==================== block 1
**Block 1: the metal 3 layer**

Bar = 50 um.
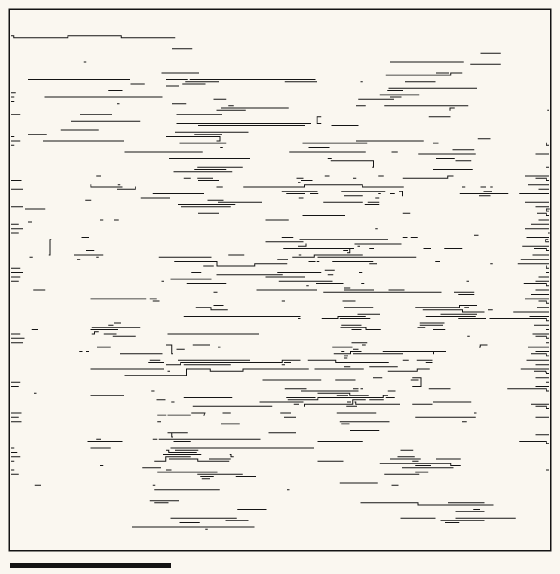

<file path="config.mk">
export PLATFORM = sky130hd
export DESIGN_NAME = hilo_muldiv
export DESIGN_NICKNAME = d
export VERILOG_FILES = /design/src/rtl/hilo_muldiv.sv
export SDC_FILE = /design/constraint.sdc
export NUM_CORES = 1
export LEC_CHECK = 0
export ABC_CLOCK_PERIOD_IN_PS = 3600
export CAP_MARGIN = 20
export CORE_MARGIN = 2
export CORE_UTILIZATION = 54
export CTS_CLUSTER_SIZE = 40
export DETAILED_ROUTE_END_ITERATION = 8
export PLACE_DENSITY_LB_ADDON = 0.25
export SLEW_MARGIN = 10
export SYNTH_ARGS = -nofsm -noshare
export SYNTH_HDL_FRONTEND = slang
export SYNTH_SLANG_ARGS = --single-unit
</file>
<file path="constraint.sdc">
create_clock -name clock -period 3.6 [get_ports clock]
set_clock_uncertainty 0.1 [all_clocks]
set_input_delay 0.54 -clock clock [delete_from_list [all_inputs] [get_ports clock]]
set_output_delay 0.54 -clock clock [all_outputs]
set_load 0.005 [all_outputs]
</file>
<file path="src/rtl/hilo_muldiv.sv">
// HI/LO multiply/divide unit: single-cycle MTHI/MTLO moves, WIDTH-cycle bit-serial
// shift-add multiply and restoring divide, results committed to HI/LO in FINISH.
module hilo_muldiv #(
  parameter int unsigned WIDTH = 32
) (
  input  logic             clock,
  input  logic             reset,
  input  logic             start,
  input  logic [2:0]       operation,
  input  logic [WIDTH-1:0] operand_a,
  input  logic [WIDTH-1:0] operand_b,
  input  logic             cancel,
  output logic             busy,
  output logic             done,
  output logic [WIDTH-1:0] hi,
  output logic [WIDTH-1:0] lo
);

  localparam int unsigned CW = $clog2(WIDTH);
  localparam logic [CW-1:0] LastCount = CW'(WIDTH - 1);

  localparam logic [2:0] OpMthi  = 3'd1;
  localparam logic [2:0] OpMtlo  = 3'd2;
  localparam logic [2:0] OpMult  = 3'd3;
  localparam logic [2:0] OpMultu = 3'd4;
  localparam logic [2:0] OpDiv   = 3'd5;
  localparam logic [2:0] OpDivu  = 3'd6;

  typedef enum logic [1:0] {StIdle, StRun, StFinish} state_t;

  state_t           r_state, w_state_next;
  logic [WIDTH-1:0] r_hi, r_lo;
  logic             r_done;
  logic             r_is_div, r_div0, r_sign_q, r_sign_r;
  logic [WIDTH-1:0] r_b, r_rem, r_quo;
  logic [CW-1:0]    r_count;

  logic             w_accept, w_is_muldiv, w_signed_op, w_a_neg, w_b_neg;
  logic [WIDTH-1:0] w_a_mag, w_b_mag;
  logic [WIDTH:0]   w_add, w_shift, w_diff;
  logic [2*WIDTH-1:0] w_prod_res;
  logic [WIDTH-1:0] w_quo_res, w_rem_res;

  assign w_is_muldiv = (operation == OpMult) || (operation == OpMultu) ||
                       (operation == OpDiv)  || (operation == OpDivu);
  assign w_signed_op = (operation == OpMult) || (operation == OpDiv);
  assign w_accept    = start && !cancel && (r_state == StIdle);

  assign w_a_neg = w_signed_op && operand_a[WIDTH-1];
  assign w_b_neg = w_signed_op && operand_b[WIDTH-1];
  assign w_a_mag = w_a_neg ? -operand_a : operand_a;
  assign w_b_mag = w_b_neg ? -operand_b : operand_b;

  // Multiply: r_rem:r_quo is the running product, multiplier bits consumed from r_quo[0].
  assign w_add   = {1'b0, r_rem} + {1'b0, (r_quo[0] ? r_b : '0)};
  // Divide: r_rem is the partial remainder, dividend bits shifted in from r_quo MSB.
  assign w_shift = {r_rem, r_quo[WIDTH-1]};
  assign w_diff  = w_shift - {1'b0, r_b};

  assign w_prod_res = r_sign_q ? -{r_rem, r_quo} : {r_rem, r_quo};
  assign w_quo_res  = r_sign_q ? -r_quo : r_quo;
  assign w_rem_res  = r_sign_r ? -r_rem : r_rem;

  always_comb begin
    w_state_next = r_state;
    if (cancel) begin
      w_state_next = StIdle;
    end else begin
      unique case (r_state)
        StIdle:   if (start && w_is_muldiv) w_state_next = StRun;
        StRun:    if (r_count == LastCount) w_state_next = StFinish;
        StFinish: w_state_next = StIdle;
        default:  w_state_next = StIdle;
      endcase
    end
  end

  always_ff @(posedge clock) begin
    if (reset) begin
      r_state <= StIdle;
      r_hi    <= '0;
      r_lo    <= '0;
      r_done  <= 1'b0;
    end else begin
      r_state <= w_state_next;
      r_done  <= 1'b0;
      if (w_accept && operation == OpMthi) r_hi <= operand_a;
      if (w_accept && operation == OpMtlo) r_lo <= operand_a;
      if (r_state == StFinish && !cancel) begin
        r_done <= 1'b1;
        if (!r_is_div) begin
          {r_hi, r_lo} <= w_prod_res;
        end else if (!r_div0) begin
          r_hi <= w_rem_res;
          r_lo <= w_quo_res;
        end
      end
    end
  end

  // Datapath carries no reset: it is always reloaded on the accepting edge.
  always_ff @(posedge clock) begin
    if (w_accept && w_is_muldiv) begin
      r_is_div <= (operation == OpDiv) || (operation == OpDivu);
      r_div0   <= (operand_b == '0);
      r_sign_q <= w_a_neg ^ w_b_neg;
      r_sign_r <= w_a_neg;
      r_b      <= w_b_mag;
      r_rem    <= '0;
      r_quo    <= w_a_mag;
      r_count  <= '0;
    end else if (r_state == StRun) begin
      r_count <= r_count + 1'b1;
      if (!r_is_div) begin
        r_rem <= w_add[WIDTH:1];
        r_quo <= {w_add[0], r_quo[WIDTH-1:1]};
      end else begin
        r_rem <= w_diff[WIDTH] ? w_shift[WIDTH-1:0] : w_diff[WIDTH-1:0];
        r_quo <= {r_quo[WIDTH-2:0], ~w_diff[WIDTH]};
      end
    end
  end

  assign busy = (r_state != StIdle);
  assign done = r_done;
  assign hi   = r_hi;
  assign lo   = r_lo;

endmodule

</file>
==================== block 2
===== src/rtl/spi_frame_pkg.sv =====
// Shared definitions for the SPI frame receiver.
// Holds the frame geometry and the receive FSM state type.
// No ports; imported by spi_frame_receiver.
// Optional build macro used by the top: SPI_FRAME_ERR_EN (enables err_count).
package spi_frame_pkg;

  localparam int unsigned FRAME_BITS = 16;
  localparam int unsigned ADDR_W     = 7;
  localparam int unsigned DATA_W     = 8;
  localparam int unsigned CNT_W      = 5;

  typedef enum logic [1:0] {
    IDLE = 2'd0,
    RECV = 2'd1,
    OVER = 2'd2
  } state_t;

endpackage


===== src/rtl/bit_synchronizer.sv =====
// Multi-flop synchroniser for one asynchronous single-bit input.
// Ports:
//   clk   - destination clock
//   rst_n - asynchronous active-low reset; all stages load RST_VAL
//   d     - raw asynchronous input
//   q     - synchronised output (last stage)
module bit_synchronizer #(
  parameter int unsigned STAGES  = 2,
  parameter logic        RST_VAL = 1'b0
) (
  input  logic clk,
  input  logic rst_n,
  input  logic d,
  output logic q
);

  logic [STAGES-1:0] sync_q;
  logic [STAGES-1:0] sync_d;

  always_comb begin
    sync_d = {sync_q[STAGES-2:0], d};
  end

  always_ff @(posedge clk or negedge rst_n) begin
    if (!rst_n) begin
      sync_q <= {STAGES{RST_VAL}};
    end else begin
      sync_q <= sync_d;
    end
  end

  assign q = sync_q[STAGES-1];

endmodule


===== src/rtl/spi_frame_receiver.sv =====
// SPI slave frame receiver: captures 16-bit frames {rw, addr[6:0], data[7:0]}
// sent MSB first on COPI, sampled on rising SCLK while nCS is low. All raw SPI
// inputs are synchronised into the clk domain before use.
// Ports:
//   clk, rst_n            - system clock, asynchronous active-low reset
//   SCLK, COPI, nCS       - raw asynchronous SPI inputs
//   frame_valid           - one-clk pulse when a complete 16-bit frame lands
//   frame_rw/addr/data    - fields of the last valid frame (held)
//   busy                  - receiver is inside a frame
//   err_count             - saturating count of malformed frames
// Build macro: SPI_FRAME_ERR_EN enables err_count; otherwise it is tied to 0.
module spi_frame_receiver
  import spi_frame_pkg::*;
#(
  parameter int unsigned SYNC_STAGES = 2
) (
  input  logic              clk,
  input  logic              rst_n,
  input  logic              SCLK,
  input  logic              COPI,
  input  logic              nCS,
  output logic              frame_valid,
  output logic              frame_rw,
  output logic [ADDR_W-1:0] frame_addr,
  output logic [DATA_W-1:0] frame_data,
  output logic              busy,
  output logic [7:0]        err_count
);

  logic sclk_s;
  logic copi_s;
  logic ncs_s;

  bit_synchronizer #(.STAGES(SYNC_STAGES), .RST_VAL(1'b0)) u_sync_sclk (
    .clk(clk), .rst_n(rst_n), .d(SCLK), .q(sclk_s)
  );
  bit_synchronizer #(.STAGES(SYNC_STAGES), .RST_VAL(1'b0)) u_sync_copi (
    .clk(clk), .rst_n(rst_n), .d(COPI), .q(copi_s)
  );
  bit_synchronizer #(.STAGES(SYNC_STAGES), .RST_VAL(1'b1)) u_sync_ncs (
    .clk(clk), .rst_n(rst_n), .d(nCS), .q(ncs_s)
  );

  logic sclk_hist_q, sclk_hist_d;
  logic ncs_hist_q,  ncs_hist_d;
  logic sclk_rise, ncs_fall, ncs_rise;

  state_t                state_q, state_d;
  logic [FRAME_BITS-1:0] shift_q, shift_d;
  logic [CNT_W-1:0]      cnt_q,   cnt_d;
  logic                  frame_ok_q, frame_ok_d;
  logic                  frame_valid_q, frame_valid_d;
  logic [FRAME_BITS-1:0] frame_q, frame_d;

  assign sclk_rise = sclk_s & ~sclk_hist_q;
  assign ncs_fall  = ~ncs_s & ncs_hist_q;
  assign ncs_rise  = ncs_s & ~ncs_hist_q;

  always_comb begin
    sclk_hist_d = sclk_s;
    ncs_hist_d  = ncs_s;
    state_d     = state_q;
    shift_d     = shift_q;
    cnt_d       = cnt_q;
    frame_ok_d  = 1'b0;

    case (state_q)
      IDLE: begin
        // SCLK edges coinciding with the nCS fall are dropped: IDLE never shifts.
        if (ncs_fall) begin
          state_d = RECV;
          shift_d = '0;
          cnt_d   = '0;
        end
      end
      RECV: begin
        // nCS rise takes priority over a simultaneous SCLK rise.
        if (ncs_rise) begin
          state_d    = IDLE;
          frame_ok_d = (cnt_q == CNT_W'(FRAME_BITS));
        end else if (sclk_rise) begin
          if (cnt_q == CNT_W'(FRAME_BITS)) begin
            state_d = OVER;
          end else begin
            shift_d = {shift_q[FRAME_BITS-2:0], copi_s};
            cnt_d   = cnt_q + CNT_W'(1);
          end
        end
      end
      OVER: begin
        if (ncs_rise) begin
          state_d = IDLE;
        end
      end
      default: state_d = IDLE;
    endcase

    // Frame outputs update one cycle after the FSM accepts the frame.
    frame_valid_d = frame_ok_q;
    frame_d       = frame_ok_q ? shift_q : frame_q;
  end

  always_ff @(posedge clk or negedge rst_n) begin
    if (!rst_n) begin
      sclk_hist_q   <= 1'b0;
      ncs_hist_q    <= 1'b1;
      state_q       <= IDLE;
      shift_q       <= '0;
      cnt_q         <= '0;
      frame_ok_q    <= 1'b0;
      frame_valid_q <= 1'b0;
      frame_q       <= '0;
    end else begin
      sclk_hist_q   <= sclk_hist_d;
      ncs_hist_q    <= ncs_hist_d;
      state_q       <= state_d;
      shift_q       <= shift_d;
      cnt_q         <= cnt_d;
      frame_ok_q    <= frame_ok_d;
      frame_valid_q <= frame_valid_d;
      frame_q       <= frame_d;
    end
  end

  assign frame_valid = frame_valid_q;
  assign frame_rw    = frame_q[FRAME_BITS-1];
  assign frame_addr  = frame_q[FRAME_BITS-2:DATA_W];
  assign frame_data  = frame_q[DATA_W-1:0];
  assign busy        = (state_q != IDLE);

`ifdef SPI_FRAME_ERR_EN
  logic [7:0] err_q, err_d;
  logic       err_inc;

  always_comb begin
    err_inc = ncs_rise &&
              (((state_q == RECV) && (cnt_q != CNT_W'(FRAME_BITS))) || (state_q == OVER));
    err_d   = err_q;
    if (err_inc && (err_q != 8'hFF)) begin
      err_d = err_q + 8'd1;
    end
  end

  always_ff @(posedge clk or negedge rst_n) begin
    if (!rst_n) begin
      err_q <= '0;
    end else begin
      err_q <= err_d;
    end
  end

  assign err_count = err_q;
`else
  assign err_count = '0;
`endif

endmodule


===== config.mk =====
export PLATFORM = sky130hd
export DESIGN_NAME = spi_frame_receiver
export DESIGN_NICKNAME = d
export VERILOG_FILES = /design/src/rtl/spi_frame_pkg.sv /design/src/rtl/bit_synchronizer.sv /design/src/rtl/spi_frame_receiver.sv
export SDC_FILE = /design/constraint.sdc
export NUM_CORES = 1
export LEC_CHECK = 0
export ABC_AREA = 1
export CAP_MARGIN = 10
export CORE_MARGIN = 2
export CORE_UTILIZATION = 36
export DETAILED_ROUTE_END_ITERATION = 16
export PLACE_DENSITY = 0.67
export SYNTH_ARGS = -nofsm -noshare
export SYNTH_HDL_FRONTEND = slang
export SYNTH_HIERARCHICAL = 1
export SYNTH_SLANG_ARGS = --single-unit

===== constraint.sdc =====
create_clock -name clk -period 3.4 [get_ports clk]
set_input_delay 0.51 -clock clk [delete_from_list [all_inputs] [get_ports clk]]
set_output_delay 0.51 -clock clk [all_outputs]
set_load 0.005 [all_outputs]

==================== block 3
### config.mk
export PLATFORM = sky130hd
export DESIGN_NAME = rscpu_control_unit
export DESIGN_NICKNAME = d
export VERILOG_FILES = /design/src/rtl/rscpu_ctrl_pkg.sv /design/src/rtl/rscpu_ctrl_decode.sv /design/src/rtl/rscpu_control_unit.sv
export SDC_FILE = /design/constraint.sdc
export NUM_CORES = 1
export LEC_CHECK = 0
export CAP_MARGIN = 20
export CORE_ASPECT_RATIO = 0.75
export CORE_MARGIN = 2
export CORE_UTILIZATION = 40
export DETAILED_ROUTE_END_ITERATION = 6
export PLACE_DENSITY_LB_ADDON = 0.25
export SETUP_SLACK_MARGIN = 0.2
export SLEW_MARGIN = 20
export SYNTH_ARGS = -nofsm -noshare
export SYNTH_HDL_FRONTEND = slang
export SYNTH_SLANG_ARGS = --single-unit
### constraint.sdc
create_clock -name clk -period 2.6 [get_ports clk]
set_input_delay 0.52 -clock clk [delete_from_list [all_inputs] [get_ports clk]]
set_output_delay 0.52 -clock clk [all_outputs]
set_load 0.01 [all_outputs]
### src/rtl/rscpu_ctrl_pkg.sv
// Shared definitions for the Relatively Simple CPU control unit: opcodes, ALUSEL codes,
// state encodings and the strobe/bus bit positions used by the datapath top.
package rscpu_ctrl_pkg;

    localparam logic [3:0] OP_NOP  = 4'h0;
    localparam logic [3:0] OP_LDAC = 4'h1;
    localparam logic [3:0] OP_STAC = 4'h2;
    localparam logic [3:0] OP_MVAC = 4'h3;
    localparam logic [3:0] OP_MOVR = 4'h4;
    localparam logic [3:0] OP_JUMP = 4'h5;
    localparam logic [3:0] OP_JMPZ = 4'h6;
    localparam logic [3:0] OP_JPNZ = 4'h7;
    localparam logic [3:0] OP_ADD  = 4'h8;
    localparam logic [3:0] OP_SUB  = 4'h9;
    localparam logic [3:0] OP_INAC = 4'hA;
    localparam logic [3:0] OP_CLAC = 4'hB;
    localparam logic [3:0] OP_AND  = 4'hC;
    localparam logic [3:0] OP_OR   = 4'hD;
    localparam logic [3:0] OP_XOR  = 4'hE;
    localparam logic [3:0] OP_NOT  = 4'hF;

    localparam logic [6:0] ALU_NONE = 7'b0000000;
    localparam logic [6:0] ALU_ADD  = 7'b0000101;
    localparam logic [6:0] ALU_SUB  = 7'b0001011;
    localparam logic [6:0] ALU_INAC = 7'b0001001;
    localparam logic [6:0] ALU_CLAC = 7'b0000000;
    localparam logic [6:0] ALU_PASS = 7'b0000100;
    localparam logic [6:0] ALU_AND  = 7'b1000000;
    localparam logic [6:0] ALU_OR   = 7'b1100000;
    localparam logic [6:0] ALU_XOR  = 7'b1010000;
    localparam logic [6:0] ALU_NOT  = 7'b1110000;

    localparam int LD_AR = 6;
    localparam int LD_PC = 5;
    localparam int LD_DR = 4;
    localparam int LD_TR = 3;
    localparam int LD_IR = 2;
    localparam int LD_R  = 1;
    localparam int LD_AC = 0;

    localparam int INC_AR = 1;
    localparam int INC_PC = 0;

    localparam int RW_READ  = 1;
    localparam int RW_WRITE = 0;

    localparam int BUS_MEM = 5;
    localparam int BUS_PC  = 4;
    localparam int BUS_DR  = 3;
    localparam int BUS_TR  = 2;
    localparam int BUS_R   = 1;
    localparam int BUS_AC  = 0;

    typedef enum logic [5:0] {
        StFetch1, StFetch2, StFetch3, StNop1,
        StLdac1, StLdac2, StLdac3, StLdac4, StLdac5,
        StStac1, StStac2, StStac3, StStac4, StStac5,
        StMvac1, StMovr1,
        StJump1, StJump2, StJump3,
        StJmpzY1, StJmpzY2, StJmpzY3, StJmpzN1, StJmpzN2,
        StJpnzY1, StJpnzY2, StJpnzY3, StJpnzN1, StJpnzN2,
        StAdd1, StSub1, StInac1, StClac1, StAnd1, StOr1, StXor1, StNot1
    } state_e;

    // States that hold a memory access until mem_ready
    function automatic logic is_mem_state(state_e s);
        case (s)
            StFetch2, StLdac1, StLdac2, StLdac4, StStac1, StStac2, StStac5,
            StJump1, StJump2, StJmpzY1, StJmpzY2, StJpnzY1, StJpnzY2: return 1'b1;
            default: return 1'b0;
        endcase
    endfunction

    function automatic state_e opcode_entry(logic [3:0] op, logic z);
        case (op)
            OP_NOP:  return StNop1;
            OP_LDAC: return StLdac1;
            OP_STAC: return StStac1;
            OP_MVAC: return StMvac1;
            OP_MOVR: return StMovr1;
            OP_JUMP: return StJump1;
            OP_JMPZ: return z ? StJmpzY1 : StJmpzN1;
            OP_JPNZ: return z ? StJpnzN1 : StJpnzY1;
            OP_ADD:  return StAdd1;
            OP_SUB:  return StSub1;
            OP_INAC: return StInac1;
            OP_CLAC: return StClac1;
            OP_AND:  return StAnd1;
            OP_OR:   return StOr1;
            OP_XOR:  return StXor1;
            default: return StNot1;
        endcase
    endfunction

endpackage

### src/rtl/rscpu_ctrl_decode.sv
// Combinational decode of control state into register strobes, bus enables and ALUSEL.
// Load/increment strobes of memory states are withheld until the memory is ready.
module rscpu_ctrl_decode
    import rscpu_ctrl_pkg::*;
(
    input  state_e      i_state,
    input  logic        i_ready,
    output logic [6:0]  o_alusel,
    output logic [6:0]  o_ld,
    output logic [1:0]  o_inc,
    output logic        o_zload,
    output logic [1:0]  o_mem_rw,
    output logic [5:0]  o_bus_drv
);

    logic [6:0] w_ld_raw;
    logic [1:0] w_inc_raw;
    logic       w_hold;

    always_comb begin
        w_ld_raw  = '0;
        w_inc_raw = '0;
        o_alusel  = ALU_NONE;
        o_zload   = 1'b0;
        o_mem_rw  = '0;
        o_bus_drv = '0;
        unique case (i_state)
            StFetch1: begin w_ld_raw[LD_AR] = 1'b1; o_bus_drv[BUS_PC] = 1'b1; end
            StFetch2: begin
                o_mem_rw[RW_READ] = 1'b1; o_bus_drv[BUS_MEM] = 1'b1;
                w_ld_raw[LD_DR] = 1'b1; w_inc_raw[INC_PC] = 1'b1;
            end
            StFetch3: begin
                w_ld_raw[LD_IR] = 1'b1; w_ld_raw[LD_AR] = 1'b1; o_bus_drv[BUS_PC] = 1'b1;
            end
            StNop1: ;
            StLdac1, StStac1: begin
                o_mem_rw[RW_READ] = 1'b1; o_bus_drv[BUS_MEM] = 1'b1; w_ld_raw[LD_DR] = 1'b1;
                w_inc_raw[INC_PC] = 1'b1; w_inc_raw[INC_AR] = 1'b1;
            end
            StLdac2, StStac2: begin
                o_mem_rw[RW_READ] = 1'b1; o_bus_drv[BUS_MEM] = 1'b1; w_ld_raw[LD_TR] = 1'b1;
                w_ld_raw[LD_DR] = 1'b1; w_inc_raw[INC_PC] = 1'b1;
            end
            StLdac3, StStac3: begin
                w_ld_raw[LD_AR] = 1'b1; o_bus_drv[BUS_DR] = 1'b1; o_bus_drv[BUS_TR] = 1'b1;
            end
            StLdac4: begin
                o_mem_rw[RW_READ] = 1'b1; o_bus_drv[BUS_MEM] = 1'b1; w_ld_raw[LD_DR] = 1'b1;
            end
            StLdac5: begin
                w_ld_raw[LD_AC] = 1'b1; o_bus_drv[BUS_DR] = 1'b1; o_alusel = ALU_PASS;
            end
            StStac4: begin w_ld_raw[LD_DR] = 1'b1; o_bus_drv[BUS_AC] = 1'b1; end
            // DR drives the bus; write steers it into memory
            StStac5: begin o_mem_rw[RW_WRITE] = 1'b1; o_bus_drv[BUS_DR] = 1'b1; end
            StMvac1: begin w_ld_raw[LD_R] = 1'b1; o_bus_drv[BUS_AC] = 1'b1; end
            StMovr1: begin
                w_ld_raw[LD_AC] = 1'b1; o_bus_drv[BUS_R] = 1'b1; o_alusel = ALU_PASS;
            end
            StJump1, StJmpzY1, StJpnzY1: begin
                o_mem_rw[RW_READ] = 1'b1; o_bus_drv[BUS_MEM] = 1'b1; w_ld_raw[LD_DR] = 1'b1;
                w_inc_raw[INC_AR] = 1'b1;
            end
            StJump2, StJmpzY2, StJpnzY2: begin
                o_mem_rw[RW_READ] = 1'b1; o_bus_drv[BUS_MEM] = 1'b1; w_ld_raw[LD_TR] = 1'b1;
                w_ld_raw[LD_DR] = 1'b1;
            end
            StJump3, StJmpzY3, StJpnzY3: begin
                w_ld_raw[LD_PC] = 1'b1; o_bus_drv[BUS_DR] = 1'b1; o_bus_drv[BUS_TR] = 1'b1;
            end
            StJmpzN1, StJmpzN2, StJpnzN1, StJpnzN2: w_inc_raw[INC_PC] = 1'b1;
            StAdd1, StSub1, StAnd1, StOr1, StXor1: begin
                w_ld_raw[LD_AC] = 1'b1; o_zload = 1'b1; o_bus_drv[BUS_R] = 1'b1;
                unique case (i_state)
                    StAdd1:  o_alusel = ALU_ADD;
                    StSub1:  o_alusel = ALU_SUB;
                    StAnd1:  o_alusel = ALU_AND;
                    StOr1:   o_alusel = ALU_OR;
                    default: o_alusel = ALU_XOR;
                endcase
            end
            StInac1: begin w_ld_raw[LD_AC] = 1'b1; o_zload = 1'b1; o_alusel = ALU_INAC; end
            StClac1: begin w_ld_raw[LD_AC] = 1'b1; o_zload = 1'b1; o_alusel = ALU_CLAC; end
            StNot1:  begin w_ld_raw[LD_AC] = 1'b1; o_zload = 1'b1; o_alusel = ALU_NOT; end
            default: ;
        endcase
    end

    assign w_hold = is_mem_state(i_state) && !i_ready;
    assign o_ld   = w_hold ? '0 : w_ld_raw;
    assign o_inc  = w_hold ? '0 : w_inc_raw;

endmodule

### src/rtl/rscpu_control_unit.sv
// Hardwired fetch/decode/execute sequencer for the Relatively Simple CPU.
// Holds the state register and next-state logic; strobes come from rscpu_ctrl_decode.
module rscpu_control_unit
    import rscpu_ctrl_pkg::*;
#(
    parameter bit          USE_MEM_READY = 1'b1,
    parameter int unsigned STATE_W       = 6
) (
    input  logic               clk,
    input  logic               rst,
    input  logic [7:0]         dr_in,
    input  logic               z_flag,
    input  logic               mem_ready,
    output logic [6:0]         alusel,
    output logic [6:0]         ld,
    output logic [1:0]         inc,
    output logic               zload,
    output logic [1:0]         mem_rw,
    output logic [5:0]         bus_drv,
    output logic [STATE_W-1:0] state_dbg
);

    state_e     r_state;
    state_e     w_state_seq;
    state_e     w_state_next;
    logic       w_ready;
    logic [6:0] w_alusel;
    logic [6:0] w_ld;
    logic [1:0] w_inc;
    logic       w_zload;
    logic [1:0] w_mem_rw;
    logic [5:0] w_bus_drv;

    assign w_ready = USE_MEM_READY ? mem_ready : 1'b1;

    always_ff @(posedge clk or posedge rst) begin
        if (rst) begin
            r_state <= StFetch1;
        end else begin
            r_state <= w_state_next;
        end
    end

    // Final state of every instruction falls through to the StFetch1 default
    always_comb begin
        w_state_seq = StFetch1;
        unique case (r_state)
            StFetch1: w_state_seq = StFetch2;
            StFetch2: w_state_seq = StFetch3;
            StFetch3: w_state_seq = (dr_in[7:4] != 4'h0) ? StNop1
                                                         : opcode_entry(dr_in[3:0], z_flag);
            StLdac1:  w_state_seq = StLdac2;
            StLdac2:  w_state_seq = StLdac3;
            StLdac3:  w_state_seq = StLdac4;
            StLdac4:  w_state_seq = StLdac5;
            StStac1:  w_state_seq = StStac2;
            StStac2:  w_state_seq = StStac3;
            StStac3:  w_state_seq = StStac4;
            StStac4:  w_state_seq = StStac5;
            StJump1:  w_state_seq = StJump2;
            StJump2:  w_state_seq = StJump3;
            StJmpzY1: w_state_seq = StJmpzY2;
            StJmpzY2: w_state_seq = StJmpzY3;
            StJmpzN1: w_state_seq = StJmpzN2;
            StJpnzY1: w_state_seq = StJpnzY2;
            StJpnzY2: w_state_seq = StJpnzY3;
            StJpnzN1: w_state_seq = StJpnzN2;
            default:  w_state_seq = StFetch1;
        endcase
        w_state_next = (is_mem_state(r_state) && !w_ready) ? r_state : w_state_seq;
    end

    rscpu_ctrl_decode u_decode (
        .i_state   (r_state),
        .i_ready   (w_ready),
        .o_alusel  (w_alusel),
        .o_ld      (w_ld),
        .o_inc     (w_inc),
        .o_zload   (w_zload),
        .o_mem_rw  (w_mem_rw),
        .o_bus_drv (w_bus_drv)
    );

    always_comb begin
        alusel  = w_alusel;
        ld      = w_ld;
        inc     = w_inc;
        zload   = w_zload;
        mem_rw  = w_mem_rw;
        bus_drv = w_bus_drv;
        if (rst) begin
            alusel  = '0;
            ld      = '0;
            inc     = '0;
            zload   = 1'b0;
            mem_rw  = '0;
            bus_drv = '0;
        end
    end

    assign state_dbg = STATE_W'(r_state);

endmodule

==> screenshots <==
Selected gate families.
picture 1
Bar = 50 um.
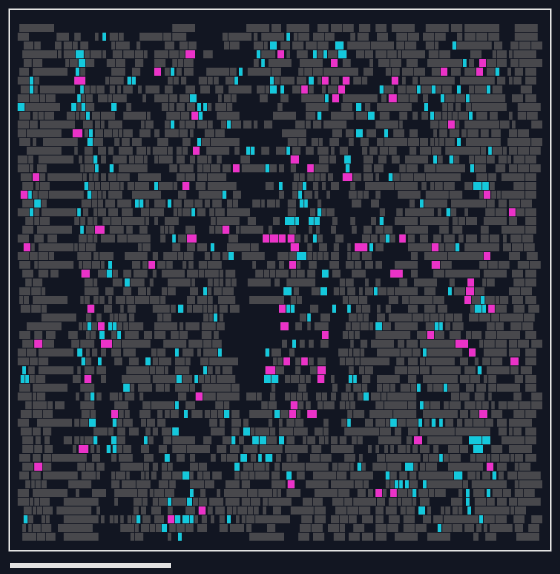
picture 2
Bar = 20 um.
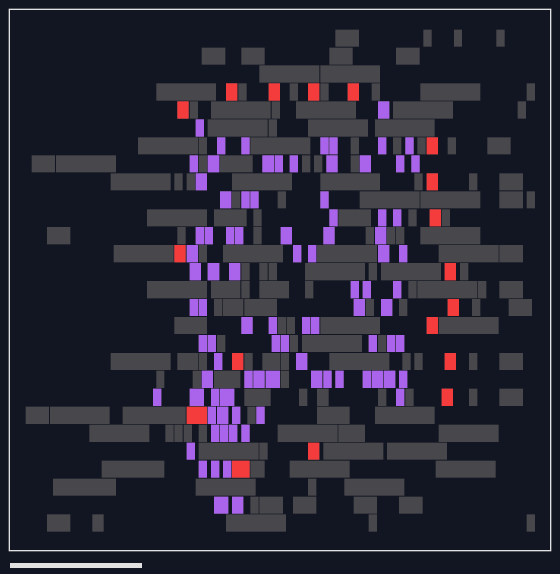
picture 3
Bar = 20 um.
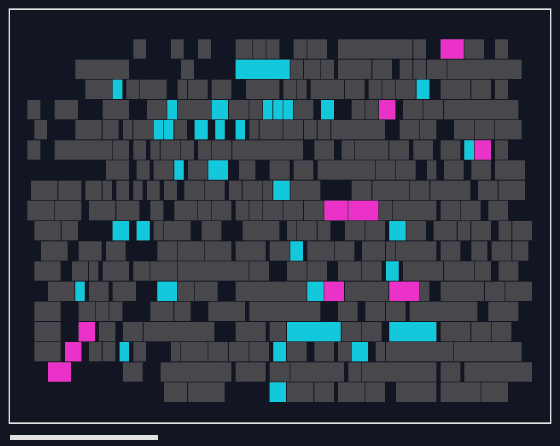
picture 3: block 3
picture 1: block 1
picture 2: block 2
Of these, most cells: picture 1
Of these, largest die: picture 1

**Block 1: placed standard cells**

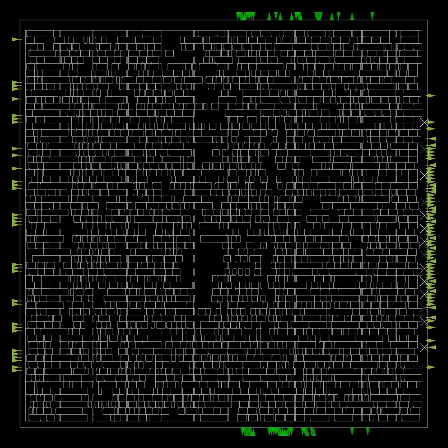
Seq/total area: 23.0%
TAP cells: 335
Core Area: 26,100 sq um
Filler Cell Count: 2,197

## Picture notes: 'the metal 3 layer' of block 1
main direction: horizontal
longest straight run: 44.2 um
nets with wire on the layer: 310
wire length on this layer: 3,570 um
share of all routed wire: 7.2%
Post-Route WL: 49,900 um
met3 usage: 4.14%
via count: 15,200

==> flow_summary.toml, block 1 <==
# flow metrics
[grt]
grt_max_degree = 106

[route]
drc = 14
first_pass_iters = 9

[placement]
dpl.cell_count = 2365
gp_congestion = 1.01

[run_status]
status = "finished, violations left"
violations = "DRC"

[worst_setup_path]
crit_end = "r_b[25]"
cp_num_buf_inv = 2
reg2regPathDepth = 9
required_ns = 3.70
reg2reg_from = "r_quo[14]"

[final_layout]
areaGrowthSynthToFinish_pct = 24.4
logic_gates = 1465
ff_count = 172
final_cell_mix = "buf_4, nor2_1, a21oi_1"
clk_share_pct = 3.22

[clock_network]
worstSkewPairLatency_ns = 0.45
ctsHoldBuffers = 0
clk_pin_slew_worst_paths_ns = 0.08
ctsHtreeMaxLevel = 4

[synth]
ys_cells = 1811
postSynthAreaPerCell_sq_um = 7.96
yosysMostFrequentCell = "nor2_1"
flop_cell = "dfxtp_1"
common_cells = "nor2_1, a21oi_1, nand2_1"
synthTopCellsByArea = "dfxtp_1, edfxtp_1, mux2i_1"

[die]
ioPinCount = 137
fp.dieArea_sq_um = 28000
die_h_um = 167

[min_path]
hold_path_depth = 2
min-delay-start = "r_count[4]"
holdCritPathClass = "reg -> reg"

[power_and_ir_drop]
finalPower_mw = 8.04
leakage_nw = 7.37

[final_timing]
finalCritPeriodShare_pct = 96.5
max_freq_mhz = 288
setup_violations = 0

[run]
maxCapViolCount = 0
[block 1: layer usage]
layer | routed length (um) | track usage [%] | vias up
li1 | - | - | 7178
met5 | 0 | 0 | -
met2 | 24100 | 60.9 | 751
met1 | 20300 | 43.8 | 7161
met3 | 3570 | 4.14 | 133
met4 | 1970 | 14.5 | 0
[block 1: kinds of logic (layout without fill, tap and decap cells)]
| logic type | after synthesis | after routing | share of synthesized area, % |
|---|---|---|---|
| AND-OR/OR-AND | 590 | 590 | 25.6 |
| AND/OR/NAND/NOR | 543 | 543 | 18.1 |
| buffers and inverters | 174 | 425 | 4.59 |
| flip-flops | 172 | 172 | 28.6 |
| XOR/XNOR | 154 | 154 | 9.35 |
| multiplexers | 106 | 106 | 7.38 |
| adder cells (fa/ha/maj) | 72 | 72 | 6.35 |
[block 1: where the power goes]
part	switching [mW]	internal [mW]	leakage [nW]	total (mW)
registers	0.160	2.21	1.48	2.37
clock network	0.947	0.927	0.276	1.87
logic	2.18	1.62	5.61	3.80
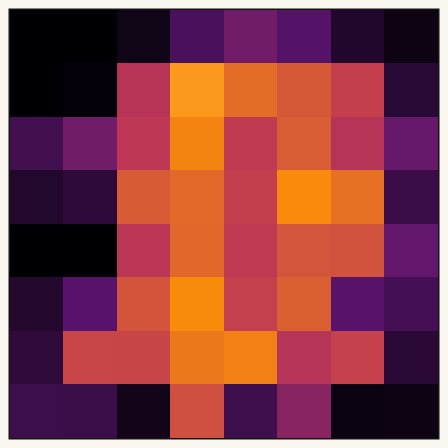
**Above:** block 2 (placement density heat map).
The die is cut into 8 by 8 equal tiles; black is low, pale yellow is high, 0 to 100% covered.
mean over tiles: 36%
nearly empty tiles: 9.4%
tiles over 75% full: 1.6%
fullest tile: 78%
emptiest ninth of the die: upper left
Floorplan Utilization: 37.0%
Core Area: 5890 sq um
Layout Utilization: 42.2%

**Block 2: I/O nets highlighted**

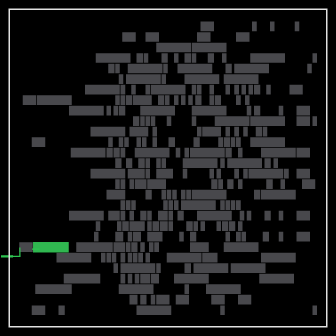
[SCLK] green | direction: input | edge: left | end cells: 1 | buffers: 1 | wire: 6.10 um
# IOs: 31
IO Port Bufs: 22

==> flow_summary.toml, block 2 <==
# flow metrics
[run_status]
status = "complete, no violations"

[synth]
flop_cell = "dfrtp_1"
synthCells = 254
synthMuxAreaShare_pct = 0.517
xor_share_pct = 0.402
yosysMostFrequentCell = "nand2_1"
async_flop_share_pct = 100
synthesis.area_sq_um = 2180
ys_top_logic_family = "simple AND/OR/NAND/NOR gates"

[final_timing]
worst_pin_slew_ns = 1.06

[worst_setup_path]
cp-end-kind = "register"
rrSetupSlack_ns = 1.41
required_ns = 3.59

[final_layout]
ff_count = 49
fin_nets = 279

[die]
die_h_um = 81.8

[power_and_ir_drop]
finalPower_mw = 1.36

[grt]
overflow = 0
-- block 2: metrics by stage --
step                area [sq um]  hold WS, ns  utilization (%)  cells  worst slack [ns]
CTS                         2490        0.358             42.2    348              1.40
detailed placement          2390        0.337             40.6    340              1.41
finish                      2490        0.355             42.2    348              1.41
global route                2490        0.363             42.2    348              1.19
global placement            2390        0.333             40.6    340              1.47
floorplan                   2200        0.214                -    261              2.07
-- block 2: power groups by stage --
stage | clock network, mW | registers, mW | logic (mW)
after floorplan | 0 | 0.660 | 0.327
after global placement | 0 | 0.666 | 0.349
after detailed placement | 0 | 0.667 | 0.358
after CTS | 0.367 | 0.656 | 0.359
after global routing | 0.394 | 0.662 | 0.407
final | 0.353 | 0.656 | 0.354
-- block 2: worst max-delay path: stages, from the launching register on --
cell     delay (ns)
dfstp_2        0.53
inv_1          0.05
nand2_1        0.16
o21ai_1        0.12
nor2_4         0.43
nand2_2        0.39
nand2_1        0.15
nand2_1        0.06
-- block 2: state kept, by name (all words and copies together), names as in the netlist, 2 cells and up --
signal,flops
cnt_q,5
frame_q,16
shift_q,16
state_q,2
u_sync_copi/sync_q,2
u_sync_ncs/sync_q,2
u_sync_sclk/sync_q,2
**Block 3: placed standard cells**

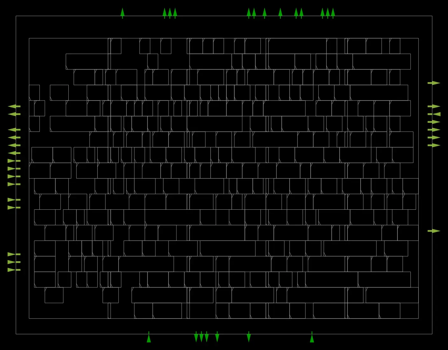
Seq/total area: 6.04%
Filler Cell Count: 231
Layout Utilization: 78.3%

==> flow_summary.toml, block 3 <==
# flow metrics
[worst_setup_path]
cp.arrival_ns = 2.09
r2r-end = "state_dbg[0]"
max_stage_delay_ns = 0.44

[synth]
ys_cells = 195
yosys.area_share.adder_pct = 4.41
top_area_share_pct = 10.6
synth-edff-count = 0
xor_share_pct = 0.617
synthMuxAreaShare_pct = 4.59

[clock_network]
clk_pin_slew_worst_paths_ns = 0.04
root_buffer = "clkbuf_8"
postCtsSetupBuffers = 14

[placement]
placed_area_sq_um = 2200

[final_timing]
worst_pin_slew_ns = 0.472
setup_violations = 1
final.setup.worst_slack_ns = -0.0107

[final_layout]
areaGrowthSynthToFinish_pct = 84.0
dominant_cells = "logic gates"

[run_status]
status = "finished, violations left"
violations = "setup timing"

[route]
route.antenna.remaining_nets = 0
drt_iter0_markers = 164

[grt]
gr-usage-all-layers_pct = 27.1
grt_first_pass_wirelength_um = 8780
antenna_found_initial = 0

[run]
warnings = 32
-- block 3: metal layers --
layer	routed length, um	global-route usage (%)	vias to the layer above	share of wire (%)
li1	-	-	939	-
met1	2540	38.7	972	43
met2	2860	43.9	106	48
met3	417	2.36	10	7.0
met4	106	6.35	0	1.8
met5	0	0	-	0
-- block 3: stage by stage --
step | setup slack (ns) | utilization, % | hold slack, ns | total power, mW
global placement | -0.124 | 66.0 | 0.670 | 1.79
finish | -0.0107 | 78.3 | 0.689 | 2.57
CTS | -0.00680 | 74.4 | 0.659 | 2.29
detailed placement | -0.133 | 66.0 | 0.670 | 1.81
floorplan | 0.235 | - | 0.642 | 1.09
global route | -0.0258 | 78.3 | 0.695 | 2.73
-- block 3: worst min-delay path: stages (launching register included) --
cell	delay [ns]
dfrtp_2	0.40
buf_4	0.14
o2bb2ai_1	0.10
-- block 3: Yosys cell counts, drive strengths merged, types with 3 or more instances --
library cell  count
nor2             13
a2111oi           4
clkbuf           14
a21o              3
nor4              7
o22ai             3
or3               3
and2              3
a211oi            6
nor2b             7
inv               8
dfrtp             6
nand2b            3
mux2              4
buf               9
nand3             8
nor3             13
a21oi            11
nand2            16
ha                5
o21ai            14

==================== block 4
**Block 4: placement density heat map**

The die is cut into 17 by 19 equal tiles; black is low, pale yellow is high, 0 to 100% covered.
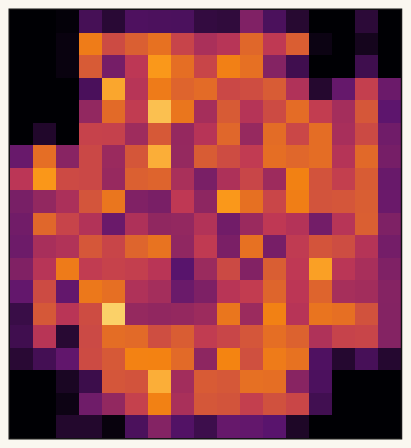

**src/rtl/block_layer_renderer.sv**
```systemverilog
// -----------------------------------------------------------------------------
// block_layer_renderer
//
// VGA timing generator plus stacked-block compositor running from one system
// clock. A clock divider produces a pixel tick; horizontal/vertical counters
// advance on that tick. Background pixels come from an external synchronous
// ROM, and up to N_BLOCKS outlined blocks are drawn on top. Block enables and
// column positions are snapshotted once per frame on the first blank line, so
// the game logic may change them at any time without tearing.
//
// Pixel path (each stage advances on tick only):
//   stage 0 : h_cnt / v_cnt           -> col / row
//   stage 1 : addr_bg, active, hs_raw, vs_raw, block hit / border
//   stage 2 : r/g/b, de, hs, vs        (2 ticks after the counters)
//
// Ports:
//   clk, rst     system clock, asynchronous active-high reset
//   blocks_en    bit i enables block i
//   pos_blocks   column index of block i in [i*POS_W +: POS_W]
//   rgb_bg       background ROM data, valid one clk after addr_bg
//   addr_bg      background ROM address (v*H_ACTIVE + h while active, else 0)
//   hs, vs       active-low syncs
//   r, g, b      4-bit colour channels
//   de           display enable, aligned with r/g/b
//   row, col     stage-0 line / column counters
//   frame_start  one-clk pulse during the clk whose tick takes the snapshot
// -----------------------------------------------------------------------------
module block_layer_renderer #(
    parameter int          CLK_DIV    = 2,
    parameter int          H_ACTIVE   = 640,
    parameter int          H_FP       = 16,
    parameter int          H_SYNC     = 96,
    parameter int          H_BP       = 48,
    parameter int          V_ACTIVE   = 480,
    parameter int          V_FP       = 10,
    parameter int          V_SYNC     = 2,
    parameter int          V_BP       = 33,
    parameter int          N_BLOCKS   = 12,
    parameter int          POS_W      = 5,
    parameter int          BLOCK_W    = 32,
    parameter int          BLOCK_H    = 24,
    parameter logic [11:0] BLOCK_RGB  = 12'hF80,
    parameter logic [11:0] BORDER_RGB = 12'h000
) (
    input  logic                      clk,
    input  logic                      rst,
    input  logic [N_BLOCKS-1:0]       blocks_en,
    input  logic [N_BLOCKS*POS_W-1:0] pos_blocks,
    input  logic [11:0]               rgb_bg,
    output logic [18:0]               addr_bg,
    output logic                      hs,
    output logic                      vs,
    output logic [3:0]                r,
    output logic [3:0]                g,
    output logic [3:0]                b,
    output logic                      de,
    output logic [8:0]                row,
    output logic [9:0]                col,
    output logic                      frame_start
);

    localparam int H_TOT    = H_ACTIVE + H_FP + H_SYNC + H_BP;
    localparam int V_TOT    = V_ACTIVE + V_FP + V_SYNC + V_BP;
    localparam int HS_START = H_ACTIVE + H_FP;
    localparam int HS_END   = H_ACTIVE + H_FP + H_SYNC;
    localparam int VS_START = V_ACTIVE + V_FP;
    localparam int VS_END   = V_ACTIVE + V_FP + V_SYNC;
    localparam int N_COLS   = H_ACTIVE / BLOCK_W;
    localparam int DIV_W    = $clog2(CLK_DIV);

    logic [DIV_W-1:0]          div;
    logic                      tick;
    logic [9:0]                h_cnt;
    logic [9:0]                v_cnt;
    logic                      snap_take;
    logic [N_BLOCKS-1:0]       snap_en;
    logic [N_BLOCKS*POS_W-1:0] snap_pos;

    // Stage-0 combinational decode feeding stage 1.
    logic active0, hs_raw, vs_raw, hit0, border0;

    // Stage-1 registers.
    logic act1, hs1, vs1, hit1, border1;

    assign tick        = (div == DIV_W'(CLK_DIV - 1));
    assign snap_take   = tick && (h_cnt == 10'd0) && (v_cnt == 10'(V_ACTIVE));
    assign frame_start = snap_take;
    assign col         = h_cnt;
    assign row         = v_cnt[8:0];

    assign active0 = (h_cnt < 10'(H_ACTIVE)) && (v_cnt < 10'(V_ACTIVE));
    assign hs_raw  = !((h_cnt >= 10'(HS_START)) && (h_cnt < 10'(HS_END)));
    assign vs_raw  = !((v_cnt >= 10'(VS_START)) && (v_cnt < 10'(VS_END)));

    // Block hit test against the snapshot. Scanning from the highest index
    // down lets the lowest enabled index overwrite and win on overlap.
    always_comb begin
        hit0    = 1'b0;
        border0 = 1'b0;
        for (int i = N_BLOCKS - 1; i >= 0; i--) begin
            int pos, x0, y0, hh, vv;
            pos = int'(snap_pos[i*POS_W +: POS_W]);
            x0  = pos * BLOCK_W;
            y0  = V_ACTIVE - (i + 1) * BLOCK_H;
            hh  = int'(h_cnt);
            vv  = int'(v_cnt);
            // Out-of-range column or a block stacked above the screen top is clipped.
            if (snap_en[i] && (pos < N_COLS) && (y0 >= 0) &&
                (hh >= x0) && (hh < x0 + BLOCK_W) &&
                (vv >= y0) && (vv < y0 + BLOCK_H)) begin
                hit0    = 1'b1;
                border0 = (hh == x0) || (hh == x0 + BLOCK_W - 1) ||
                          (vv == y0) || (vv == y0 + BLOCK_H - 1);
            end
        end
    end

    // Divider, raster counters and per-frame snapshot.
    // NOTE: sequential state uses non-blocking assignments so every register
    // samples pre-edge values; blocking here would chain stages in one clk.
    always_ff @(posedge clk or posedge rst) begin
        if (rst) begin
            div      <= '0;
            h_cnt    <= '0;
            v_cnt    <= '0;
            snap_en  <= '0;
            snap_pos <= '0;
        end else begin
            div <= tick ? '0 : div + DIV_W'(1);
            if (tick) begin
                if (h_cnt == 10'(H_TOT - 1)) begin
                    h_cnt <= '0;
                    v_cnt <= (v_cnt == 10'(V_TOT - 1)) ? '0 : v_cnt + 10'd1;
                end else begin
                    h_cnt <= h_cnt + 10'd1;
                end
                if (snap_take) begin
                    snap_en  <= blocks_en;
                    snap_pos <= pos_blocks;
                end
            end
        end
    end

    // Stage 1: ROM address and decoded attributes.
    // Sync registers reset to the inactive level so no stray sync pulse
    // reaches the pins while the pipeline refills after reset.
    always_ff @(posedge clk or posedge rst) begin
        if (rst) begin
            addr_bg <= '0;
            act1    <= 1'b0;
            hs1     <= 1'b1;
            vs1     <= 1'b1;
            hit1    <= 1'b0;
            border1 <= 1'b0;
        end else if (tick) begin
            addr_bg <= active0 ? (19'(v_cnt) * 19'(H_ACTIVE) + 19'(h_cnt)) : '0;
            act1    <= active0;
            hs1     <= hs_raw;
            vs1     <= vs_raw;
            hit1    <= hit0;
            border1 <= border0;
        end
    end

    // Stage 2: registered pins. rgb_bg is valid here because at least one clk
    // separates the stage-1 tick from the stage-2 tick.
    always_ff @(posedge clk or posedge rst) begin
        if (rst) begin
            {r, g, b} <= '0;
            de        <= 1'b0;
            hs        <= 1'b1;
            vs        <= 1'b1;
        end else if (tick) begin
            if (!act1)        {r, g, b} <= '0;
            else if (border1) {r, g, b} <= BORDER_RGB;
            else if (hit1)    {r, g, b} <= BLOCK_RGB;
            else              {r, g, b} <= rgb_bg;
            de <= act1;
            hs <= hs1;
            vs <= vs1;
        end
    end

endmodule

```
**config.mk**
```make
export PLATFORM = sky130hd
export DESIGN_NAME = block_layer_renderer
export DESIGN_NICKNAME = d
export VERILOG_FILES = /design/src/rtl/block_layer_renderer.sv
export SDC_FILE = /design/constraint.sdc
export NUM_CORES = 1
export LEC_CHECK = 0
export CORE_ASPECT_RATIO = 1.1
export CORE_MARGIN = 4
export CORE_UTILIZATION = 39
export CTS_CLUSTER_SIZE = 25
export DETAILED_ROUTE_END_ITERATION = 10
export PLACE_DENSITY = 0.56
export SYNTH_ARGS = -nofsm -noshare
export SYNTH_HDL_FRONTEND = slang
export SYNTH_SLANG_ARGS = --single-unit
```
**constraint.sdc**
```tcl
create_clock -name clk -period 5.8 [get_ports clk]
set_clock_uncertainty 0.05 [all_clocks]
set_input_delay 0.87 -clock clk [delete_from_list [all_inputs] [get_ports clk]]
set_output_delay 0.87 -clock clk [all_outputs]
set_load 0.05 [all_outputs]
```
==================== block 5
`src/rtl/mem_pkg.sv`:
```
// Shared definitions for the memory responder: FSM state encoding,
// channel select and the word size in bytes.
package mem_pkg;
  typedef enum logic [2:0] {
    ST_IDLE,
    ST_ISSUE,
    ST_CAPTURE,
    ST_WAIT,
    ST_RESP,
    ST_FAULT
  } state_t;

  typedef enum logic {
    SEL_INSTR = 1'b0,
    SEL_DATA  = 1'b1
  } sel_t;

  localparam int WORD_BYTES = 4;
endpackage

```
`src/rtl/mem_addr_check.sv`:
```
// Combinational legality check for a byte address: word aligned and
// inside [MEM_BASE, MEM_LIMIT].
//   i_addr  : byte address to test
//   o_legal : 1 when the address may be sent to the SRAM
module mem_addr_check
  import mem_pkg::*;
#(
  parameter int              ADDR_W    = 16,
  parameter logic [ADDR_W-1:0] MEM_BASE  = 16'h0000,
  parameter logic [ADDR_W-1:0] MEM_LIMIT = 16'h3FFC
) (
  input  logic [ADDR_W-1:0] i_addr,
  output logic              o_legal
);
  localparam int LSB = $clog2(WORD_BYTES);

  logic w_aligned, w_ge_base, w_le_limit;

  assign w_aligned = (i_addr[LSB-1:0] == '0);

  // Bounds that sit at the ends of the address space are trivially met;
  // resolving them here keeps constant comparisons out of the netlist.
  if (MEM_BASE == '0) begin : g_base_any
    assign w_ge_base = 1'b1;
  end else begin : g_base_cmp
    assign w_ge_base = (i_addr >= MEM_BASE);
  end

  if (MEM_LIMIT == '1) begin : g_lim_any
    assign w_le_limit = 1'b1;
  end else begin : g_lim_cmp
    assign w_le_limit = (i_addr <= MEM_LIMIT);
  end

  assign o_legal = w_aligned & w_ge_base & w_le_limit;
endmodule

```
`src/rtl/mem_responder.sv`:
```
// Memory-side responder serving an instruction-fetch channel and a data
// load/store channel from one single-port synchronous SRAM (1-cycle read).
// Data has fixed priority. Illegal addresses answer with a 1-cycle segv.
//   clk, reset_n                 : clock, async active-low reset
//   instr_req/addr               : fetch request (held until response)
//   wait_instr/instr_rdata/segv  : fetch handshake and result
//   data_req/we/addr/wdata       : load/store request (held until response)
//   wait_data/data_rdata/segv    : data handshake and result
//   sram_en/we/addr/wdata/rdata  : SRAM macro interface
module mem_responder
  import mem_pkg::*;
#(
  parameter int                ADDR_W     = 16,
  parameter int                DATA_W     = 32,
  parameter logic [ADDR_W-1:0] MEM_BASE   = 16'h0000,
  parameter logic [ADDR_W-1:0] MEM_LIMIT  = 16'h3FFC,
  parameter int                EXTRA_WAIT = 0
) (
  input  logic              clk,
  input  logic              reset_n,
  input  logic              instr_req,
  input  logic [ADDR_W-1:0] instr_addr,
  output logic              wait_instr,
  output logic [DATA_W-1:0] instr_rdata,
  output logic              instr_segv,
  input  logic              data_req,
  input  logic              data_we,
  input  logic [ADDR_W-1:0] data_addr,
  input  logic [DATA_W-1:0] data_wdata,
  output logic              wait_data,
  output logic [DATA_W-1:0] data_rdata,
  output logic              data_segv,
  output logic              sram_en,
  output logic              sram_we,
  output logic [ADDR_W-3:0] sram_addr,
  output logic [DATA_W-1:0] sram_wdata,
  input  logic [DATA_W-1:0] sram_rdata
);
  localparam int  LSB      = $clog2(WORD_BYTES);
  localparam int  CW       = (EXTRA_WAIT < 2) ? 1 : $clog2(EXTRA_WAIT + 1);
  localparam logic HAS_WAIT = (EXTRA_WAIT != 0);

  state_t                r_state, w_next;
  sel_t                  r_sel, w_sel_req;
  logic [ADDR_W-LSB-1:0] r_waddr;
  logic                  r_we;
  logic [DATA_W-1:0]     r_wdata;
  logic [CW-1:0]         r_cnt;
  logic [DATA_W-1:0]     r_irdata, r_drdata;
  logic                  r_isegv, r_dsegv;

  logic              w_req_any, w_legal, w_done, w_accept;
  logic [ADDR_W-1:0] w_req_addr;

  assign w_req_any  = data_req | instr_req;
  assign w_sel_req  = data_req ? SEL_DATA : SEL_INSTR;
  assign w_req_addr = data_req ? data_addr : instr_addr;
  assign w_accept   = (r_state == ST_IDLE) & w_req_any;

  mem_addr_check #(
    .ADDR_W   (ADDR_W),
    .MEM_BASE (MEM_BASE),
    .MEM_LIMIT(MEM_LIMIT)
  ) u_chk (
    .i_addr (w_req_addr),
    .o_legal(w_legal)
  );

  always_ff @(posedge clk or negedge reset_n) begin
    if (!reset_n) r_state <= ST_IDLE;
    else          r_state <= w_next;
  end

  always_comb begin
    w_next     = r_state;
    w_done     = (r_state == ST_RESP) | (r_state == ST_FAULT);
    // Only the selected channel completes; the other keeps waiting.
    wait_instr = instr_req & ~(w_done & (r_sel == SEL_INSTR));
    wait_data  = data_req  & ~(w_done & (r_sel == SEL_DATA));
    sram_en    = (r_state == ST_ISSUE);
    sram_we    = (r_state == ST_ISSUE) & r_we;
    sram_addr  = r_waddr;
    sram_wdata = r_wdata;
    unique case (r_state)
      ST_IDLE:    if (w_req_any) w_next = w_legal ? ST_ISSUE : ST_FAULT;
      ST_ISSUE:   w_next = ST_CAPTURE;
      ST_CAPTURE: w_next = HAS_WAIT ? ST_WAIT : ST_RESP;
      ST_WAIT:    if (r_cnt == CW'(1)) w_next = ST_RESP;
      ST_RESP:    w_next = ST_IDLE;
      ST_FAULT:   w_next = ST_IDLE;
      default:    w_next = ST_IDLE;
    endcase
  end

  always_ff @(posedge clk or negedge reset_n) begin
    if (!reset_n) begin
      r_sel    <= SEL_INSTR;
      r_waddr  <= '0;
      r_we     <= 1'b0;
      r_wdata  <= '0;
      r_cnt    <= '0;
      r_irdata <= '0;
      r_drdata <= '0;
      r_isegv  <= 1'b0;
      r_dsegv  <= 1'b0;
    end else begin
      if (w_accept) begin
        r_sel   <= w_sel_req;
        r_waddr <= w_req_addr[ADDR_W-1:LSB];
        r_we    <= data_req & data_we;
        r_wdata <= data_req ? data_wdata : '0;
      end
      if (r_state == ST_ISSUE)     r_cnt <= CW'(EXTRA_WAIT);
      else if (r_state == ST_WAIT) r_cnt <= r_cnt - 1'b1;
      // Load data is captured even if the requester has since dropped.
      if ((r_state == ST_CAPTURE) && !r_we) begin
        if (r_sel == SEL_DATA) r_drdata <= sram_rdata;
        else                   r_irdata <= sram_rdata;
      end
      // segv is high exactly in the FAULT cycle that follows a rejected IDLE.
      r_isegv <= w_accept & ~w_legal & (w_sel_req == SEL_INSTR);
      r_dsegv <= w_accept & ~w_legal & (w_sel_req == SEL_DATA);
    end
  end

  assign instr_rdata = r_irdata;
  assign data_rdata  = r_drdata;
  assign instr_segv  = r_isegv;
  assign data_segv   = r_dsegv;
endmodule

```
`config.mk`:
```
export PLATFORM = sky130hd
export DESIGN_NAME = mem_responder
export DESIGN_NICKNAME = d
export VERILOG_FILES = /design/src/rtl/mem_pkg.sv /design/src/rtl/mem_addr_check.sv /design/src/rtl/mem_responder.sv
export SDC_FILE = /design/constraint.sdc
export NUM_CORES = 1
export LEC_CHECK = 0
export ABC_CLOCK_PERIOD_IN_PS = 2100
export CORE_MARGIN = 4
export CORE_UTILIZATION = 41
export DETAILED_ROUTE_END_ITERATION = 8
export GPL_TIMING_DRIVEN = 0
export PLACE_DENSITY = 0.85
export SLEW_MARGIN = 15
export SYNTH_ARGS = -nofsm -noshare
export SYNTH_HDL_FRONTEND = slang
export SYNTH_SLANG_ARGS = --single-unit
```
`constraint.sdc`:
```
create_clock -name clk -period 2.1 [get_ports clk]
set_clock_uncertainty 0.1 [all_clocks]
set_input_delay 0.315 -clock clk [delete_from_list [all_inputs] [get_ports clk]]
set_output_delay 0.315 -clock clk [all_outputs]
set_load 0.01 [all_outputs]
```
==================== block 6
### src/rtl/count_capture_compare.sv
// Period detection, registered compare and handshaked event capture for an up-counter's cnt bus.
// Define COUNT_CAPTURE_COMPARE_SYNC_EN to route capture through a 2-flop synchronizer.
module count_capture_compare #(
    parameter int Width   = 4,
    parameter int CmpMode = 0
) (
    input  logic             clock,
    input  logic             reset,
    input  logic [Width-1:0] cnt,
    input  logic             cnt_en,
    input  logic [Width-1:0] period,
    input  logic [Width-1:0] cmp,
    input  logic             capture,
    input  logic             cap_ack,
    input  logic             ovr_clr,
    output logic             cnt_reset,
    output logic             tc,
    output logic             cmp_out,
    output logic [Width-1:0] cap_data,
    output logic             cap_valid,
    output logic             overrun
);

    typedef enum logic {
        IDLE,
        FULL
    } cap_state_t;

    logic             at_terminal;
    logic             tc_reg;
    logic             cmp_next;
    logic             cmp_reg;
    logic             capture_q;
    logic             capture_prev_reg;
    logic             reset_d_reg;
    logic             cap_edge;
    cap_state_t       cap_state_reg;
    logic [Width-1:0] cap_data_reg;
    logic             cap_valid_reg;
    logic             overrun_reg;

    // The counter clears together with this block, then on every terminal count.
    assign at_terminal = cnt_en && (cnt == period);
    assign cnt_reset   = reset | at_terminal;

    always_ff @(posedge clock) begin
        if (reset) begin
            tc_reg <= 1'b0;
        end else begin
            tc_reg <= at_terminal;
        end
    end

    always_comb begin
        cmp_next = 1'b0;
        case (CmpMode)
            1:       cmp_next = (cnt == cmp);
            2:       cmp_next = (cnt <= cmp);
            3:       cmp_next = (cnt > cmp);
            default: cmp_next = (cnt < cmp);
        endcase
    end

    always_ff @(posedge clock) begin
        if (reset) begin
            cmp_reg <= 1'b0;
        end else begin
            cmp_reg <= cmp_next;
        end
    end

`ifdef COUNT_CAPTURE_COMPARE_SYNC_EN
    logic [1:0] sync_reg;

    always_ff @(posedge clock) begin
        if (reset) begin
            sync_reg <= 2'b00;
        end else begin
            sync_reg <= {sync_reg[0], capture};
        end
    end

    assign capture_q = sync_reg[1];
`else
    assign capture_q = capture;
`endif

    always_ff @(posedge clock) begin
        if (reset) begin
            capture_prev_reg <= 1'b0;
        end else begin
            capture_prev_reg <= capture_q;
        end
        reset_d_reg <= reset;
    end

    // History is cleared by reset, so the first post-reset cycle is masked to keep a
    // level that was already high at release from looking like a rising edge.
    assign cap_edge = capture_q & ~capture_prev_reg & ~reset_d_reg;

    always_ff @(posedge clock) begin
        if (reset) begin
            cap_state_reg <= IDLE;
            cap_data_reg  <= '0;
            cap_valid_reg <= 1'b0;
            overrun_reg   <= 1'b0;
        end else begin
            case (cap_state_reg)
                IDLE: begin
                    if (cap_edge) begin
                        cap_data_reg  <= cnt;
                        cap_state_reg <= FULL;
                        cap_valid_reg <= 1'b1;
                    end
                end
                FULL: begin
                    if (cap_ack) begin
                        if (cap_edge) begin
                            cap_data_reg <= cnt;
                        end else begin
                            cap_state_reg <= IDLE;
                            cap_valid_reg <= 1'b0;
                        end
                    end
                end
                default: begin
                    cap_state_reg <= IDLE;
                    cap_valid_reg <= 1'b0;
                end
            endcase

            // An unacknowledged slot keeps the oldest sample; a new overrun beats a clear.
            if ((cap_state_reg == FULL) && !cap_ack && cap_edge) begin
                overrun_reg <= 1'b1;
            end else if (ovr_clr) begin
                overrun_reg <= 1'b0;
            end
        end
    end

    assign tc        = tc_reg;
    assign cmp_out   = cmp_reg;
    assign cap_data  = cap_data_reg;
    assign cap_valid = cap_valid_reg;
    assign overrun   = overrun_reg;

endmodule
### config.mk
export PLATFORM = sky130hd
export DESIGN_NAME = count_capture_compare
export DESIGN_NICKNAME = d
export VERILOG_FILES = /design/src/rtl/count_capture_compare.sv
export SDC_FILE = /design/constraint.sdc
export NUM_CORES = 1
export LEC_CHECK = 0
export CAP_MARGIN = 20
export CELL_PAD_IN_SITES_DETAIL_PLACEMENT = 1
export CELL_PAD_IN_SITES_GLOBAL_PLACEMENT = 1
export CORE_ASPECT_RATIO = 0.7
export CORE_MARGIN = 1
export CORE_UTILIZATION = 26
export CTS_CLUSTER_DIAMETER = 100
export DETAILED_ROUTE_END_ITERATION = 8
export PLACE_DENSITY = 0.75
export REMOVE_ABC_BUFFERS = 1
export SKIP_CTS_REPAIR_TIMING = 1
export SLEW_MARGIN = 20
export SYNTH_ARGS = -nofsm -noshare
export SYNTH_HDL_FRONTEND = slang
export SYNTH_SLANG_ARGS = --single-unit
export TNS_END_PERCENT = 1
### constraint.sdc
create_clock -name clock -period 1.7 [get_ports clock]
set_input_delay 0.34 -clock clock [delete_from_list [all_inputs] [get_ports clock]]
set_output_delay 0.34 -clock clock [all_outputs]
set_load 0.005 [all_outputs]
**Block 6: placed standard cells**

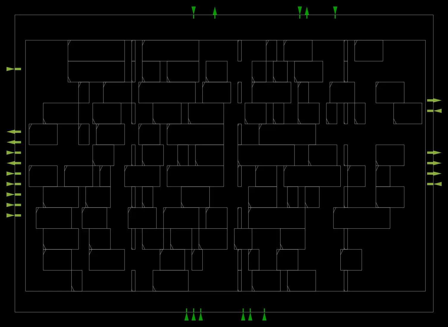
Seq/total area: 25.7%
Filler Cell Count: 197

==> flow_summary.toml, block 6 <==
# flow metrics
[worst_setup_path]
reg2regPathDepth = 4
rrSetupSlack_ns = 0.48

[run_status]
status = "complete, no violations"

[route]
route.antenna.remaining_nets = 0
drt_iter0_markers = 1
drt-total-wl_um = 1200
route.vias.total = 454

[power_and_ir_drop]
p_clk_share_pct = 29.5
seqPwrFrac_pct = 48.6
p_per_area_nw_per_um2 = 662

[final_layout]
drive_gt1_share_pct = 15.3
n_all_buffers = 32

[clock_network]
cts.sinks = 11
clockBufferDepth = 2
clk_pin_slew_worst_paths_ns = 0.06

[grt]
grt_first_pass_wirelength_um = 1840
grt_max_degree = 12
grt_pass1_vias = 429
grt_use_met2_pct = 24.1
gr-usage-all-layers_pct = 13.5

[run]
maxCapViolCount = 0
warnings = 25

[synth]
yosys.area_share.adder_pct = 7.52

[die]
tap_cells = 21

[placement]
placed_area_sq_um = 816
## block 6: stage by stage
step | power, mW | utilization, % | setup WS (ns) | hold slack (ns)
after floorplan | 0.323 | - | 0.500 | 0.368
after global placement | 0.407 | 48.1 | -0.514 | 0.448
after detailed placement | 0.410 | 48.1 | -0.577 | 0.479
after CTS | 0.585 | 49.6 | -0.584 | 0.492
after global routing | 0.606 | 50.5 | 0.0363 | 0.511
final | 0.568 | 50.5 | 0.101 | 0.484
## block 6: synth_stat cells
library cell and number:
a311oi_1 1, nand2b_4 1, buf_6 1, dfxtp_1 11
clkbuf_1 1, nor2b_1 1, inv_1 4, nor3_1 1
or3b_4 1, xnor2_1 1, a21o_1 2, mux2i_1 4
ha_1 3, nand2b_1 2, a211oi_1 1, or2b_1 1
nor2_1 9, xor2_1 3, nand3_1 1, a21oi_1 2
## block 6: worst max-delay path, cell delays in order
cell	delay (ns)
clkdlybuf4s50_1	0.49
xnor2_1	0.12
nand3_1	0.11
nand2b_1	0.09
clkbuf_2	0.11
## block 6: metal layers
layer,wire (um),share of wire (%),vias to the layer above
met5,0,0,-
met4,0,0,0
met2,600,50,18
met3,113,9.4,0
li1,-,-,236
met1,487,41,200
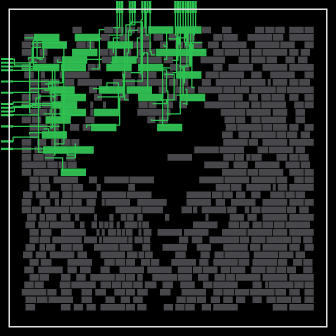
**Above:** block 5 (I/O nets highlighted).
[sram_wdata] green | direction: output | edge: 19 top, 13 left | end cells: 32 | buffers: 32 | wire: 1,300 um
# IOs: 217
IO Port Bufs: 216

==> flow_summary.toml, block 5 <==
# flow metrics
[run_status]
status = "complete, no violations"

[final_timing]
worst_pin_slew_ns = 0.531
slew_headroom_pct = 64.6

[route]
route.antenna.remaining_nets = 0
met3_length_um = 1310
route.vias.total = 3406
wire_per_inst_um = 19.4

[final_layout]
seqCellArea_sq_um = 2950
n_all_buffers = 238
clkbuf_count = 24
fin_nets = 630
logic_gates = 151
areaGrowthSynthToFinish_pct = 65.8
clk_share_pct = 8.41

[die]
tap_cells = 140
row_count = 38
fp.dieArea_sq_um = 13200

[synth]
synthTopCellsByArea = "dfrtp_1, mux2_2, mux2_4"
yosys_area_sq_um = 4670
fp_nets = 391
flop_cell = "dfrtp_1"
async_flop_share_pct = 100
synthMuxAreaShare_pct = 24.9
ys_cells = 290
simple_gate_area_share_pct = 1.98
common_cells = "dfrtp_1, mux2_2, a22o_1"

[power_and_ir_drop]
peakVddDrop_v = 0.000915

[placement]
dp_hpwl_um = 9600

[grt]
grtUsageMet3_pct = 8.83
grt_max_degree = 80
grt_pass1_vias = 3773
grt_use_met2_pct = 34.2

[worst_setup_path]
cp_num_buf_inv = 2

[min_path]
holdCritPathClass = "in -> async"

[clock_network]
ctsResizeCount = 8
worstSkewPairLatency_ns = 0.41
-- block 5: per-stage QoR --
step	cells	hold slack [ns]	setup TNS, ns
after floorplan	290	-0.0806	0
after global placement	646	0.369	-457.46
after detailed placement	647	0.151	-12.71
after CTS	682	0.284	0
after global routing	682	0.305	0
final	682	0.284	0
-- block 5: kinds of logic after synthesis --
group	count (synthesis)
buffers and inverters	21
muxes	93
DFF	118
AOI/OAI and AO/OA	42
and+or+nand+nor	16
-- block 5: worst max-delay path by stage --
stage / start / end / slack [ns] / cells past startpoint
after global routing: r_state[2] / sram_we / 0.002 / 5
after CTS: r_state[1] / wait_instr / 0.002 / 2
after global placement: reset_n / sram_addr[0] / -3.81 / 1
after floorplan: r_state[0] / data_rdata[10] / 0.36 / 4
final: r_state[2] / sram_we / 0.09 / 5
after detailed placement: data_req / sram_wdata[24] / -0.39 / 6
-- block 5: power by group --
part           leakage (nW)  switching [mW]  total [mW]  internal [mW]
clock                 0.318           0.985        3.18           2.20
combinational          1.68            1.91        5.11           3.20
sequential             1.44           0.664        4.03           3.37
total                  3.44            3.56        12.3           8.76
**Block 4: I/O nets highlighted**

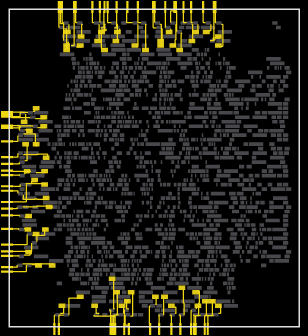
[pos_blocks] yellow | direction: input | edge: 22 top, 21 left, 17 bottom | end cells: 60 | buffers: 60 | wire: 1,160 um
# IOs: 140
IO Port Bufs: 139

**Block 4: placed standard cells**

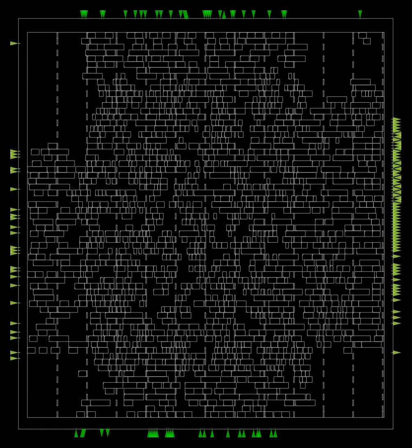
TAP cells: 408
cell row count: 66

Notes on 'placement density heat map' of block 4 above:
fullest tile: 90%
nearly empty tiles: 12%
mean over tiles: 41%
emptiest ninth of the die: upper left
Layout Utilization: 47.6%
Floorplan Utilization: 39.9%
Core Area: 29,900 sq um

==> flow_summary.toml, block 4 <==
# flow metrics
[route]
drt-total-wl_um = 33600
met3_length_um = 1400
top_layer_used = "met4"
drt_iter0_markers = 785
first_pass_iters = 5

[grt]
grt-busiest-layer = "met2"
grt_use_met2_pct = 35.4
overflow = 0
gr-usage-all-layers_pct = 20.3
grt_first_pass_wirelength_um = 54700

[clock_network]
postCtsSetupBuffers = 0
worstSkewPairLatency_ns = 0.44
cts_tree = "done"

[synth]
synth-edff-count = 0
synth.distinct_cells = 80
postSynthAreaPerCell_sq_um = 9.03
ys_cells = 1321
synthTopCellsByArea = "dfrtp_1, ha_1, mux2_2"
top_area_share_pct = 26.8
yosys.area.top_type = "dfrtp_1"

[final_timing]
hold_viol = 0
max_freq_mhz = 253

[final_layout]
areaGrowthSynthToFinish_pct = 19.2
largest_reg_flops = 60

[worst_setup_path]
rrSetupSlack_ns = 2.33
cp-end-kind = "primary output"
required_ns = 4.88
crit_fanout = 15
startpoint = "col[7]"

[run]
warnings = 47

[min_path]
min-delay-start = "hs1"

[die]
die_h_um = 191

[power_and_ir_drop]
peakVddDrop_v = 0.000144

[run_status]
status = "complete, no violations"

[placement]
dpl.cell_count = 1810
-- block 4: stage by stage --
| step | instance area [sq um] | power (mW) | setup slack (ns) | util [%] | hold WS [ns] |
|---|---|---|---|---|---|
| 6_report | 14200 | 2.15 | 1.84 | 47.6 | 0.436 |
| 5_1_grt | 14200 | 2.22 | 1.78 | 47.6 | 0.455 |
| 4_1_cts | 14200 | 2.18 | 1.84 | 47.6 | 0.441 |
| 3_5_place_dp | 13600 | 1.05 | 2.33 | 45.6 | 0.428 |
| 3_3_place_gp | 13600 | 1.05 | 2.34 | 45.6 | 0.431 |
| 2_1_floorplan | 11900 | 0.978 | 1.36 | - | 0.414 |
-- block 4: power breakdown --
group | switching (mW) | leakage, nW | internal (mW)
logic | 0.0447 | 4.12 | 0.0603
registers | 0.00214 | 1.75 | 0.924
clock network | 0.530 | 0.293 | 0.584
-- block 4: final cells by class --
class / count / area [sq um]
tap: 408 / 510
clock buffer: 17 / 425
multi-input combinational: 1016 / 7920
sequential: 132 / 3310
clock inverter: 15 / 185
fill: 2974 / 15700
timing repair buffer: 152 / 1490
inverter: 102 / 388

==================== block 7
**Block 7: selected gate families**

Bar = 20 um.
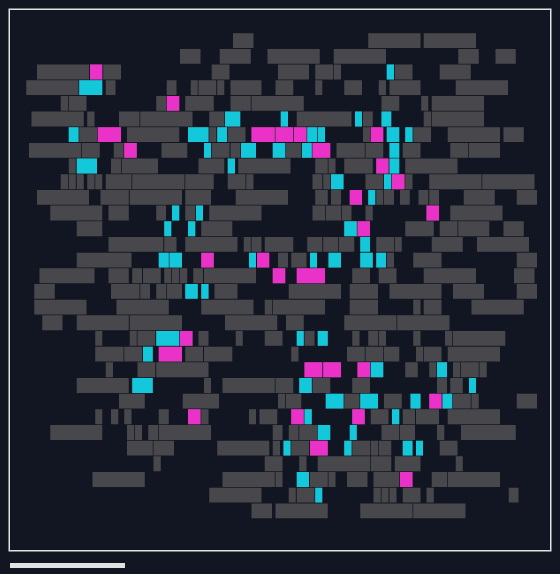

==> config.mk <==
export PLATFORM = sky130hd
export DESIGN_NAME = rc_pulse_capture
export DESIGN_NICKNAME = d
export VERILOG_FILES = /design/src/rtl/rc_pulse_capture_pkg.sv /design/src/rtl/rc_pulse_capture_us_prescaler.sv /design/src/rtl/rc_pulse_capture.sv
export SDC_FILE = /design/constraint.sdc
export NUM_CORES = 1
export LEC_CHECK = 0
export CAP_MARGIN = 5
export CORE_MARGIN = 2
export CORE_UTILIZATION = 45
export CTS_CLUSTER_SIZE = 14
export DETAILED_ROUTE_END_ITERATION = 7
export MAX_ROUTING_LAYER = met4
export PLACE_DENSITY_LB_ADDON = 0.2
export SLEW_MARGIN = 10
export SYNTH_ARGS = -nofsm -noshare
export SYNTH_HDL_FRONTEND = slang
export SYNTH_HIERARCHICAL = 1
export SYNTH_SLANG_ARGS = --single-unit
==> constraint.sdc <==
create_clock -name clk -period 4.6 [get_ports clk]
set_clock_uncertainty 0.15 [all_clocks]
set_input_delay 0.92 -clock clk [delete_from_list [all_inputs] [get_ports clk]]
set_output_delay 0.92 -clock clk [all_outputs]
set_load 0.01 [all_outputs]
==> src/rtl/rc_pulse_capture_pkg.sv <==
// Shared constants and types for the RC pulse-width capture block.
package rc_pulse_capture_pkg;

  localparam int unsigned CLK_HZ     = 125_000_000;
  localparam int unsigned CLK_PER_US = CLK_HZ / 1_000_000;

  // Counter widths: 7-bit microsecond prescaler, 12-bit width counter,
  // 16-bit signal-loss timeout counter.
  localparam int unsigned PRESC_W = 7;
  localparam int unsigned WIDTH_W = 12;
  localparam int unsigned TO_W    = 16;

  typedef enum logic [1:0] {
    ST_IDLE    = 2'd0,
    ST_MEASURE = 2'd1,
    ST_OVERRUN = 2'd2
  } state_e;

endpackage

==> src/rtl/rc_pulse_capture_us_prescaler.sv <==
// Microsecond prescaler: counts 0..CYCLES-1 and emits a one-cycle tick
// while sitting on the terminal count. A synchronous clear restarts it at 0.
module us_prescaler #(
  parameter int unsigned CYCLES = rc_pulse_capture_pkg::CLK_PER_US
) (
  input  logic clk,
  input  logic reset_n,
  input  logic clear,
  output logic tick
);
  import rc_pulse_capture_pkg::*;

  logic [PRESC_W-1:0] cnt_q, cnt_d;

  assign tick = (cnt_q == PRESC_W'(CYCLES - 1));

  // Next count: restart on clear or wrap, otherwise advance.
  // NOTE: every signal assigned in always_comb gets a default first, so no path can infer a latch.
  always_comb begin
    cnt_d = cnt_q + PRESC_W'(1);
    if (clear || tick) cnt_d = '0;
  end

  // Count register.
  // NOTE: sequential state uses non-blocking (<=) so all flops update together at the edge.
  always_ff @(posedge clk or negedge reset_n) begin
    if (!reset_n) cnt_q <= '0;
    else          cnt_q <= cnt_d;
  end

endmodule

==> src/rtl/rc_pulse_capture.sv <==
// RC receiver pulse capture: measures the high time of a servo/ESC pulse in
// whole microseconds, strobes valid/error, and flags loss of signal.
module rc_pulse_capture #(
  parameter int unsigned CLK_PER_US = rc_pulse_capture_pkg::CLK_PER_US,
  parameter int unsigned MIN_US     = 800,
  parameter int unsigned MAX_US     = 2200,
  parameter int unsigned TIMEOUT_US = 50000
) (
  input  logic        clk,
  input  logic        reset_n,
  input  logic        pwm_in,
  output logic [11:0] width_us,
  output logic        valid,
  output logic        error,
  output logic        busy,
  output logic        signal_lost
);
  import rc_pulse_capture_pkg::*;

  // Input synchronizer and edge detect.
  logic sync1_q, pwm_s_q, pwm_d_q;
  logic rise, fall;

  // Synchronize pwm_in and keep one delayed copy for edge detection.
  // NOTE: these flops reset high so a line already high at reset release is not seen as a rising edge.
  always_ff @(posedge clk or negedge reset_n) begin
    if (!reset_n) begin
      sync1_q <= 1'b1;
      pwm_s_q <= 1'b1;
      pwm_d_q <= 1'b1;
    end else begin
      sync1_q <= pwm_in;
      pwm_s_q <= sync1_q;
      pwm_d_q <= pwm_s_q;
    end
  end

  assign rise = pwm_s_q & ~pwm_d_q;
  assign fall = ~pwm_s_q & pwm_d_q;

  // Measurement prescaler restarts on every rising edge; the timeout
  // prescaler free-runs.
  logic meas_tick, free_tick;

  us_prescaler #(.CYCLES(CLK_PER_US)) u_meas_presc (
    .clk     (clk),
    .reset_n (reset_n),
    .clear   (rise),
    .tick    (meas_tick)
  );

  us_prescaler #(.CYCLES(CLK_PER_US)) u_free_presc (
    .clk     (clk),
    .reset_n (reset_n),
    .clear   (1'b0),
    .tick    (free_tick)
  );

  // meas_cnt includes a tick landing in the current cycle, so on the fall
  // cycle it equals floor(N / CLK_PER_US) for N high cycles.
  logic [WIDTH_W-1:0] width_cnt_q, width_cnt_d, meas_cnt;
  state_e             state_q, state_d;
  logic [WIDTH_W-1:0] width_us_q, width_us_d;
  logic               valid_q, valid_d, error_q, error_d, busy_q, busy_d;
  logic [TO_W-1:0]    to_cnt_q, to_cnt_d;
  logic               signal_lost_q, signal_lost_d;

  assign meas_cnt = width_cnt_q + WIDTH_W'(meas_tick);

  // Width counter, FSM next state and strobes, timeout counter.
  always_comb begin
    width_cnt_d = width_cnt_q;
    if (rise)                         width_cnt_d = '0;
    else if (state_q == ST_MEASURE)   width_cnt_d = meas_cnt;

    state_d    = state_q;
    valid_d    = 1'b0;
    error_d    = 1'b0;
    width_us_d = width_us_q;
    case (state_q)
      ST_IDLE: begin
        if (rise) state_d = ST_MEASURE;
      end
      ST_MEASURE: begin
        if (fall) begin
          state_d = ST_IDLE;
          if (meas_cnt >= WIDTH_W'(MIN_US) && meas_cnt <= WIDTH_W'(MAX_US)) begin
            valid_d    = 1'b1;
            width_us_d = meas_cnt;
          end else begin
            error_d = 1'b1;
          end
        end else if (meas_cnt == WIDTH_W'(MAX_US + 1)) begin
          error_d = 1'b1;
          state_d = ST_OVERRUN;
        end
      end
      ST_OVERRUN: begin
        if (fall) state_d = ST_IDLE;
      end
      default: state_d = ST_IDLE;
    endcase
    busy_d = (state_d != ST_IDLE);

    // A valid pulse always wins over a coinciding timeout expiry.
    to_cnt_d      = to_cnt_q;
    signal_lost_d = signal_lost_q;
    if (valid_d) begin
      to_cnt_d      = '0;
      signal_lost_d = 1'b0;
    end else begin
      if (free_tick && to_cnt_q != TO_W'(TIMEOUT_US)) to_cnt_d = to_cnt_q + TO_W'(1);
      if (to_cnt_d == TO_W'(TIMEOUT_US))              signal_lost_d = 1'b1;
    end
  end

  // FSM state, counters and registered outputs.
  always_ff @(posedge clk or negedge reset_n) begin
    if (!reset_n) begin
      state_q       <= ST_IDLE;
      width_cnt_q   <= '0;
      width_us_q    <= '0;
      valid_q       <= 1'b0;
      error_q       <= 1'b0;
      busy_q        <= 1'b0;
      to_cnt_q      <= '0;
      signal_lost_q <= 1'b1;
    end else begin
      state_q       <= state_d;
      width_cnt_q   <= width_cnt_d;
      width_us_q    <= width_us_d;
      valid_q       <= valid_d;
      error_q       <= error_d;
      busy_q        <= busy_d;
      to_cnt_q      <= to_cnt_d;
      signal_lost_q <= signal_lost_d;
    end
  end

  assign width_us    = width_us_q;
  assign valid       = valid_q;
  assign error       = error_q;
  assign busy        = busy_q;
  assign signal_lost = signal_lost_q;

endmodule

==================== block 8
$ cat config.mk
export PLATFORM = sky130hd
export DESIGN_NAME = alu_req_sequencer
export DESIGN_NICKNAME = d
export VERILOG_FILES = /design/src/rtl/alu_req_sequencer.sv
export SDC_FILE = /design/constraint.sdc
export NUM_CORES = 1
export LEC_CHECK = 0
export CAP_MARGIN = 30
export CORE_ASPECT_RATIO = 0.6
export CORE_MARGIN = 3
export CORE_UTILIZATION = 39
export DETAILED_ROUTE_END_ITERATION = 7
export PLACE_DENSITY_LB_ADDON = 0.05
export SYNTH_ARGS = -nofsm -noshare
export SYNTH_HDL_FRONTEND = slang
export SYNTH_SLANG_ARGS = --single-unit
$ cat constraint.sdc
create_clock -name clk_in -period 3.2 [get_ports clk_in]
set_input_delay 0.64 -clock clk_in [delete_from_list [all_inputs] [get_ports clk_in]]
set_output_delay 0.64 -clock clk_in [all_outputs]
set_load 0.005 [all_outputs]
$ cat src/rtl/alu_req_sequencer.sv
`timescale 1ns/1ps
`default_nettype none
// ============================================================================
//  Module   : alu_req_sequencer
//  Purpose  : Two-port round-robin arbiter and sequencer for the shared ALU /
//             mul8x8 datapath. Grants one request at a time, drives registered
//             operands into the ALU, waits the per-opcode latency, captures
//             the result/flags and returns them with a one-cycle done pulse.
//  Ports    : clk_in, rst_in (async, active-high)
//             reqN_valid_in/op_in/a_in/b_in/sz_in/ccr_in   request fields
//             reqN_ack_out  (1-cycle accept pulse), reqN_done_out (1-cycle)
//             alu_a/b/op/sz/ccr_out  registered drive into the ALU
//             alu_q_in, alu_ccr_in   ALU result and flags
//             res_q_out, res_ccr_out captured result (held until next capture)
//             busy_out               high whenever not idle
//  Revision : 1.0  initial release
// ============================================================================
module alu_req_sequencer #(
    parameter int          LAT_ALU = 1,
    parameter int          LAT_MUL = 3,
    parameter logic [4:0]  MUL_OP  = 5'h10
) (
    input  logic        clk_in,
    input  logic        rst_in,
    input  logic        req0_valid_in,
    input  logic [4:0]  req0_op_in,
    input  logic [15:0] req0_a_in,
    input  logic [15:0] req0_b_in,
    input  logic        req0_sz_in,
    input  logic [7:0]  req0_ccr_in,
    output logic        req0_ack_out,
    output logic        req0_done_out,
    input  logic        req1_valid_in,
    input  logic [4:0]  req1_op_in,
    input  logic [15:0] req1_a_in,
    input  logic [15:0] req1_b_in,
    input  logic        req1_sz_in,
    input  logic [7:0]  req1_ccr_in,
    output logic        req1_ack_out,
    output logic        req1_done_out,
    output logic [15:0] alu_a_out,
    output logic [15:0] alu_b_out,
    output logic [4:0]  alu_op_out,
    output logic        alu_sz_out,
    output logic [7:0]  alu_ccr_out,
    input  logic [15:0] alu_q_in,
    input  logic [7:0]  alu_ccr_in,
    output logic [15:0] res_q_out,
    output logic [7:0]  res_ccr_out,
    output logic        busy_out
);

    localparam logic [2:0] C_LAT_ALU = 3'(LAT_ALU);
    localparam logic [2:0] C_LAT_MUL = 3'(LAT_MUL);

    typedef enum logic [1:0] {
        ST_IDLE = 2'd0,
        ST_WAIT = 2'd1,
        ST_DONE = 2'd2
    } state_t;

    state_t      r_state;
    logic        r_rr;       // last granted port; the other port wins a tie
    logic        r_grant;
    logic [2:0]  r_cnt;
    logic        r_ack0, r_ack1, r_done0, r_done1;
    logic [15:0] r_alu_a, r_alu_b;
    logic [4:0]  r_alu_op;
    logic        r_alu_sz;
    logic [7:0]  r_alu_ccr;
    logic [15:0] r_res_q;
    logic [7:0]  r_res_ccr;

    logic        w_any;
    logic        w_port;
    logic [4:0]  w_op;
    logic [15:0] w_a, w_b;
    logic        w_sz;
    logic [7:0]  w_ccr;
    logic [2:0]  w_lat;

    // Single requester takes it; on a tie the port that did not win last time.
    // ~valid0 yields 1 only when port 1 is the lone requester.
    assign w_any  = req0_valid_in | req1_valid_in;
    assign w_port = (req0_valid_in & req1_valid_in) ? ~r_rr : ~req0_valid_in;

    assign w_op  = w_port ? req1_op_in  : req0_op_in;
    assign w_a   = w_port ? req1_a_in   : req0_a_in;
    assign w_b   = w_port ? req1_b_in   : req0_b_in;
    assign w_sz  = w_port ? req1_sz_in  : req0_sz_in;
    assign w_ccr = w_port ? req1_ccr_in : req0_ccr_in;
    assign w_lat = (w_op == MUL_OP) ? C_LAT_MUL : C_LAT_ALU;

    always_ff @(posedge clk_in or posedge rst_in) begin
        if (rst_in) begin
            r_state   <= ST_IDLE;
            r_rr      <= 1'b1;
            r_grant   <= 1'b0;
            r_cnt     <= 3'd0;
            r_ack0    <= 1'b0;
            r_ack1    <= 1'b0;
            r_done0   <= 1'b0;
            r_done1   <= 1'b0;
            r_alu_a   <= 16'h0000;
            r_alu_b   <= 16'h0000;
            r_alu_op  <= 5'h00;
            r_alu_sz  <= 1'b0;
            r_alu_ccr <= 8'h00;
            r_res_q   <= 16'h0000;
            r_res_ccr <= 8'h00;
        end else begin
            // Handshake strobes are single-cycle by default.
            r_ack0  <= 1'b0;
            r_ack1  <= 1'b0;
            r_done0 <= 1'b0;
            r_done1 <= 1'b0;
            case (r_state)
                ST_IDLE: begin
                    if (w_any) begin
                        r_alu_a   <= w_a;
                        r_alu_b   <= w_b;
                        r_alu_op  <= w_op;
                        r_alu_sz  <= w_sz;
                        r_alu_ccr <= w_ccr;
                        r_grant   <= w_port;
                        r_rr      <= w_port;
                        r_cnt     <= w_lat;
                        r_ack0    <= ~w_port;
                        r_ack1    <= w_port;
                        r_state   <= ST_WAIT;
                    end
                end
                ST_WAIT: begin
                    if (r_cnt == 3'd1) begin
                        r_res_q   <= alu_q_in;
                        r_res_ccr <= alu_ccr_in;
                        r_done0   <= ~r_grant;
                        r_done1   <= r_grant;
                        r_state   <= ST_DONE;
                    end else begin
                        r_cnt <= r_cnt - 3'd1;
                    end
                end
                ST_DONE: begin
                    r_state <= ST_IDLE;
                end
                default: begin
                    r_state <= ST_IDLE;
                end
            endcase
        end
    end

    assign req0_ack_out  = r_ack0;
    assign req1_ack_out  = r_ack1;
    assign req0_done_out = r_done0;
    assign req1_done_out = r_done1;
    assign alu_a_out     = r_alu_a;
    assign alu_b_out     = r_alu_b;
    assign alu_op_out    = r_alu_op;
    assign alu_sz_out    = r_alu_sz;
    assign alu_ccr_out   = r_alu_ccr;
    assign res_q_out     = r_res_q;
    assign res_ccr_out   = r_res_ccr;
    assign busy_out      = (r_state != ST_IDLE);

endmodule
`default_nettype wire

==================== block 9
`src/rtl/mux8_rr_arbiter_if.sv`:
```
// mux8_rr_arbiter_if -- request/grant bus between eight requesters and the
// round-robin arbiter that drives the 8x1 data mux.
//
// Handshake: req[i] is a level request held by requester i for as long as it
// wants the mux.  gnt/sel/valid are registered by the arbiter; valid=1 means
// gnt is one-hot with gnt[sel]=1 and dout carries din[sel] in that same cycle.
// There is no ready/backpressure path: a requester consumes its grant by
// keeping req high and releases it by dropping req.
interface mux8_rr_arbiter_if;
    logic [7:0] req;
    logic [7:0] din;
    logic [7:0] gnt;
    logic [2:0] sel;
    logic       valid;
    logic       dout;

    // Requester side: drives requests and data, observes the grant.
    modport master (
        output req,
        output din,
        input  gnt,
        input  sel,
        input  valid,
        input  dout
    );

    // Arbiter side.
    modport slave (
        input  req,
        input  din,
        output gnt,
        output sel,
        output valid,
        output dout
    );
endinterface

```
`src/rtl/mux8_rr_arbiter.sv`:
```
// mux8_rr_arbiter -- 8-input round-robin arbiter steering an 8x1 bit mux.
//
// Two-state FSM (IDLE / GRANT).  A rotating pointer sets where the search for
// the next winner starts, so every requester is reached within seven other
// tenures.  A released grant hands over to the next pending requester on the
// following edge without an idle bubble.
//
// Optional build macro ARB_TIMEOUT_EN: adds a hold counter that forces
// rotation after HOLD_MAX consecutive grant cycles when another requester is
// waiting.  Without the macro the arbiter is non-preemptive.
//
// dbg_state exposes the FSM state (0 = IDLE, 1 = GRANT).
module mux8_rr_arbiter #(
    parameter int unsigned HOLD_MAX = 4
) (
    input  logic                clk,
    input  logic                rst_n,
    mux8_rr_arbiter_if.slave    bus,
    output logic                dbg_state
);

    typedef enum logic {
        IDLE  = 1'b0,
        GRANT = 1'b1
    } state_t;

    // Legal HOLD_MAX is 1..255; an out-of-range setting elaborates this
    // marker block so it is visible in the design hierarchy.
    if (HOLD_MAX == 0 || HOLD_MAX > 255) begin : g_hold_max_illegal
    end

    state_t     state;
    logic [7:0] gnt_q;
    logic [2:0] sel_q;
    logic       valid_q;
    logic [2:0] ptr;

    // Search result helpers: {found, index}.
    logic       any_found;
    logic [2:0] any_idx;
    logic       oth_found;
    logic [2:0] oth_idx;
    logic [7:0] other_req;

    // Next-action decode.
    logic       load;
    logic [2:0] load_idx;
    logic       drop;
    logic       hold_done;

    // First set bit of r scanning start, start+1, ... modulo 8.
    function automatic logic [3:0] pick(input logic [7:0] r, input logic [2:0] start);
        logic [3:0] res;
        logic [2:0] idx;
        res = 4'b0000;
        // Scan from the farthest offset down so the nearest hit is kept last.
        for (int k = 7; k >= 0; k--) begin
            idx = start + 3'(k);
            if (r[idx]) begin
                res = {1'b1, idx};
            end
        end
        return res;
    endfunction

`ifdef ARB_TIMEOUT_EN
    localparam logic [7:0] HOLD_LAST = 8'(HOLD_MAX - 1);

    logic [7:0] hold_cnt;

    // The current owner has used up its tenure once the counter reaches the last slot.
    assign hold_done = (hold_cnt == HOLD_LAST);

    // Count consecutive cycles of one grant; restart on every new grant.
    always_ff @(posedge clk or negedge rst_n) begin
        if (!rst_n) begin
            hold_cnt <= 8'd0;
        end else if (load || drop) begin
            hold_cnt <= 8'd0;
        end else if (state == GRANT && hold_cnt != HOLD_LAST) begin
            hold_cnt <= hold_cnt + 8'd1;
        end
    end
`else
    // Non-preemptive build: a tenure never expires.
    assign hold_done = 1'b0;
`endif

    // Winner searches: among all requests, and among requests other than the current owner.
    always_comb begin
        other_req              = bus.req & ~gnt_q;
        {any_found, any_idx}   = pick(bus.req, ptr);
        {oth_found, oth_idx}   = pick(other_req, ptr);
    end

    // Decide whether the next edge loads a new grant, drops to idle, or holds.
    always_comb begin
        load     = 1'b0;
        load_idx = any_idx;
        drop     = 1'b0;
        case (state)
            IDLE: begin
                if (any_found) begin
                    load     = 1'b1;
                    load_idx = any_idx;
                end
            end
            GRANT: begin
                if (bus.req[sel_q] && !(hold_done && oth_found)) begin
                    // Owner keeps the mux.
                    load = 1'b0;
                end else if (oth_found) begin
                    // Released or timed out: hand over with no bubble.
                    load     = 1'b1;
                    load_idx = oth_idx;
                end else begin
                    drop = 1'b1;
                end
            end
            default: begin
                drop = 1'b1;
            end
        endcase
    end

    // FSM with registered grant outputs and the round-robin pointer.
    always_ff @(posedge clk or negedge rst_n) begin
        if (!rst_n) begin
            state   <= IDLE;
            gnt_q   <= 8'h00;
            sel_q   <= 3'd0;
            valid_q <= 1'b0;
            ptr     <= 3'd0;
        end else if (load) begin
            state   <= GRANT;
            gnt_q   <= 8'h01 << load_idx;
            sel_q   <= load_idx;
            valid_q <= 1'b1;
            // Natural 3-bit wrap takes requester 7 back to 0.
            ptr     <= load_idx + 3'd1;
        end else if (drop) begin
            state   <= IDLE;
            gnt_q   <= 8'h00;
            valid_q <= 1'b0;
        end
    end

    // Outputs: registered grant state plus the combinational data mux.
    assign bus.gnt   = gnt_q;
    assign bus.sel   = sel_q;
    assign bus.valid = valid_q;
    assign bus.dout  = valid_q ? bus.din[sel_q] : 1'b0;
    assign dbg_state = (state == GRANT);

endmodule

```
`src/flat_wrapper.sv`:
```
// flat-port wrapper written by rule: the top's interface ports become plain ports
module mux8_rr_arbiter_flat 
#(
    parameter int unsigned HOLD_MAX = 4
)
  (clk, rst_n, dbg_state, bus_req, bus_din, bus_gnt, bus_sel, bus_valid, bus_dout);
  mux8_rr_arbiter_if bus_i ();
  input  logic clk;
  input  logic rst_n;
  output logic dbg_state;
  input wire logic [$bits(bus_i.req)-1:0] bus_req;
  input wire logic [$bits(bus_i.din)-1:0] bus_din;
  output wire logic [$bits(bus_i.gnt)-1:0] bus_gnt;
  output wire logic [$bits(bus_i.sel)-1:0] bus_sel;
  output wire logic [$bits(bus_i.valid)-1:0] bus_valid;
  output wire logic [$bits(bus_i.dout)-1:0] bus_dout;
  assign bus_i.req = bus_req;
  assign bus_i.din = bus_din;
  assign bus_gnt = bus_i.gnt;
  assign bus_sel = bus_i.sel;
  assign bus_valid = bus_i.valid;
  assign bus_dout = bus_i.dout;
  mux8_rr_arbiter #(.HOLD_MAX(HOLD_MAX)) u_core (.clk(clk), .rst_n(rst_n), .bus(bus_i), .dbg_state(dbg_state));
endmodule
```
`config.mk`:
```
export PLATFORM = sky130hd
export DESIGN_NAME = mux8_rr_arbiter_flat
export DESIGN_NICKNAME = d
export VERILOG_FILES = /design/src/rtl/mux8_rr_arbiter_if.sv /design/src/rtl/mux8_rr_arbiter.sv /design/src/flat_wrapper.sv
export SDC_FILE = /design/constraint.sdc
export NUM_CORES = 1
export LEC_CHECK = 0
export CORE_ASPECT_RATIO = 2
export CORE_UTILIZATION = 45
export CTS_CLUSTER_SIZE = 16
export DETAILED_ROUTE_END_ITERATION = 12
export GPL_ROUTABILITY_DRIVEN = 0
export GPL_TIMING_DRIVEN = 0
export PLACE_DENSITY = 0.67
export SLEW_MARGIN = 20
export SYNTH_ARGS = -nofsm -noshare
export SYNTH_HDL_FRONTEND = slang
export SYNTH_SLANG_ARGS = --single-unit
export TNS_END_PERCENT = 1
```
`constraint.sdc`:
```
create_clock -name clk -period 6.9 [get_ports clk]
set_input_delay 1.38 -clock clk [delete_from_list [all_inputs] [get_ports clk]]
set_output_delay 1.38 -clock clk [all_outputs]
set_load 0.01 [all_outputs]
```
==================== block 10
<file path="src/rtl/control_pkg.sv">
// rtl/control_pkg.sv - shared constants, state encoding and sizing helpers for control_dispatch
package control_pkg;

    localparam int OP_NOP = 0;

    typedef enum logic [1:0] {
        ST_IDLE  = 2'd0,
        ST_ISSUE = 2'd1,
        ST_BUSY  = 2'd2
    } state_t;

    function automatic int clog2(input int v);
        int r;
        r = 0;
        while ((1 << r) < v) begin
            r = r + 1;
        end
        return r;
    endfunction

    function automatic int max1(input int v);
        return (v < 1) ? 1 : v;
    endfunction

endpackage

</file>
<file path="src/rtl/control_dispatch_if.sv">
// rtl/control_dispatch_if.sv - request, opcode handshake and status bundle of control_dispatch
interface control_dispatch_if #(
    parameter int N_SRC = 3,
    parameter int OP_W  = 2
);
    logic [N_SRC-1:0] req_in;
    logic             op_ready_in;
    logic             op_done_in;
    logic [OP_W-1:0]  opcode_out;
    logic             op_valid_out;
    logic [N_SRC-1:0] grant_out;
    logic [N_SRC-1:0] pending_out;
    logic             busy_out;
    logic             timeout_out;

    modport master (
        input  req_in, op_ready_in, op_done_in,
        output opcode_out, op_valid_out, grant_out, pending_out, busy_out, timeout_out
    );

    modport slave (
        output req_in, op_ready_in, op_done_in,
        input  opcode_out, op_valid_out, grant_out, pending_out, busy_out, timeout_out
    );
endinterface

</file>
<file path="src/rtl/dispatch_arbiter.sv">
// rtl/dispatch_arbiter.sv - combinational fixed-priority / round-robin pick among pending sources
module dispatch_arbiter
    import control_pkg::*;
#(
    parameter int N_SRC   = 3,
    parameter int RR_MODE = 0,
    parameter int IDX_W   = clog2(N_SRC)
) (
    input  logic [N_SRC-1:0] pending,
    input  logic [IDX_W-1:0] ptr,
    output logic [N_SRC-1:0] winner_onehot,
    output logic [IDX_W-1:0] winner_idx,
    output logic             winner_any
);

    logic [IDX_W-1:0] cand;

    // Candidates are scanned from lowest to highest priority so the last hit is the winner.
    always_comb begin
        winner_idx    = '0;
        winner_onehot = '0;
        cand          = '0;
        for (int k = N_SRC; k >= 1; k--) begin
            if (RR_MODE != 0) begin
                cand = IDX_W'((int'(ptr) + k) % N_SRC);
            end else begin
                cand = IDX_W'(k - 1);
            end
            if (pending[cand]) begin
                winner_idx          = cand;
                winner_onehot       = '0;
                winner_onehot[cand] = 1'b1;
            end
        end
    end

    assign winner_any = |pending;

endmodule

</file>
<file path="src/rtl/control_dispatch.sv">
// rtl/control_dispatch.sv - edge-captured request dispatcher issuing one opcode at a time
module control_dispatch
    import control_pkg::*;
#(
    parameter int N_SRC       = 3,
    parameter int RR_MODE     = 0,
    parameter int TIMEOUT_CYC = 255,
    parameter int OP_W        = clog2(N_SRC + 1)
) (
    input logic                clk,
    input logic                reset_n,
    control_dispatch_if.master bus
);

    localparam int IDX_W = clog2(N_SRC);
    localparam int TMR_W = max1(clog2(TIMEOUT_CYC + 1));
    localparam logic [TMR_W-1:0] TMR_LAST = TMR_W'((TIMEOUT_CYC == 0) ? 0 : TIMEOUT_CYC - 1);

    state_t           state;
    logic [N_SRC-1:0] req_q;
    logic [N_SRC-1:0] pending;
    logic [N_SRC-1:0] grant;
    logic [IDX_W-1:0] ptr;
    logic [IDX_W-1:0] win_idx;
    logic [OP_W-1:0]  opcode;
    logic             valid;
    logic             busy;
    logic             timeout;
    logic [TMR_W-1:0] timer;

    logic [N_SRC-1:0] rise;
    logic [N_SRC-1:0] clr;
    logic [N_SRC-1:0] arb_onehot;
    logic [IDX_W-1:0] arb_idx;
    logic             arb_any;

    assign rise = bus.req_in & ~req_q;
    // A rise in the accept cycle re-sets the bit, so the source gets served again.
    assign clr  = (state == ST_ISSUE && bus.op_ready_in) ? grant : '0;

    dispatch_arbiter #(
        .N_SRC   (N_SRC),
        .RR_MODE (RR_MODE),
        .IDX_W   (IDX_W)
    ) u_arb (
        .pending       (pending),
        .ptr           (ptr),
        .winner_onehot (arb_onehot),
        .winner_idx    (arb_idx),
        .winner_any    (arb_any)
    );

    always_ff @(posedge clk or negedge reset_n) begin
        if (!reset_n) begin
            state   <= ST_IDLE;
            req_q   <= '0;
            pending <= '0;
            grant   <= '0;
            ptr     <= IDX_W'(N_SRC - 1);
            win_idx <= '0;
            opcode  <= OP_W'(OP_NOP);
            valid   <= 1'b0;
            busy    <= 1'b0;
            timeout <= 1'b0;
            timer   <= '0;
        end else begin
            req_q   <= bus.req_in;
            pending <= (pending & ~clr) | rise;
            timeout <= 1'b0;
            case (state)
                ST_IDLE: begin
                    if (arb_any) begin
                        opcode  <= OP_W'(arb_idx) + OP_W'(1);
                        grant   <= arb_onehot;
                        win_idx <= arb_idx;
                        valid   <= 1'b1;
                        busy    <= 1'b1;
                        state   <= ST_ISSUE;
                    end
                end
                ST_ISSUE: begin
                    if (bus.op_ready_in) begin
                        valid <= 1'b0;
                        timer <= '0;
                        ptr   <= win_idx;
                        state <= ST_BUSY;
                    end
                end
                ST_BUSY: begin
                    if (bus.op_done_in) begin
                        opcode <= OP_W'(OP_NOP);
                        grant  <= '0;
                        busy   <= 1'b0;
                        state  <= ST_IDLE;
                    end else if (TIMEOUT_CYC != 0 && timer == TMR_LAST) begin
                        timeout <= 1'b1;
                        opcode  <= OP_W'(OP_NOP);
                        grant   <= '0;
                        busy    <= 1'b0;
                        state   <= ST_IDLE;
                    end else if (TIMEOUT_CYC != 0) begin
                        timer <= timer + TMR_W'(1);
                    end
                end
                default: begin
                    state <= ST_IDLE;
                end
            endcase
        end
    end

    assign bus.opcode_out   = opcode;
    assign bus.op_valid_out = valid;
    assign bus.grant_out    = grant;
    assign bus.pending_out  = pending;
    assign bus.busy_out     = busy;
    assign bus.timeout_out  = timeout;

endmodule

</file>
<file path="src/flat_wrapper.sv">
// flat-port wrapper written by rule: the top's interface ports become plain ports
module control_dispatch_flat import control_pkg::*;
#(
    parameter int N_SRC       = 3,
    parameter int RR_MODE     = 0,
    parameter int TIMEOUT_CYC = 255,
    parameter int OP_W        = clog2(N_SRC + 1)
)
  (clk, reset_n, bus_req_in, bus_op_ready_in, bus_op_done_in, bus_opcode_out, bus_op_valid_out, bus_grant_out, bus_pending_out, bus_busy_out, bus_timeout_out);
  control_dispatch_if #(.N_SRC(N_SRC), .OP_W(OP_W)) bus_i ();
  input logic clk;
  input logic reset_n;
  input wire logic [$bits(bus_i.req_in)-1:0] bus_req_in;
  input wire logic [$bits(bus_i.op_ready_in)-1:0] bus_op_ready_in;
  input wire logic [$bits(bus_i.op_done_in)-1:0] bus_op_done_in;
  output wire logic [$bits(bus_i.opcode_out)-1:0] bus_opcode_out;
  output wire logic [$bits(bus_i.op_valid_out)-1:0] bus_op_valid_out;
  output wire logic [$bits(bus_i.grant_out)-1:0] bus_grant_out;
  output wire logic [$bits(bus_i.pending_out)-1:0] bus_pending_out;
  output wire logic [$bits(bus_i.busy_out)-1:0] bus_busy_out;
  output wire logic [$bits(bus_i.timeout_out)-1:0] bus_timeout_out;
  assign bus_i.req_in = bus_req_in;
  assign bus_i.op_ready_in = bus_op_ready_in;
  assign bus_i.op_done_in = bus_op_done_in;
  assign bus_opcode_out = bus_i.opcode_out;
  assign bus_op_valid_out = bus_i.op_valid_out;
  assign bus_grant_out = bus_i.grant_out;
  assign bus_pending_out = bus_i.pending_out;
  assign bus_busy_out = bus_i.busy_out;
  assign bus_timeout_out = bus_i.timeout_out;
  control_dispatch #(.N_SRC(N_SRC), .RR_MODE(RR_MODE), .TIMEOUT_CYC(TIMEOUT_CYC), .OP_W(OP_W)) u_core (.clk(clk), .reset_n(reset_n), .bus(bus_i));
endmodule
</file>
<file path="config.mk">
export PLATFORM = sky130hd
export DESIGN_NAME = control_dispatch_flat
export DESIGN_NICKNAME = d
export VERILOG_FILES = /design/src/rtl/control_pkg.sv /design/src/rtl/control_dispatch_if.sv /design/src/rtl/dispatch_arbiter.sv /design/src/rtl/control_dispatch.sv /design/src/flat_wrapper.sv
export SDC_FILE = /design/constraint.sdc
export NUM_CORES = 1
export LEC_CHECK = 0
export CORE_MARGIN = 3
export CORE_UTILIZATION = 50
export DETAILED_ROUTE_END_ITERATION = 10
export GPL_TIMING_DRIVEN = 0
export PLACE_DENSITY_LB_ADDON = 0.1
export SETUP_SLACK_MARGIN = 0.1
export SYNTH_ARGS = -nofsm -noshare
export SYNTH_HDL_FRONTEND = slang
export SYNTH_SLANG_ARGS = --single-unit
</file>
<file path="constraint.sdc">
create_clock -name clk -period 2.1 [get_ports clk]
set_input_delay 0.525 -clock clk [delete_from_list [all_inputs] [get_ports clk]]
set_output_delay 0.525 -clock clk [all_outputs]
set_load 0.05 [all_outputs]
</file>
**Block 10: selected gate families**

Bar = 20 um.
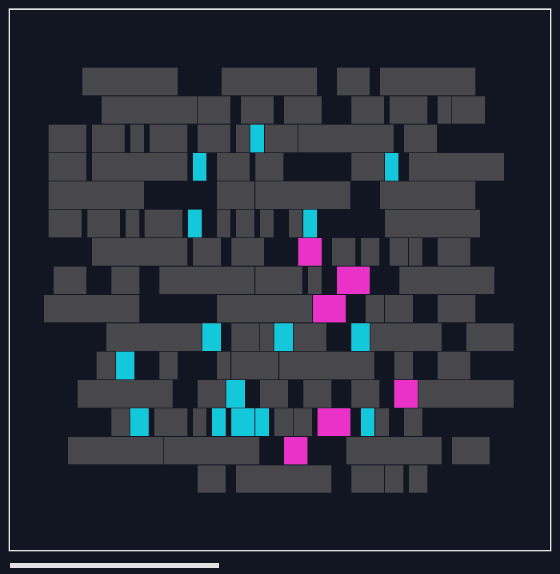
[and/or cells] magenta | cells: 6
[nand cells] cyan | cells: 15
Final Non-Filler Cells: 140
Comb area share: 32.9%
most frequent logic cell in the layout: dfrtp_1

==> flow_summary.toml, block 10 <==
# flow metrics
[clock_network]
ctsHtreeMaxLevel = 1
clk_pin_slew_worst_paths_ns = 0.13
ctsHoldBuffers = 0

[grt]
grt_max_degree = 25
grt-busiest-layer = "met2"
grt_pass1_vias = 764

[route]
drc = 0
first_pass_iters = 4
wire_per_inst_um = 13.9

[synth]
xor_share_pct = 0.837
simple_gate_area_share_pct = 16.5
compound_area_share_pct = 19.9
ys_cells = 95
common_cells = "dfrtp_1, nand2_1"
synthTopCellsByArea = "dfrtp_1, a22o_1, nand3_1"
synthesis.area_sq_um = 1050

[worst_setup_path]
critPathKind = "reg -> out"
crit_end = "bus_pending_out[0]"
crit_cells = 1
startpoint = "u_core.bus.pending_out[0]"
cp_num_buf_inv = 1

[final_layout]
areaGrowthSynthToFinish_pct = 20.5
largest-register = "u_core.timer"

[die]
die_w_um = 51.7
ioPinCount = 18
fp_util_pct = 56.9

[placement]
dp_hpwl_um = 1450
io_buffer_count = 17
gp_congestion = 0.809
place_worst_setup_slack_ns = -0.0469

[run_status]
status = "complete, no violations"

[run]
warnings = 27
maxCapViolCount = 0

[final_timing]
fin_hold_ws_ns = 0.494
rsz0062_at_grt = "false"
fin_crit_ns = 1.86
maxSlewViolCount = 0
-- block 10: repair_timing --
| action | CTS | global route |
|---|---|---|
| endpoints found under the hold margin | 0 | 0 |
| gates resized | 10 | 1 |
| setup endpoints to repair | 10 | 1 |
| cloned | 0 | 0 |
| pin swaps | 0 | 0 |
-- block 10: final cells by class --
type / instances / area (sq um)
tap: 25 / 31.3
sequential: 24 / 601
inverter: 6 / 22.5
timing repair buffer: 17 / 160
fill: 184 / 579
clock buffer: 3 / 22.5
multi-input combinational: 63 / 414
buffer: 2 / 8.76
-- block 10: per-layer routing --
layer / up-vias / wire length (um)
met5: - / 0
met4: 0 / 35
met3: 4 / 112
met2: 27 / 919
li1: 382 / -
met1: 378 / 884
-- block 10: stage by stage --
step,instance area [sq um],TNS (ns)
2_1_floorplan,1050,0
3_3_place_gp,1250,-0.0779
3_5_place_dp,1250,-0.117
4_1_cts,1260,0
5_1_grt,1260,0
6_report,1260,0
**Block 9: the metal 3 layer**

Bar = 20 um.
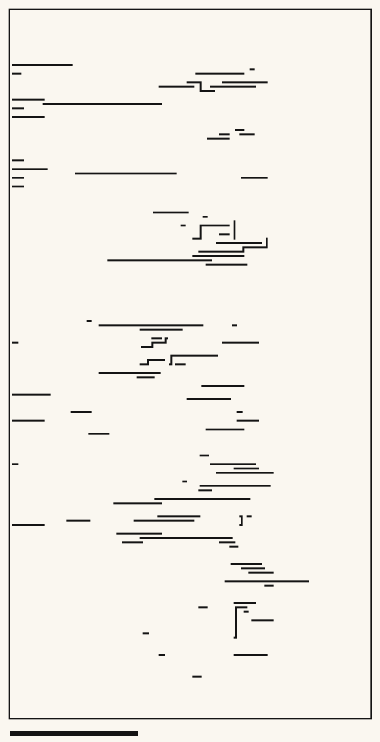
longest straight run: 18.4 um
main direction: horizontal
nets with wire on the layer: 61
wire length on this layer: 436 um
met3 usage: 2.57%
Post-Route WL: 8360 um
via count: 2,560

==> flow_summary.toml, block 9 <==
# flow metrics
[synth]
yosys_area_sq_um = 2670
synthesis.area_sq_um = 2670
compound_area_share_pct = 23.3
async_flop_share_pct = 100
yosysWarningCount = 0
synthMuxAreaShare_pct = 33.0
synthTopCellsByArea = "dfrtp_1, mux4_2, mux2i_1"
simple_gate_area_share_pct = 17.7
fp_nets = 298

[final_layout]
final_cell_mix = "clkdlybuf4s50_1, nand2_1, mux2i_1"
areaGrowthSynthToFinish_pct = 17.4
final_area_sq_um = 3140
drive_gt1_share_pct = 21.4

[min_path]
hold_path_depth = 1
min_to = "u_core.bus.gnt[1]"
holdCritPathClass = "reg -> reg"

[route]
drc = 0
drt_iter0_markers = 144
routed_via_density = 6.94

[die]
die_w_um = 56.5
die_h_um = 111
ioPinCount = 32

[placement]
dp_hpwl_um = 6740
io_buffer_count = 31
placed_area_sq_um = 3060

[final_timing]
fin_crit_ns = 4.76
fin_hold_ws_ns = 0.569
setup_violations = 0
slew_headroom_pct = 47.5

[worst_setup_path]
critPathKind = "in -> reg"
path_cells = "clkdlybuf4s50_1 -> or2b_2 -> mux2i_2 -> or4_4 -> a211oi_2 -> or4_2 -> a31oi_1 -> and4b_4 -> inv_1 -> ha_1 -> ha_1 -> nand2_1 -> o21ai_0"
critPathTopFamily = "simple AND/OR/NAND/NOR gates"
crit_end = "u_core.ptr[2]"
r2r-end = "u_core.ptr[2]"
worstSetupStartpointType = "input pin"
cpMostUsedCell = "ha_1"
cp.arrival_ns = 4.88
rrSetupSlack_ns = 2.60

[run_status]
status = "complete, no violations"

[clock_network]
worstSkewPairLatency_ns = 0.24
clockBufferDepth = 2
ctsResizeCount = 0

[grt]
grt_pass1_vias = 2611
## block 9: flip-flops by register name, indices dropped and copies added, names as in the netlist
signal            count
u_core.bus.sel        3
u_core.ptr            3
u_core.bus.valid      1
u_core.bus.gnt        8
## block 9: layer usage
metal / wire, um / GRT usage, %
met1: 2800 / 27.6
met2: 4530 / 49.8
met3: 435 / 2.57
met4: 594 / 20.0
met5: 0 / 0
## block 9: final cells by class
| cell class | count | area, sq um | share of cell area, % |
|---|---|---|---|
| multi-input cells | 229 | 2110 | 67.1 |
| plain buffers | 16 | 136 | 4.35 |
| inverters | 13 | 53.8 | 1.72 |
| well taps | 61 | 76.3 | 2.43 |
| clock buffers | 4 | 78.8 | 2.51 |
| repair buffers | 31 | 310 | 9.89 |
| flip-flops and latches | 15 | 375 | 12.0 |
## block 9: metrics by stage
stage	instances	setup slack, ns
3_5_place_dp	365	1.94
3_3_place_gp	365	1.95
6_report	369	2.14
5_1_grt	369	2.06
4_1_cts	369	2.21
2_1_floorplan	273	2.97
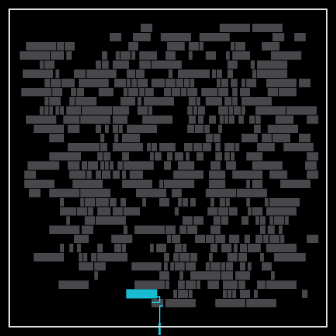
**Above:** block 7 (I/O nets highlighted).
[valid] cyan | direction: output | edge: bottom | end cells: 1 | buffers: 1 | wire: 11.4 um
# IOs: 19
IO Port Bufs: 18

## Picture notes: 'selected gate families' of block 7
[and/or cells] magenta | cells: 29
[nand cells] cyan | cells: 62
Final Non-Filler Cells: 485
most frequent logic cell in the layout: dfrtp_1
Comb area share: 46.7%

==> flow_summary.toml, block 7 <==
# flow metrics
[run_status]
status = "complete, no violations"

[synth]
flop_cell = "dfrtp_1"
compound_area_share_pct = 10.4
synth-edff-count = 0
simple_gate_area_share_pct = 23.2
postSynthAreaPerCell_sq_um = 9.84
ys_cells = 368

[clock_network]
ctsHtreeMaxLevel = 3
postCtsSetupBuffers = 0

[final_timing]
fin_crit_ns = 3.72
worst_pin_slew_ns = 1.08

[grt]
gr-usage-all-layers_pct = 17.8
antenna_found_initial = 0
grt_first_pass_wirelength_um = 12000

[run]
maxCapViolCount = 0

[route]
route.antenna.remaining_nets = 0

[worst_setup_path]
required_ns = 4.66
startpoint = "u_meas_presc/cnt_q[3]"
critPathTopFamily = "simple AND/OR/NAND/NOR gates"

[placement]
dp_hpwl_um = 4750
gp_congestion = 0.863
[block 7: layer usage]
metal	global-route usage, %	vias to the layer above	part of all wire (%)
met5	-	-	0
met4	5.92	0	1.6
met3	4.33	14	3.2
met2	24.8	41	44
met1	25.6	1263	51
li1	-	1295	-
[block 7: layout make-up]
class                      count  area, sq um
clock buffer                  16          190
sequential                    63         1580
timing repair buffer          19          183
inverter                      15         56.3
tap                          102          128
fill                         730         3760
multi-input combinational    270         1870
[block 7: registers in the layout, indices dropped and copies added (netlist names)]
signal              count
pwm_d_q                 1
u_meas_presc/cnt_q      7
width_cnt_q            12
to_cnt_q               16
state_q                 2
error                   1
valid                   1
sync1_q                 1
busy                    1
u_free_presc/cnt_q      7
signal_lost             1
width_us               12
pwm_s_q                 1
**Block 8: selected gate families**

Bar = 50 um.
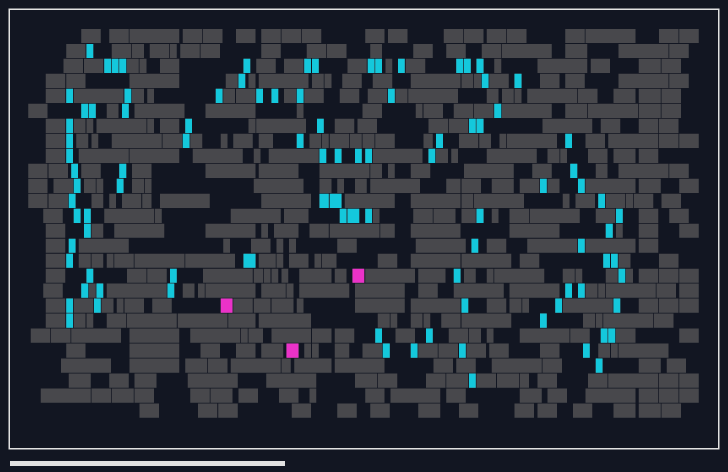
[and/or cells] magenta | cells: 3
[nand cells] cyan | cells: 96
Comb area share: 22.8%
most frequent logic cell in the layout: clkdlybuf4s50_1
Final Non-Filler Cells: 657

==> flow_summary.toml, block 8 <==
# flow metrics
[run_status]
status = "complete, no violations"

[final_timing]
fin_hold_ws_ns = 0.452
worst_pin_slew_ns = 0.768
hold_viol = 0
finalCritPeriodShare_pct = 70.8
setup_violations = 0

[final_layout]
areaGrowthSynthToFinish_pct = 65.9
dominant_cells = "sequential cells"
sh_seq_area_pct = 34.8
nFillCells = 675

[clock_network]
postCtsSetupBuffers = 0
cts.sinks = 81
clockBufferDepth = 2

[synth]
synth_seq_share_pct = 57.7
yosys_area_sq_um = 3510
yosysWarningCount = 0
fp_nets = 474
flop_cell = "dfrtp_1"
postSynthAreaPerCell_sq_um = 9.98

[worst_setup_path]
worstSetupStartpointType = "input pin"
r2r-end = "alu_ccr_out[6]"
crit_fanout = 61
rrSetupSlack_ns = 1.23
crit_end = "alu_ccr_out[6]"
path_cells = "clkdlybuf4s50_1 -> nor2_1 -> nor2_8 -> buf_12 -> nor2_1 -> a31oi_1"
required_ns = 3.44

[die]
fp.dieArea_sq_um = 10200
row_count = 26

[grt]
gr-usage-all-layers_pct = 21.4
grt_first_pass_wirelength_um = 16900
overflow = 0
grt_max_degree = 62

[route]
drc = 0
met3_length_um = 990
m1WireLength_um = 4690

[run]
maxCapViolCount = 0
warnings = 27

[placement]
dp_hpwl_um = 7990
-- block 8: flip-flops by register name, summed over array words and instances, names as in the netlist --
signal,count
alu_b_out,16
alu_ccr_out,8
r_grant,1
res_q_out,16
alu_sz_out,1
r_rr,1
req1_ack_out,1
alu_op_out,5
req0_ack_out,1
res_ccr_out,8
r_cnt,3
alu_a_out,16
req0_done_out,1
req1_done_out,1
r_state,2
-- block 8: kinds of logic after synthesis --
| group | Yosys count | share of synthesized area (%) |
|---|---|---|
| AOI/OAI and AO/OA | 51 | 9.40 |
| adders and majority gates | 2 | 0.712 |
| buffers and inverters | 30 | 5.02 |
| DFF | 81 | 57.7 |
| muxes | 26 | 8.26 |
| and+or+nand+nor | 162 | 18.9 |
-- block 8: per-layer routing --
| metal | up-vias | track usage, % |
|---|---|---|
| li1 | 1558 | - |
| met1 | 1511 | 28.1 |
| met2 | 121 | 34.1 |
| met3 | 11 | 7.82 |
| met4 | 0 | 5.03 |
| met5 | - | 0 |
-- block 8: critical path: cells and delay by family --
kind                   cells  cell delay, ns
AND-OR/OR-AND              1            0.17
buffers and inverters      2            0.84
AND/OR/NAND/NOR            3            0.84


==> screenshots <==
The metal 3 layer.
shot_01.png
Bar = 50 um.
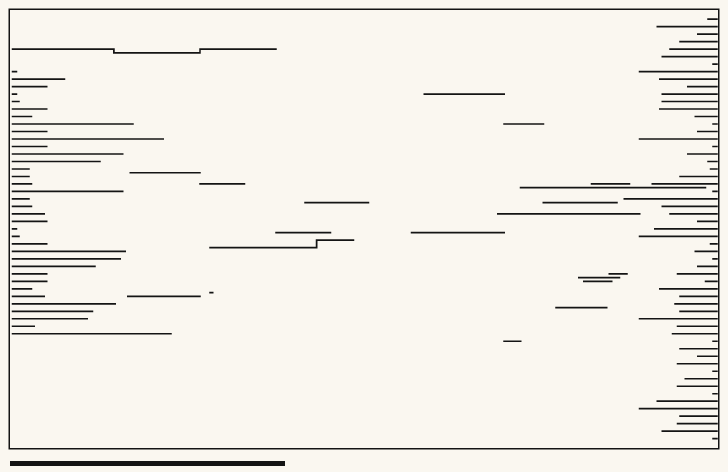
shot_02.png
Bar = 20 um.
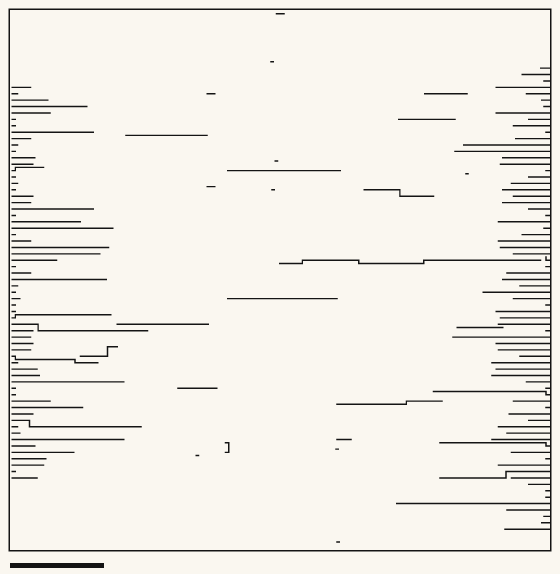
shot_03.png
Bar = 20 um.
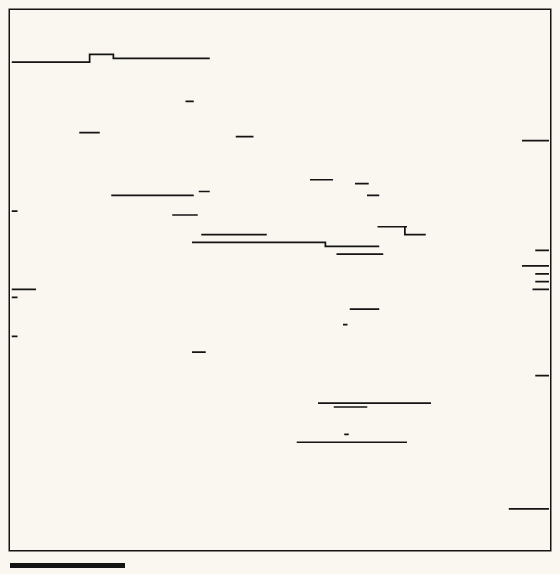
shot_04.png
Bar = 20 um.
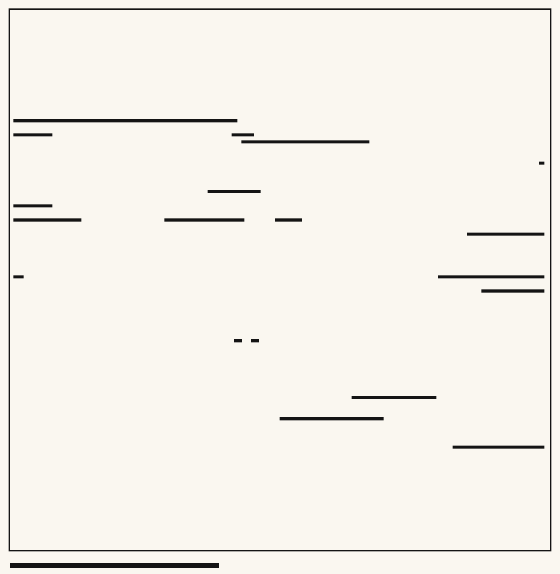
shot_05.png
Bar = 50 um.
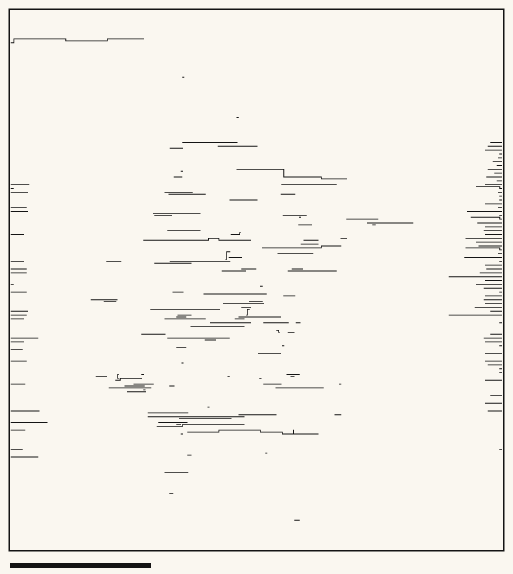
shot_06.png
Bar = 20 um.
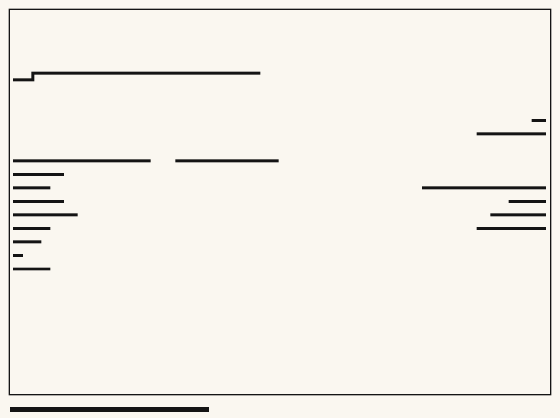
Of these, smallest die: shot_06.png
block 10 -> shot_04.png
block 7 -> shot_03.png
block 4 -> shot_05.png
block 6 -> shot_06.png
block 8 -> shot_01.png
block 5 -> shot_02.png

Key to shot_04.png:
longest straight run: 21.2 um
share of all routed wire: 5.8%
nets with wire on the layer: 17
wire length on this layer: 112 um
main direction: horizontal


## Gallery

Placed standard cells.
(a)
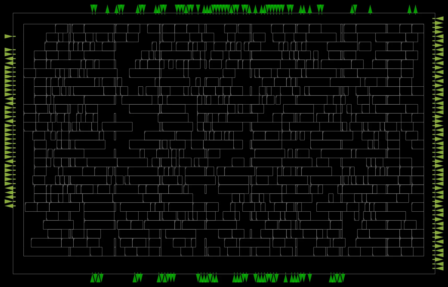
(b)
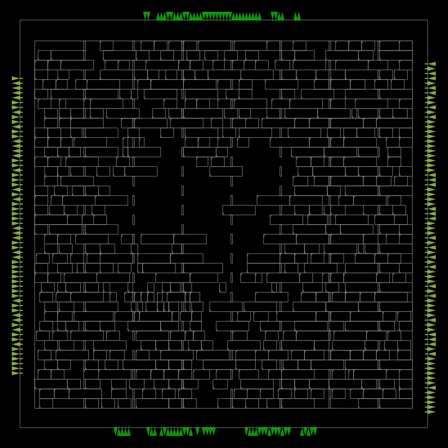
(c)
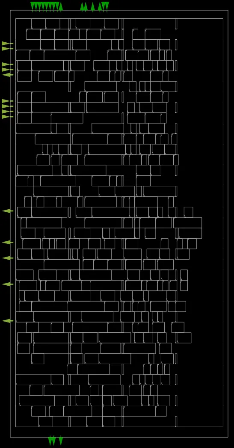
(d)
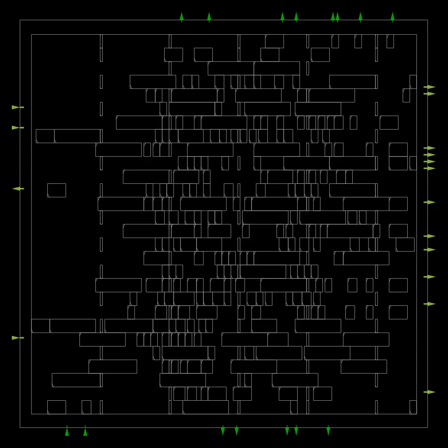
(e)
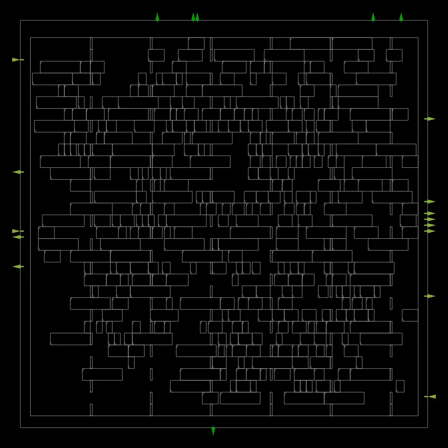
For block 9, see (c).
For block 2, see (d).
For block 7, see (e).
For block 8, see (a).
For block 5, see (b).
- lowest utilization: (d)
- fewest sequential cells: (c)

No activity file was given, so power comes from the tool's default toggle rates.
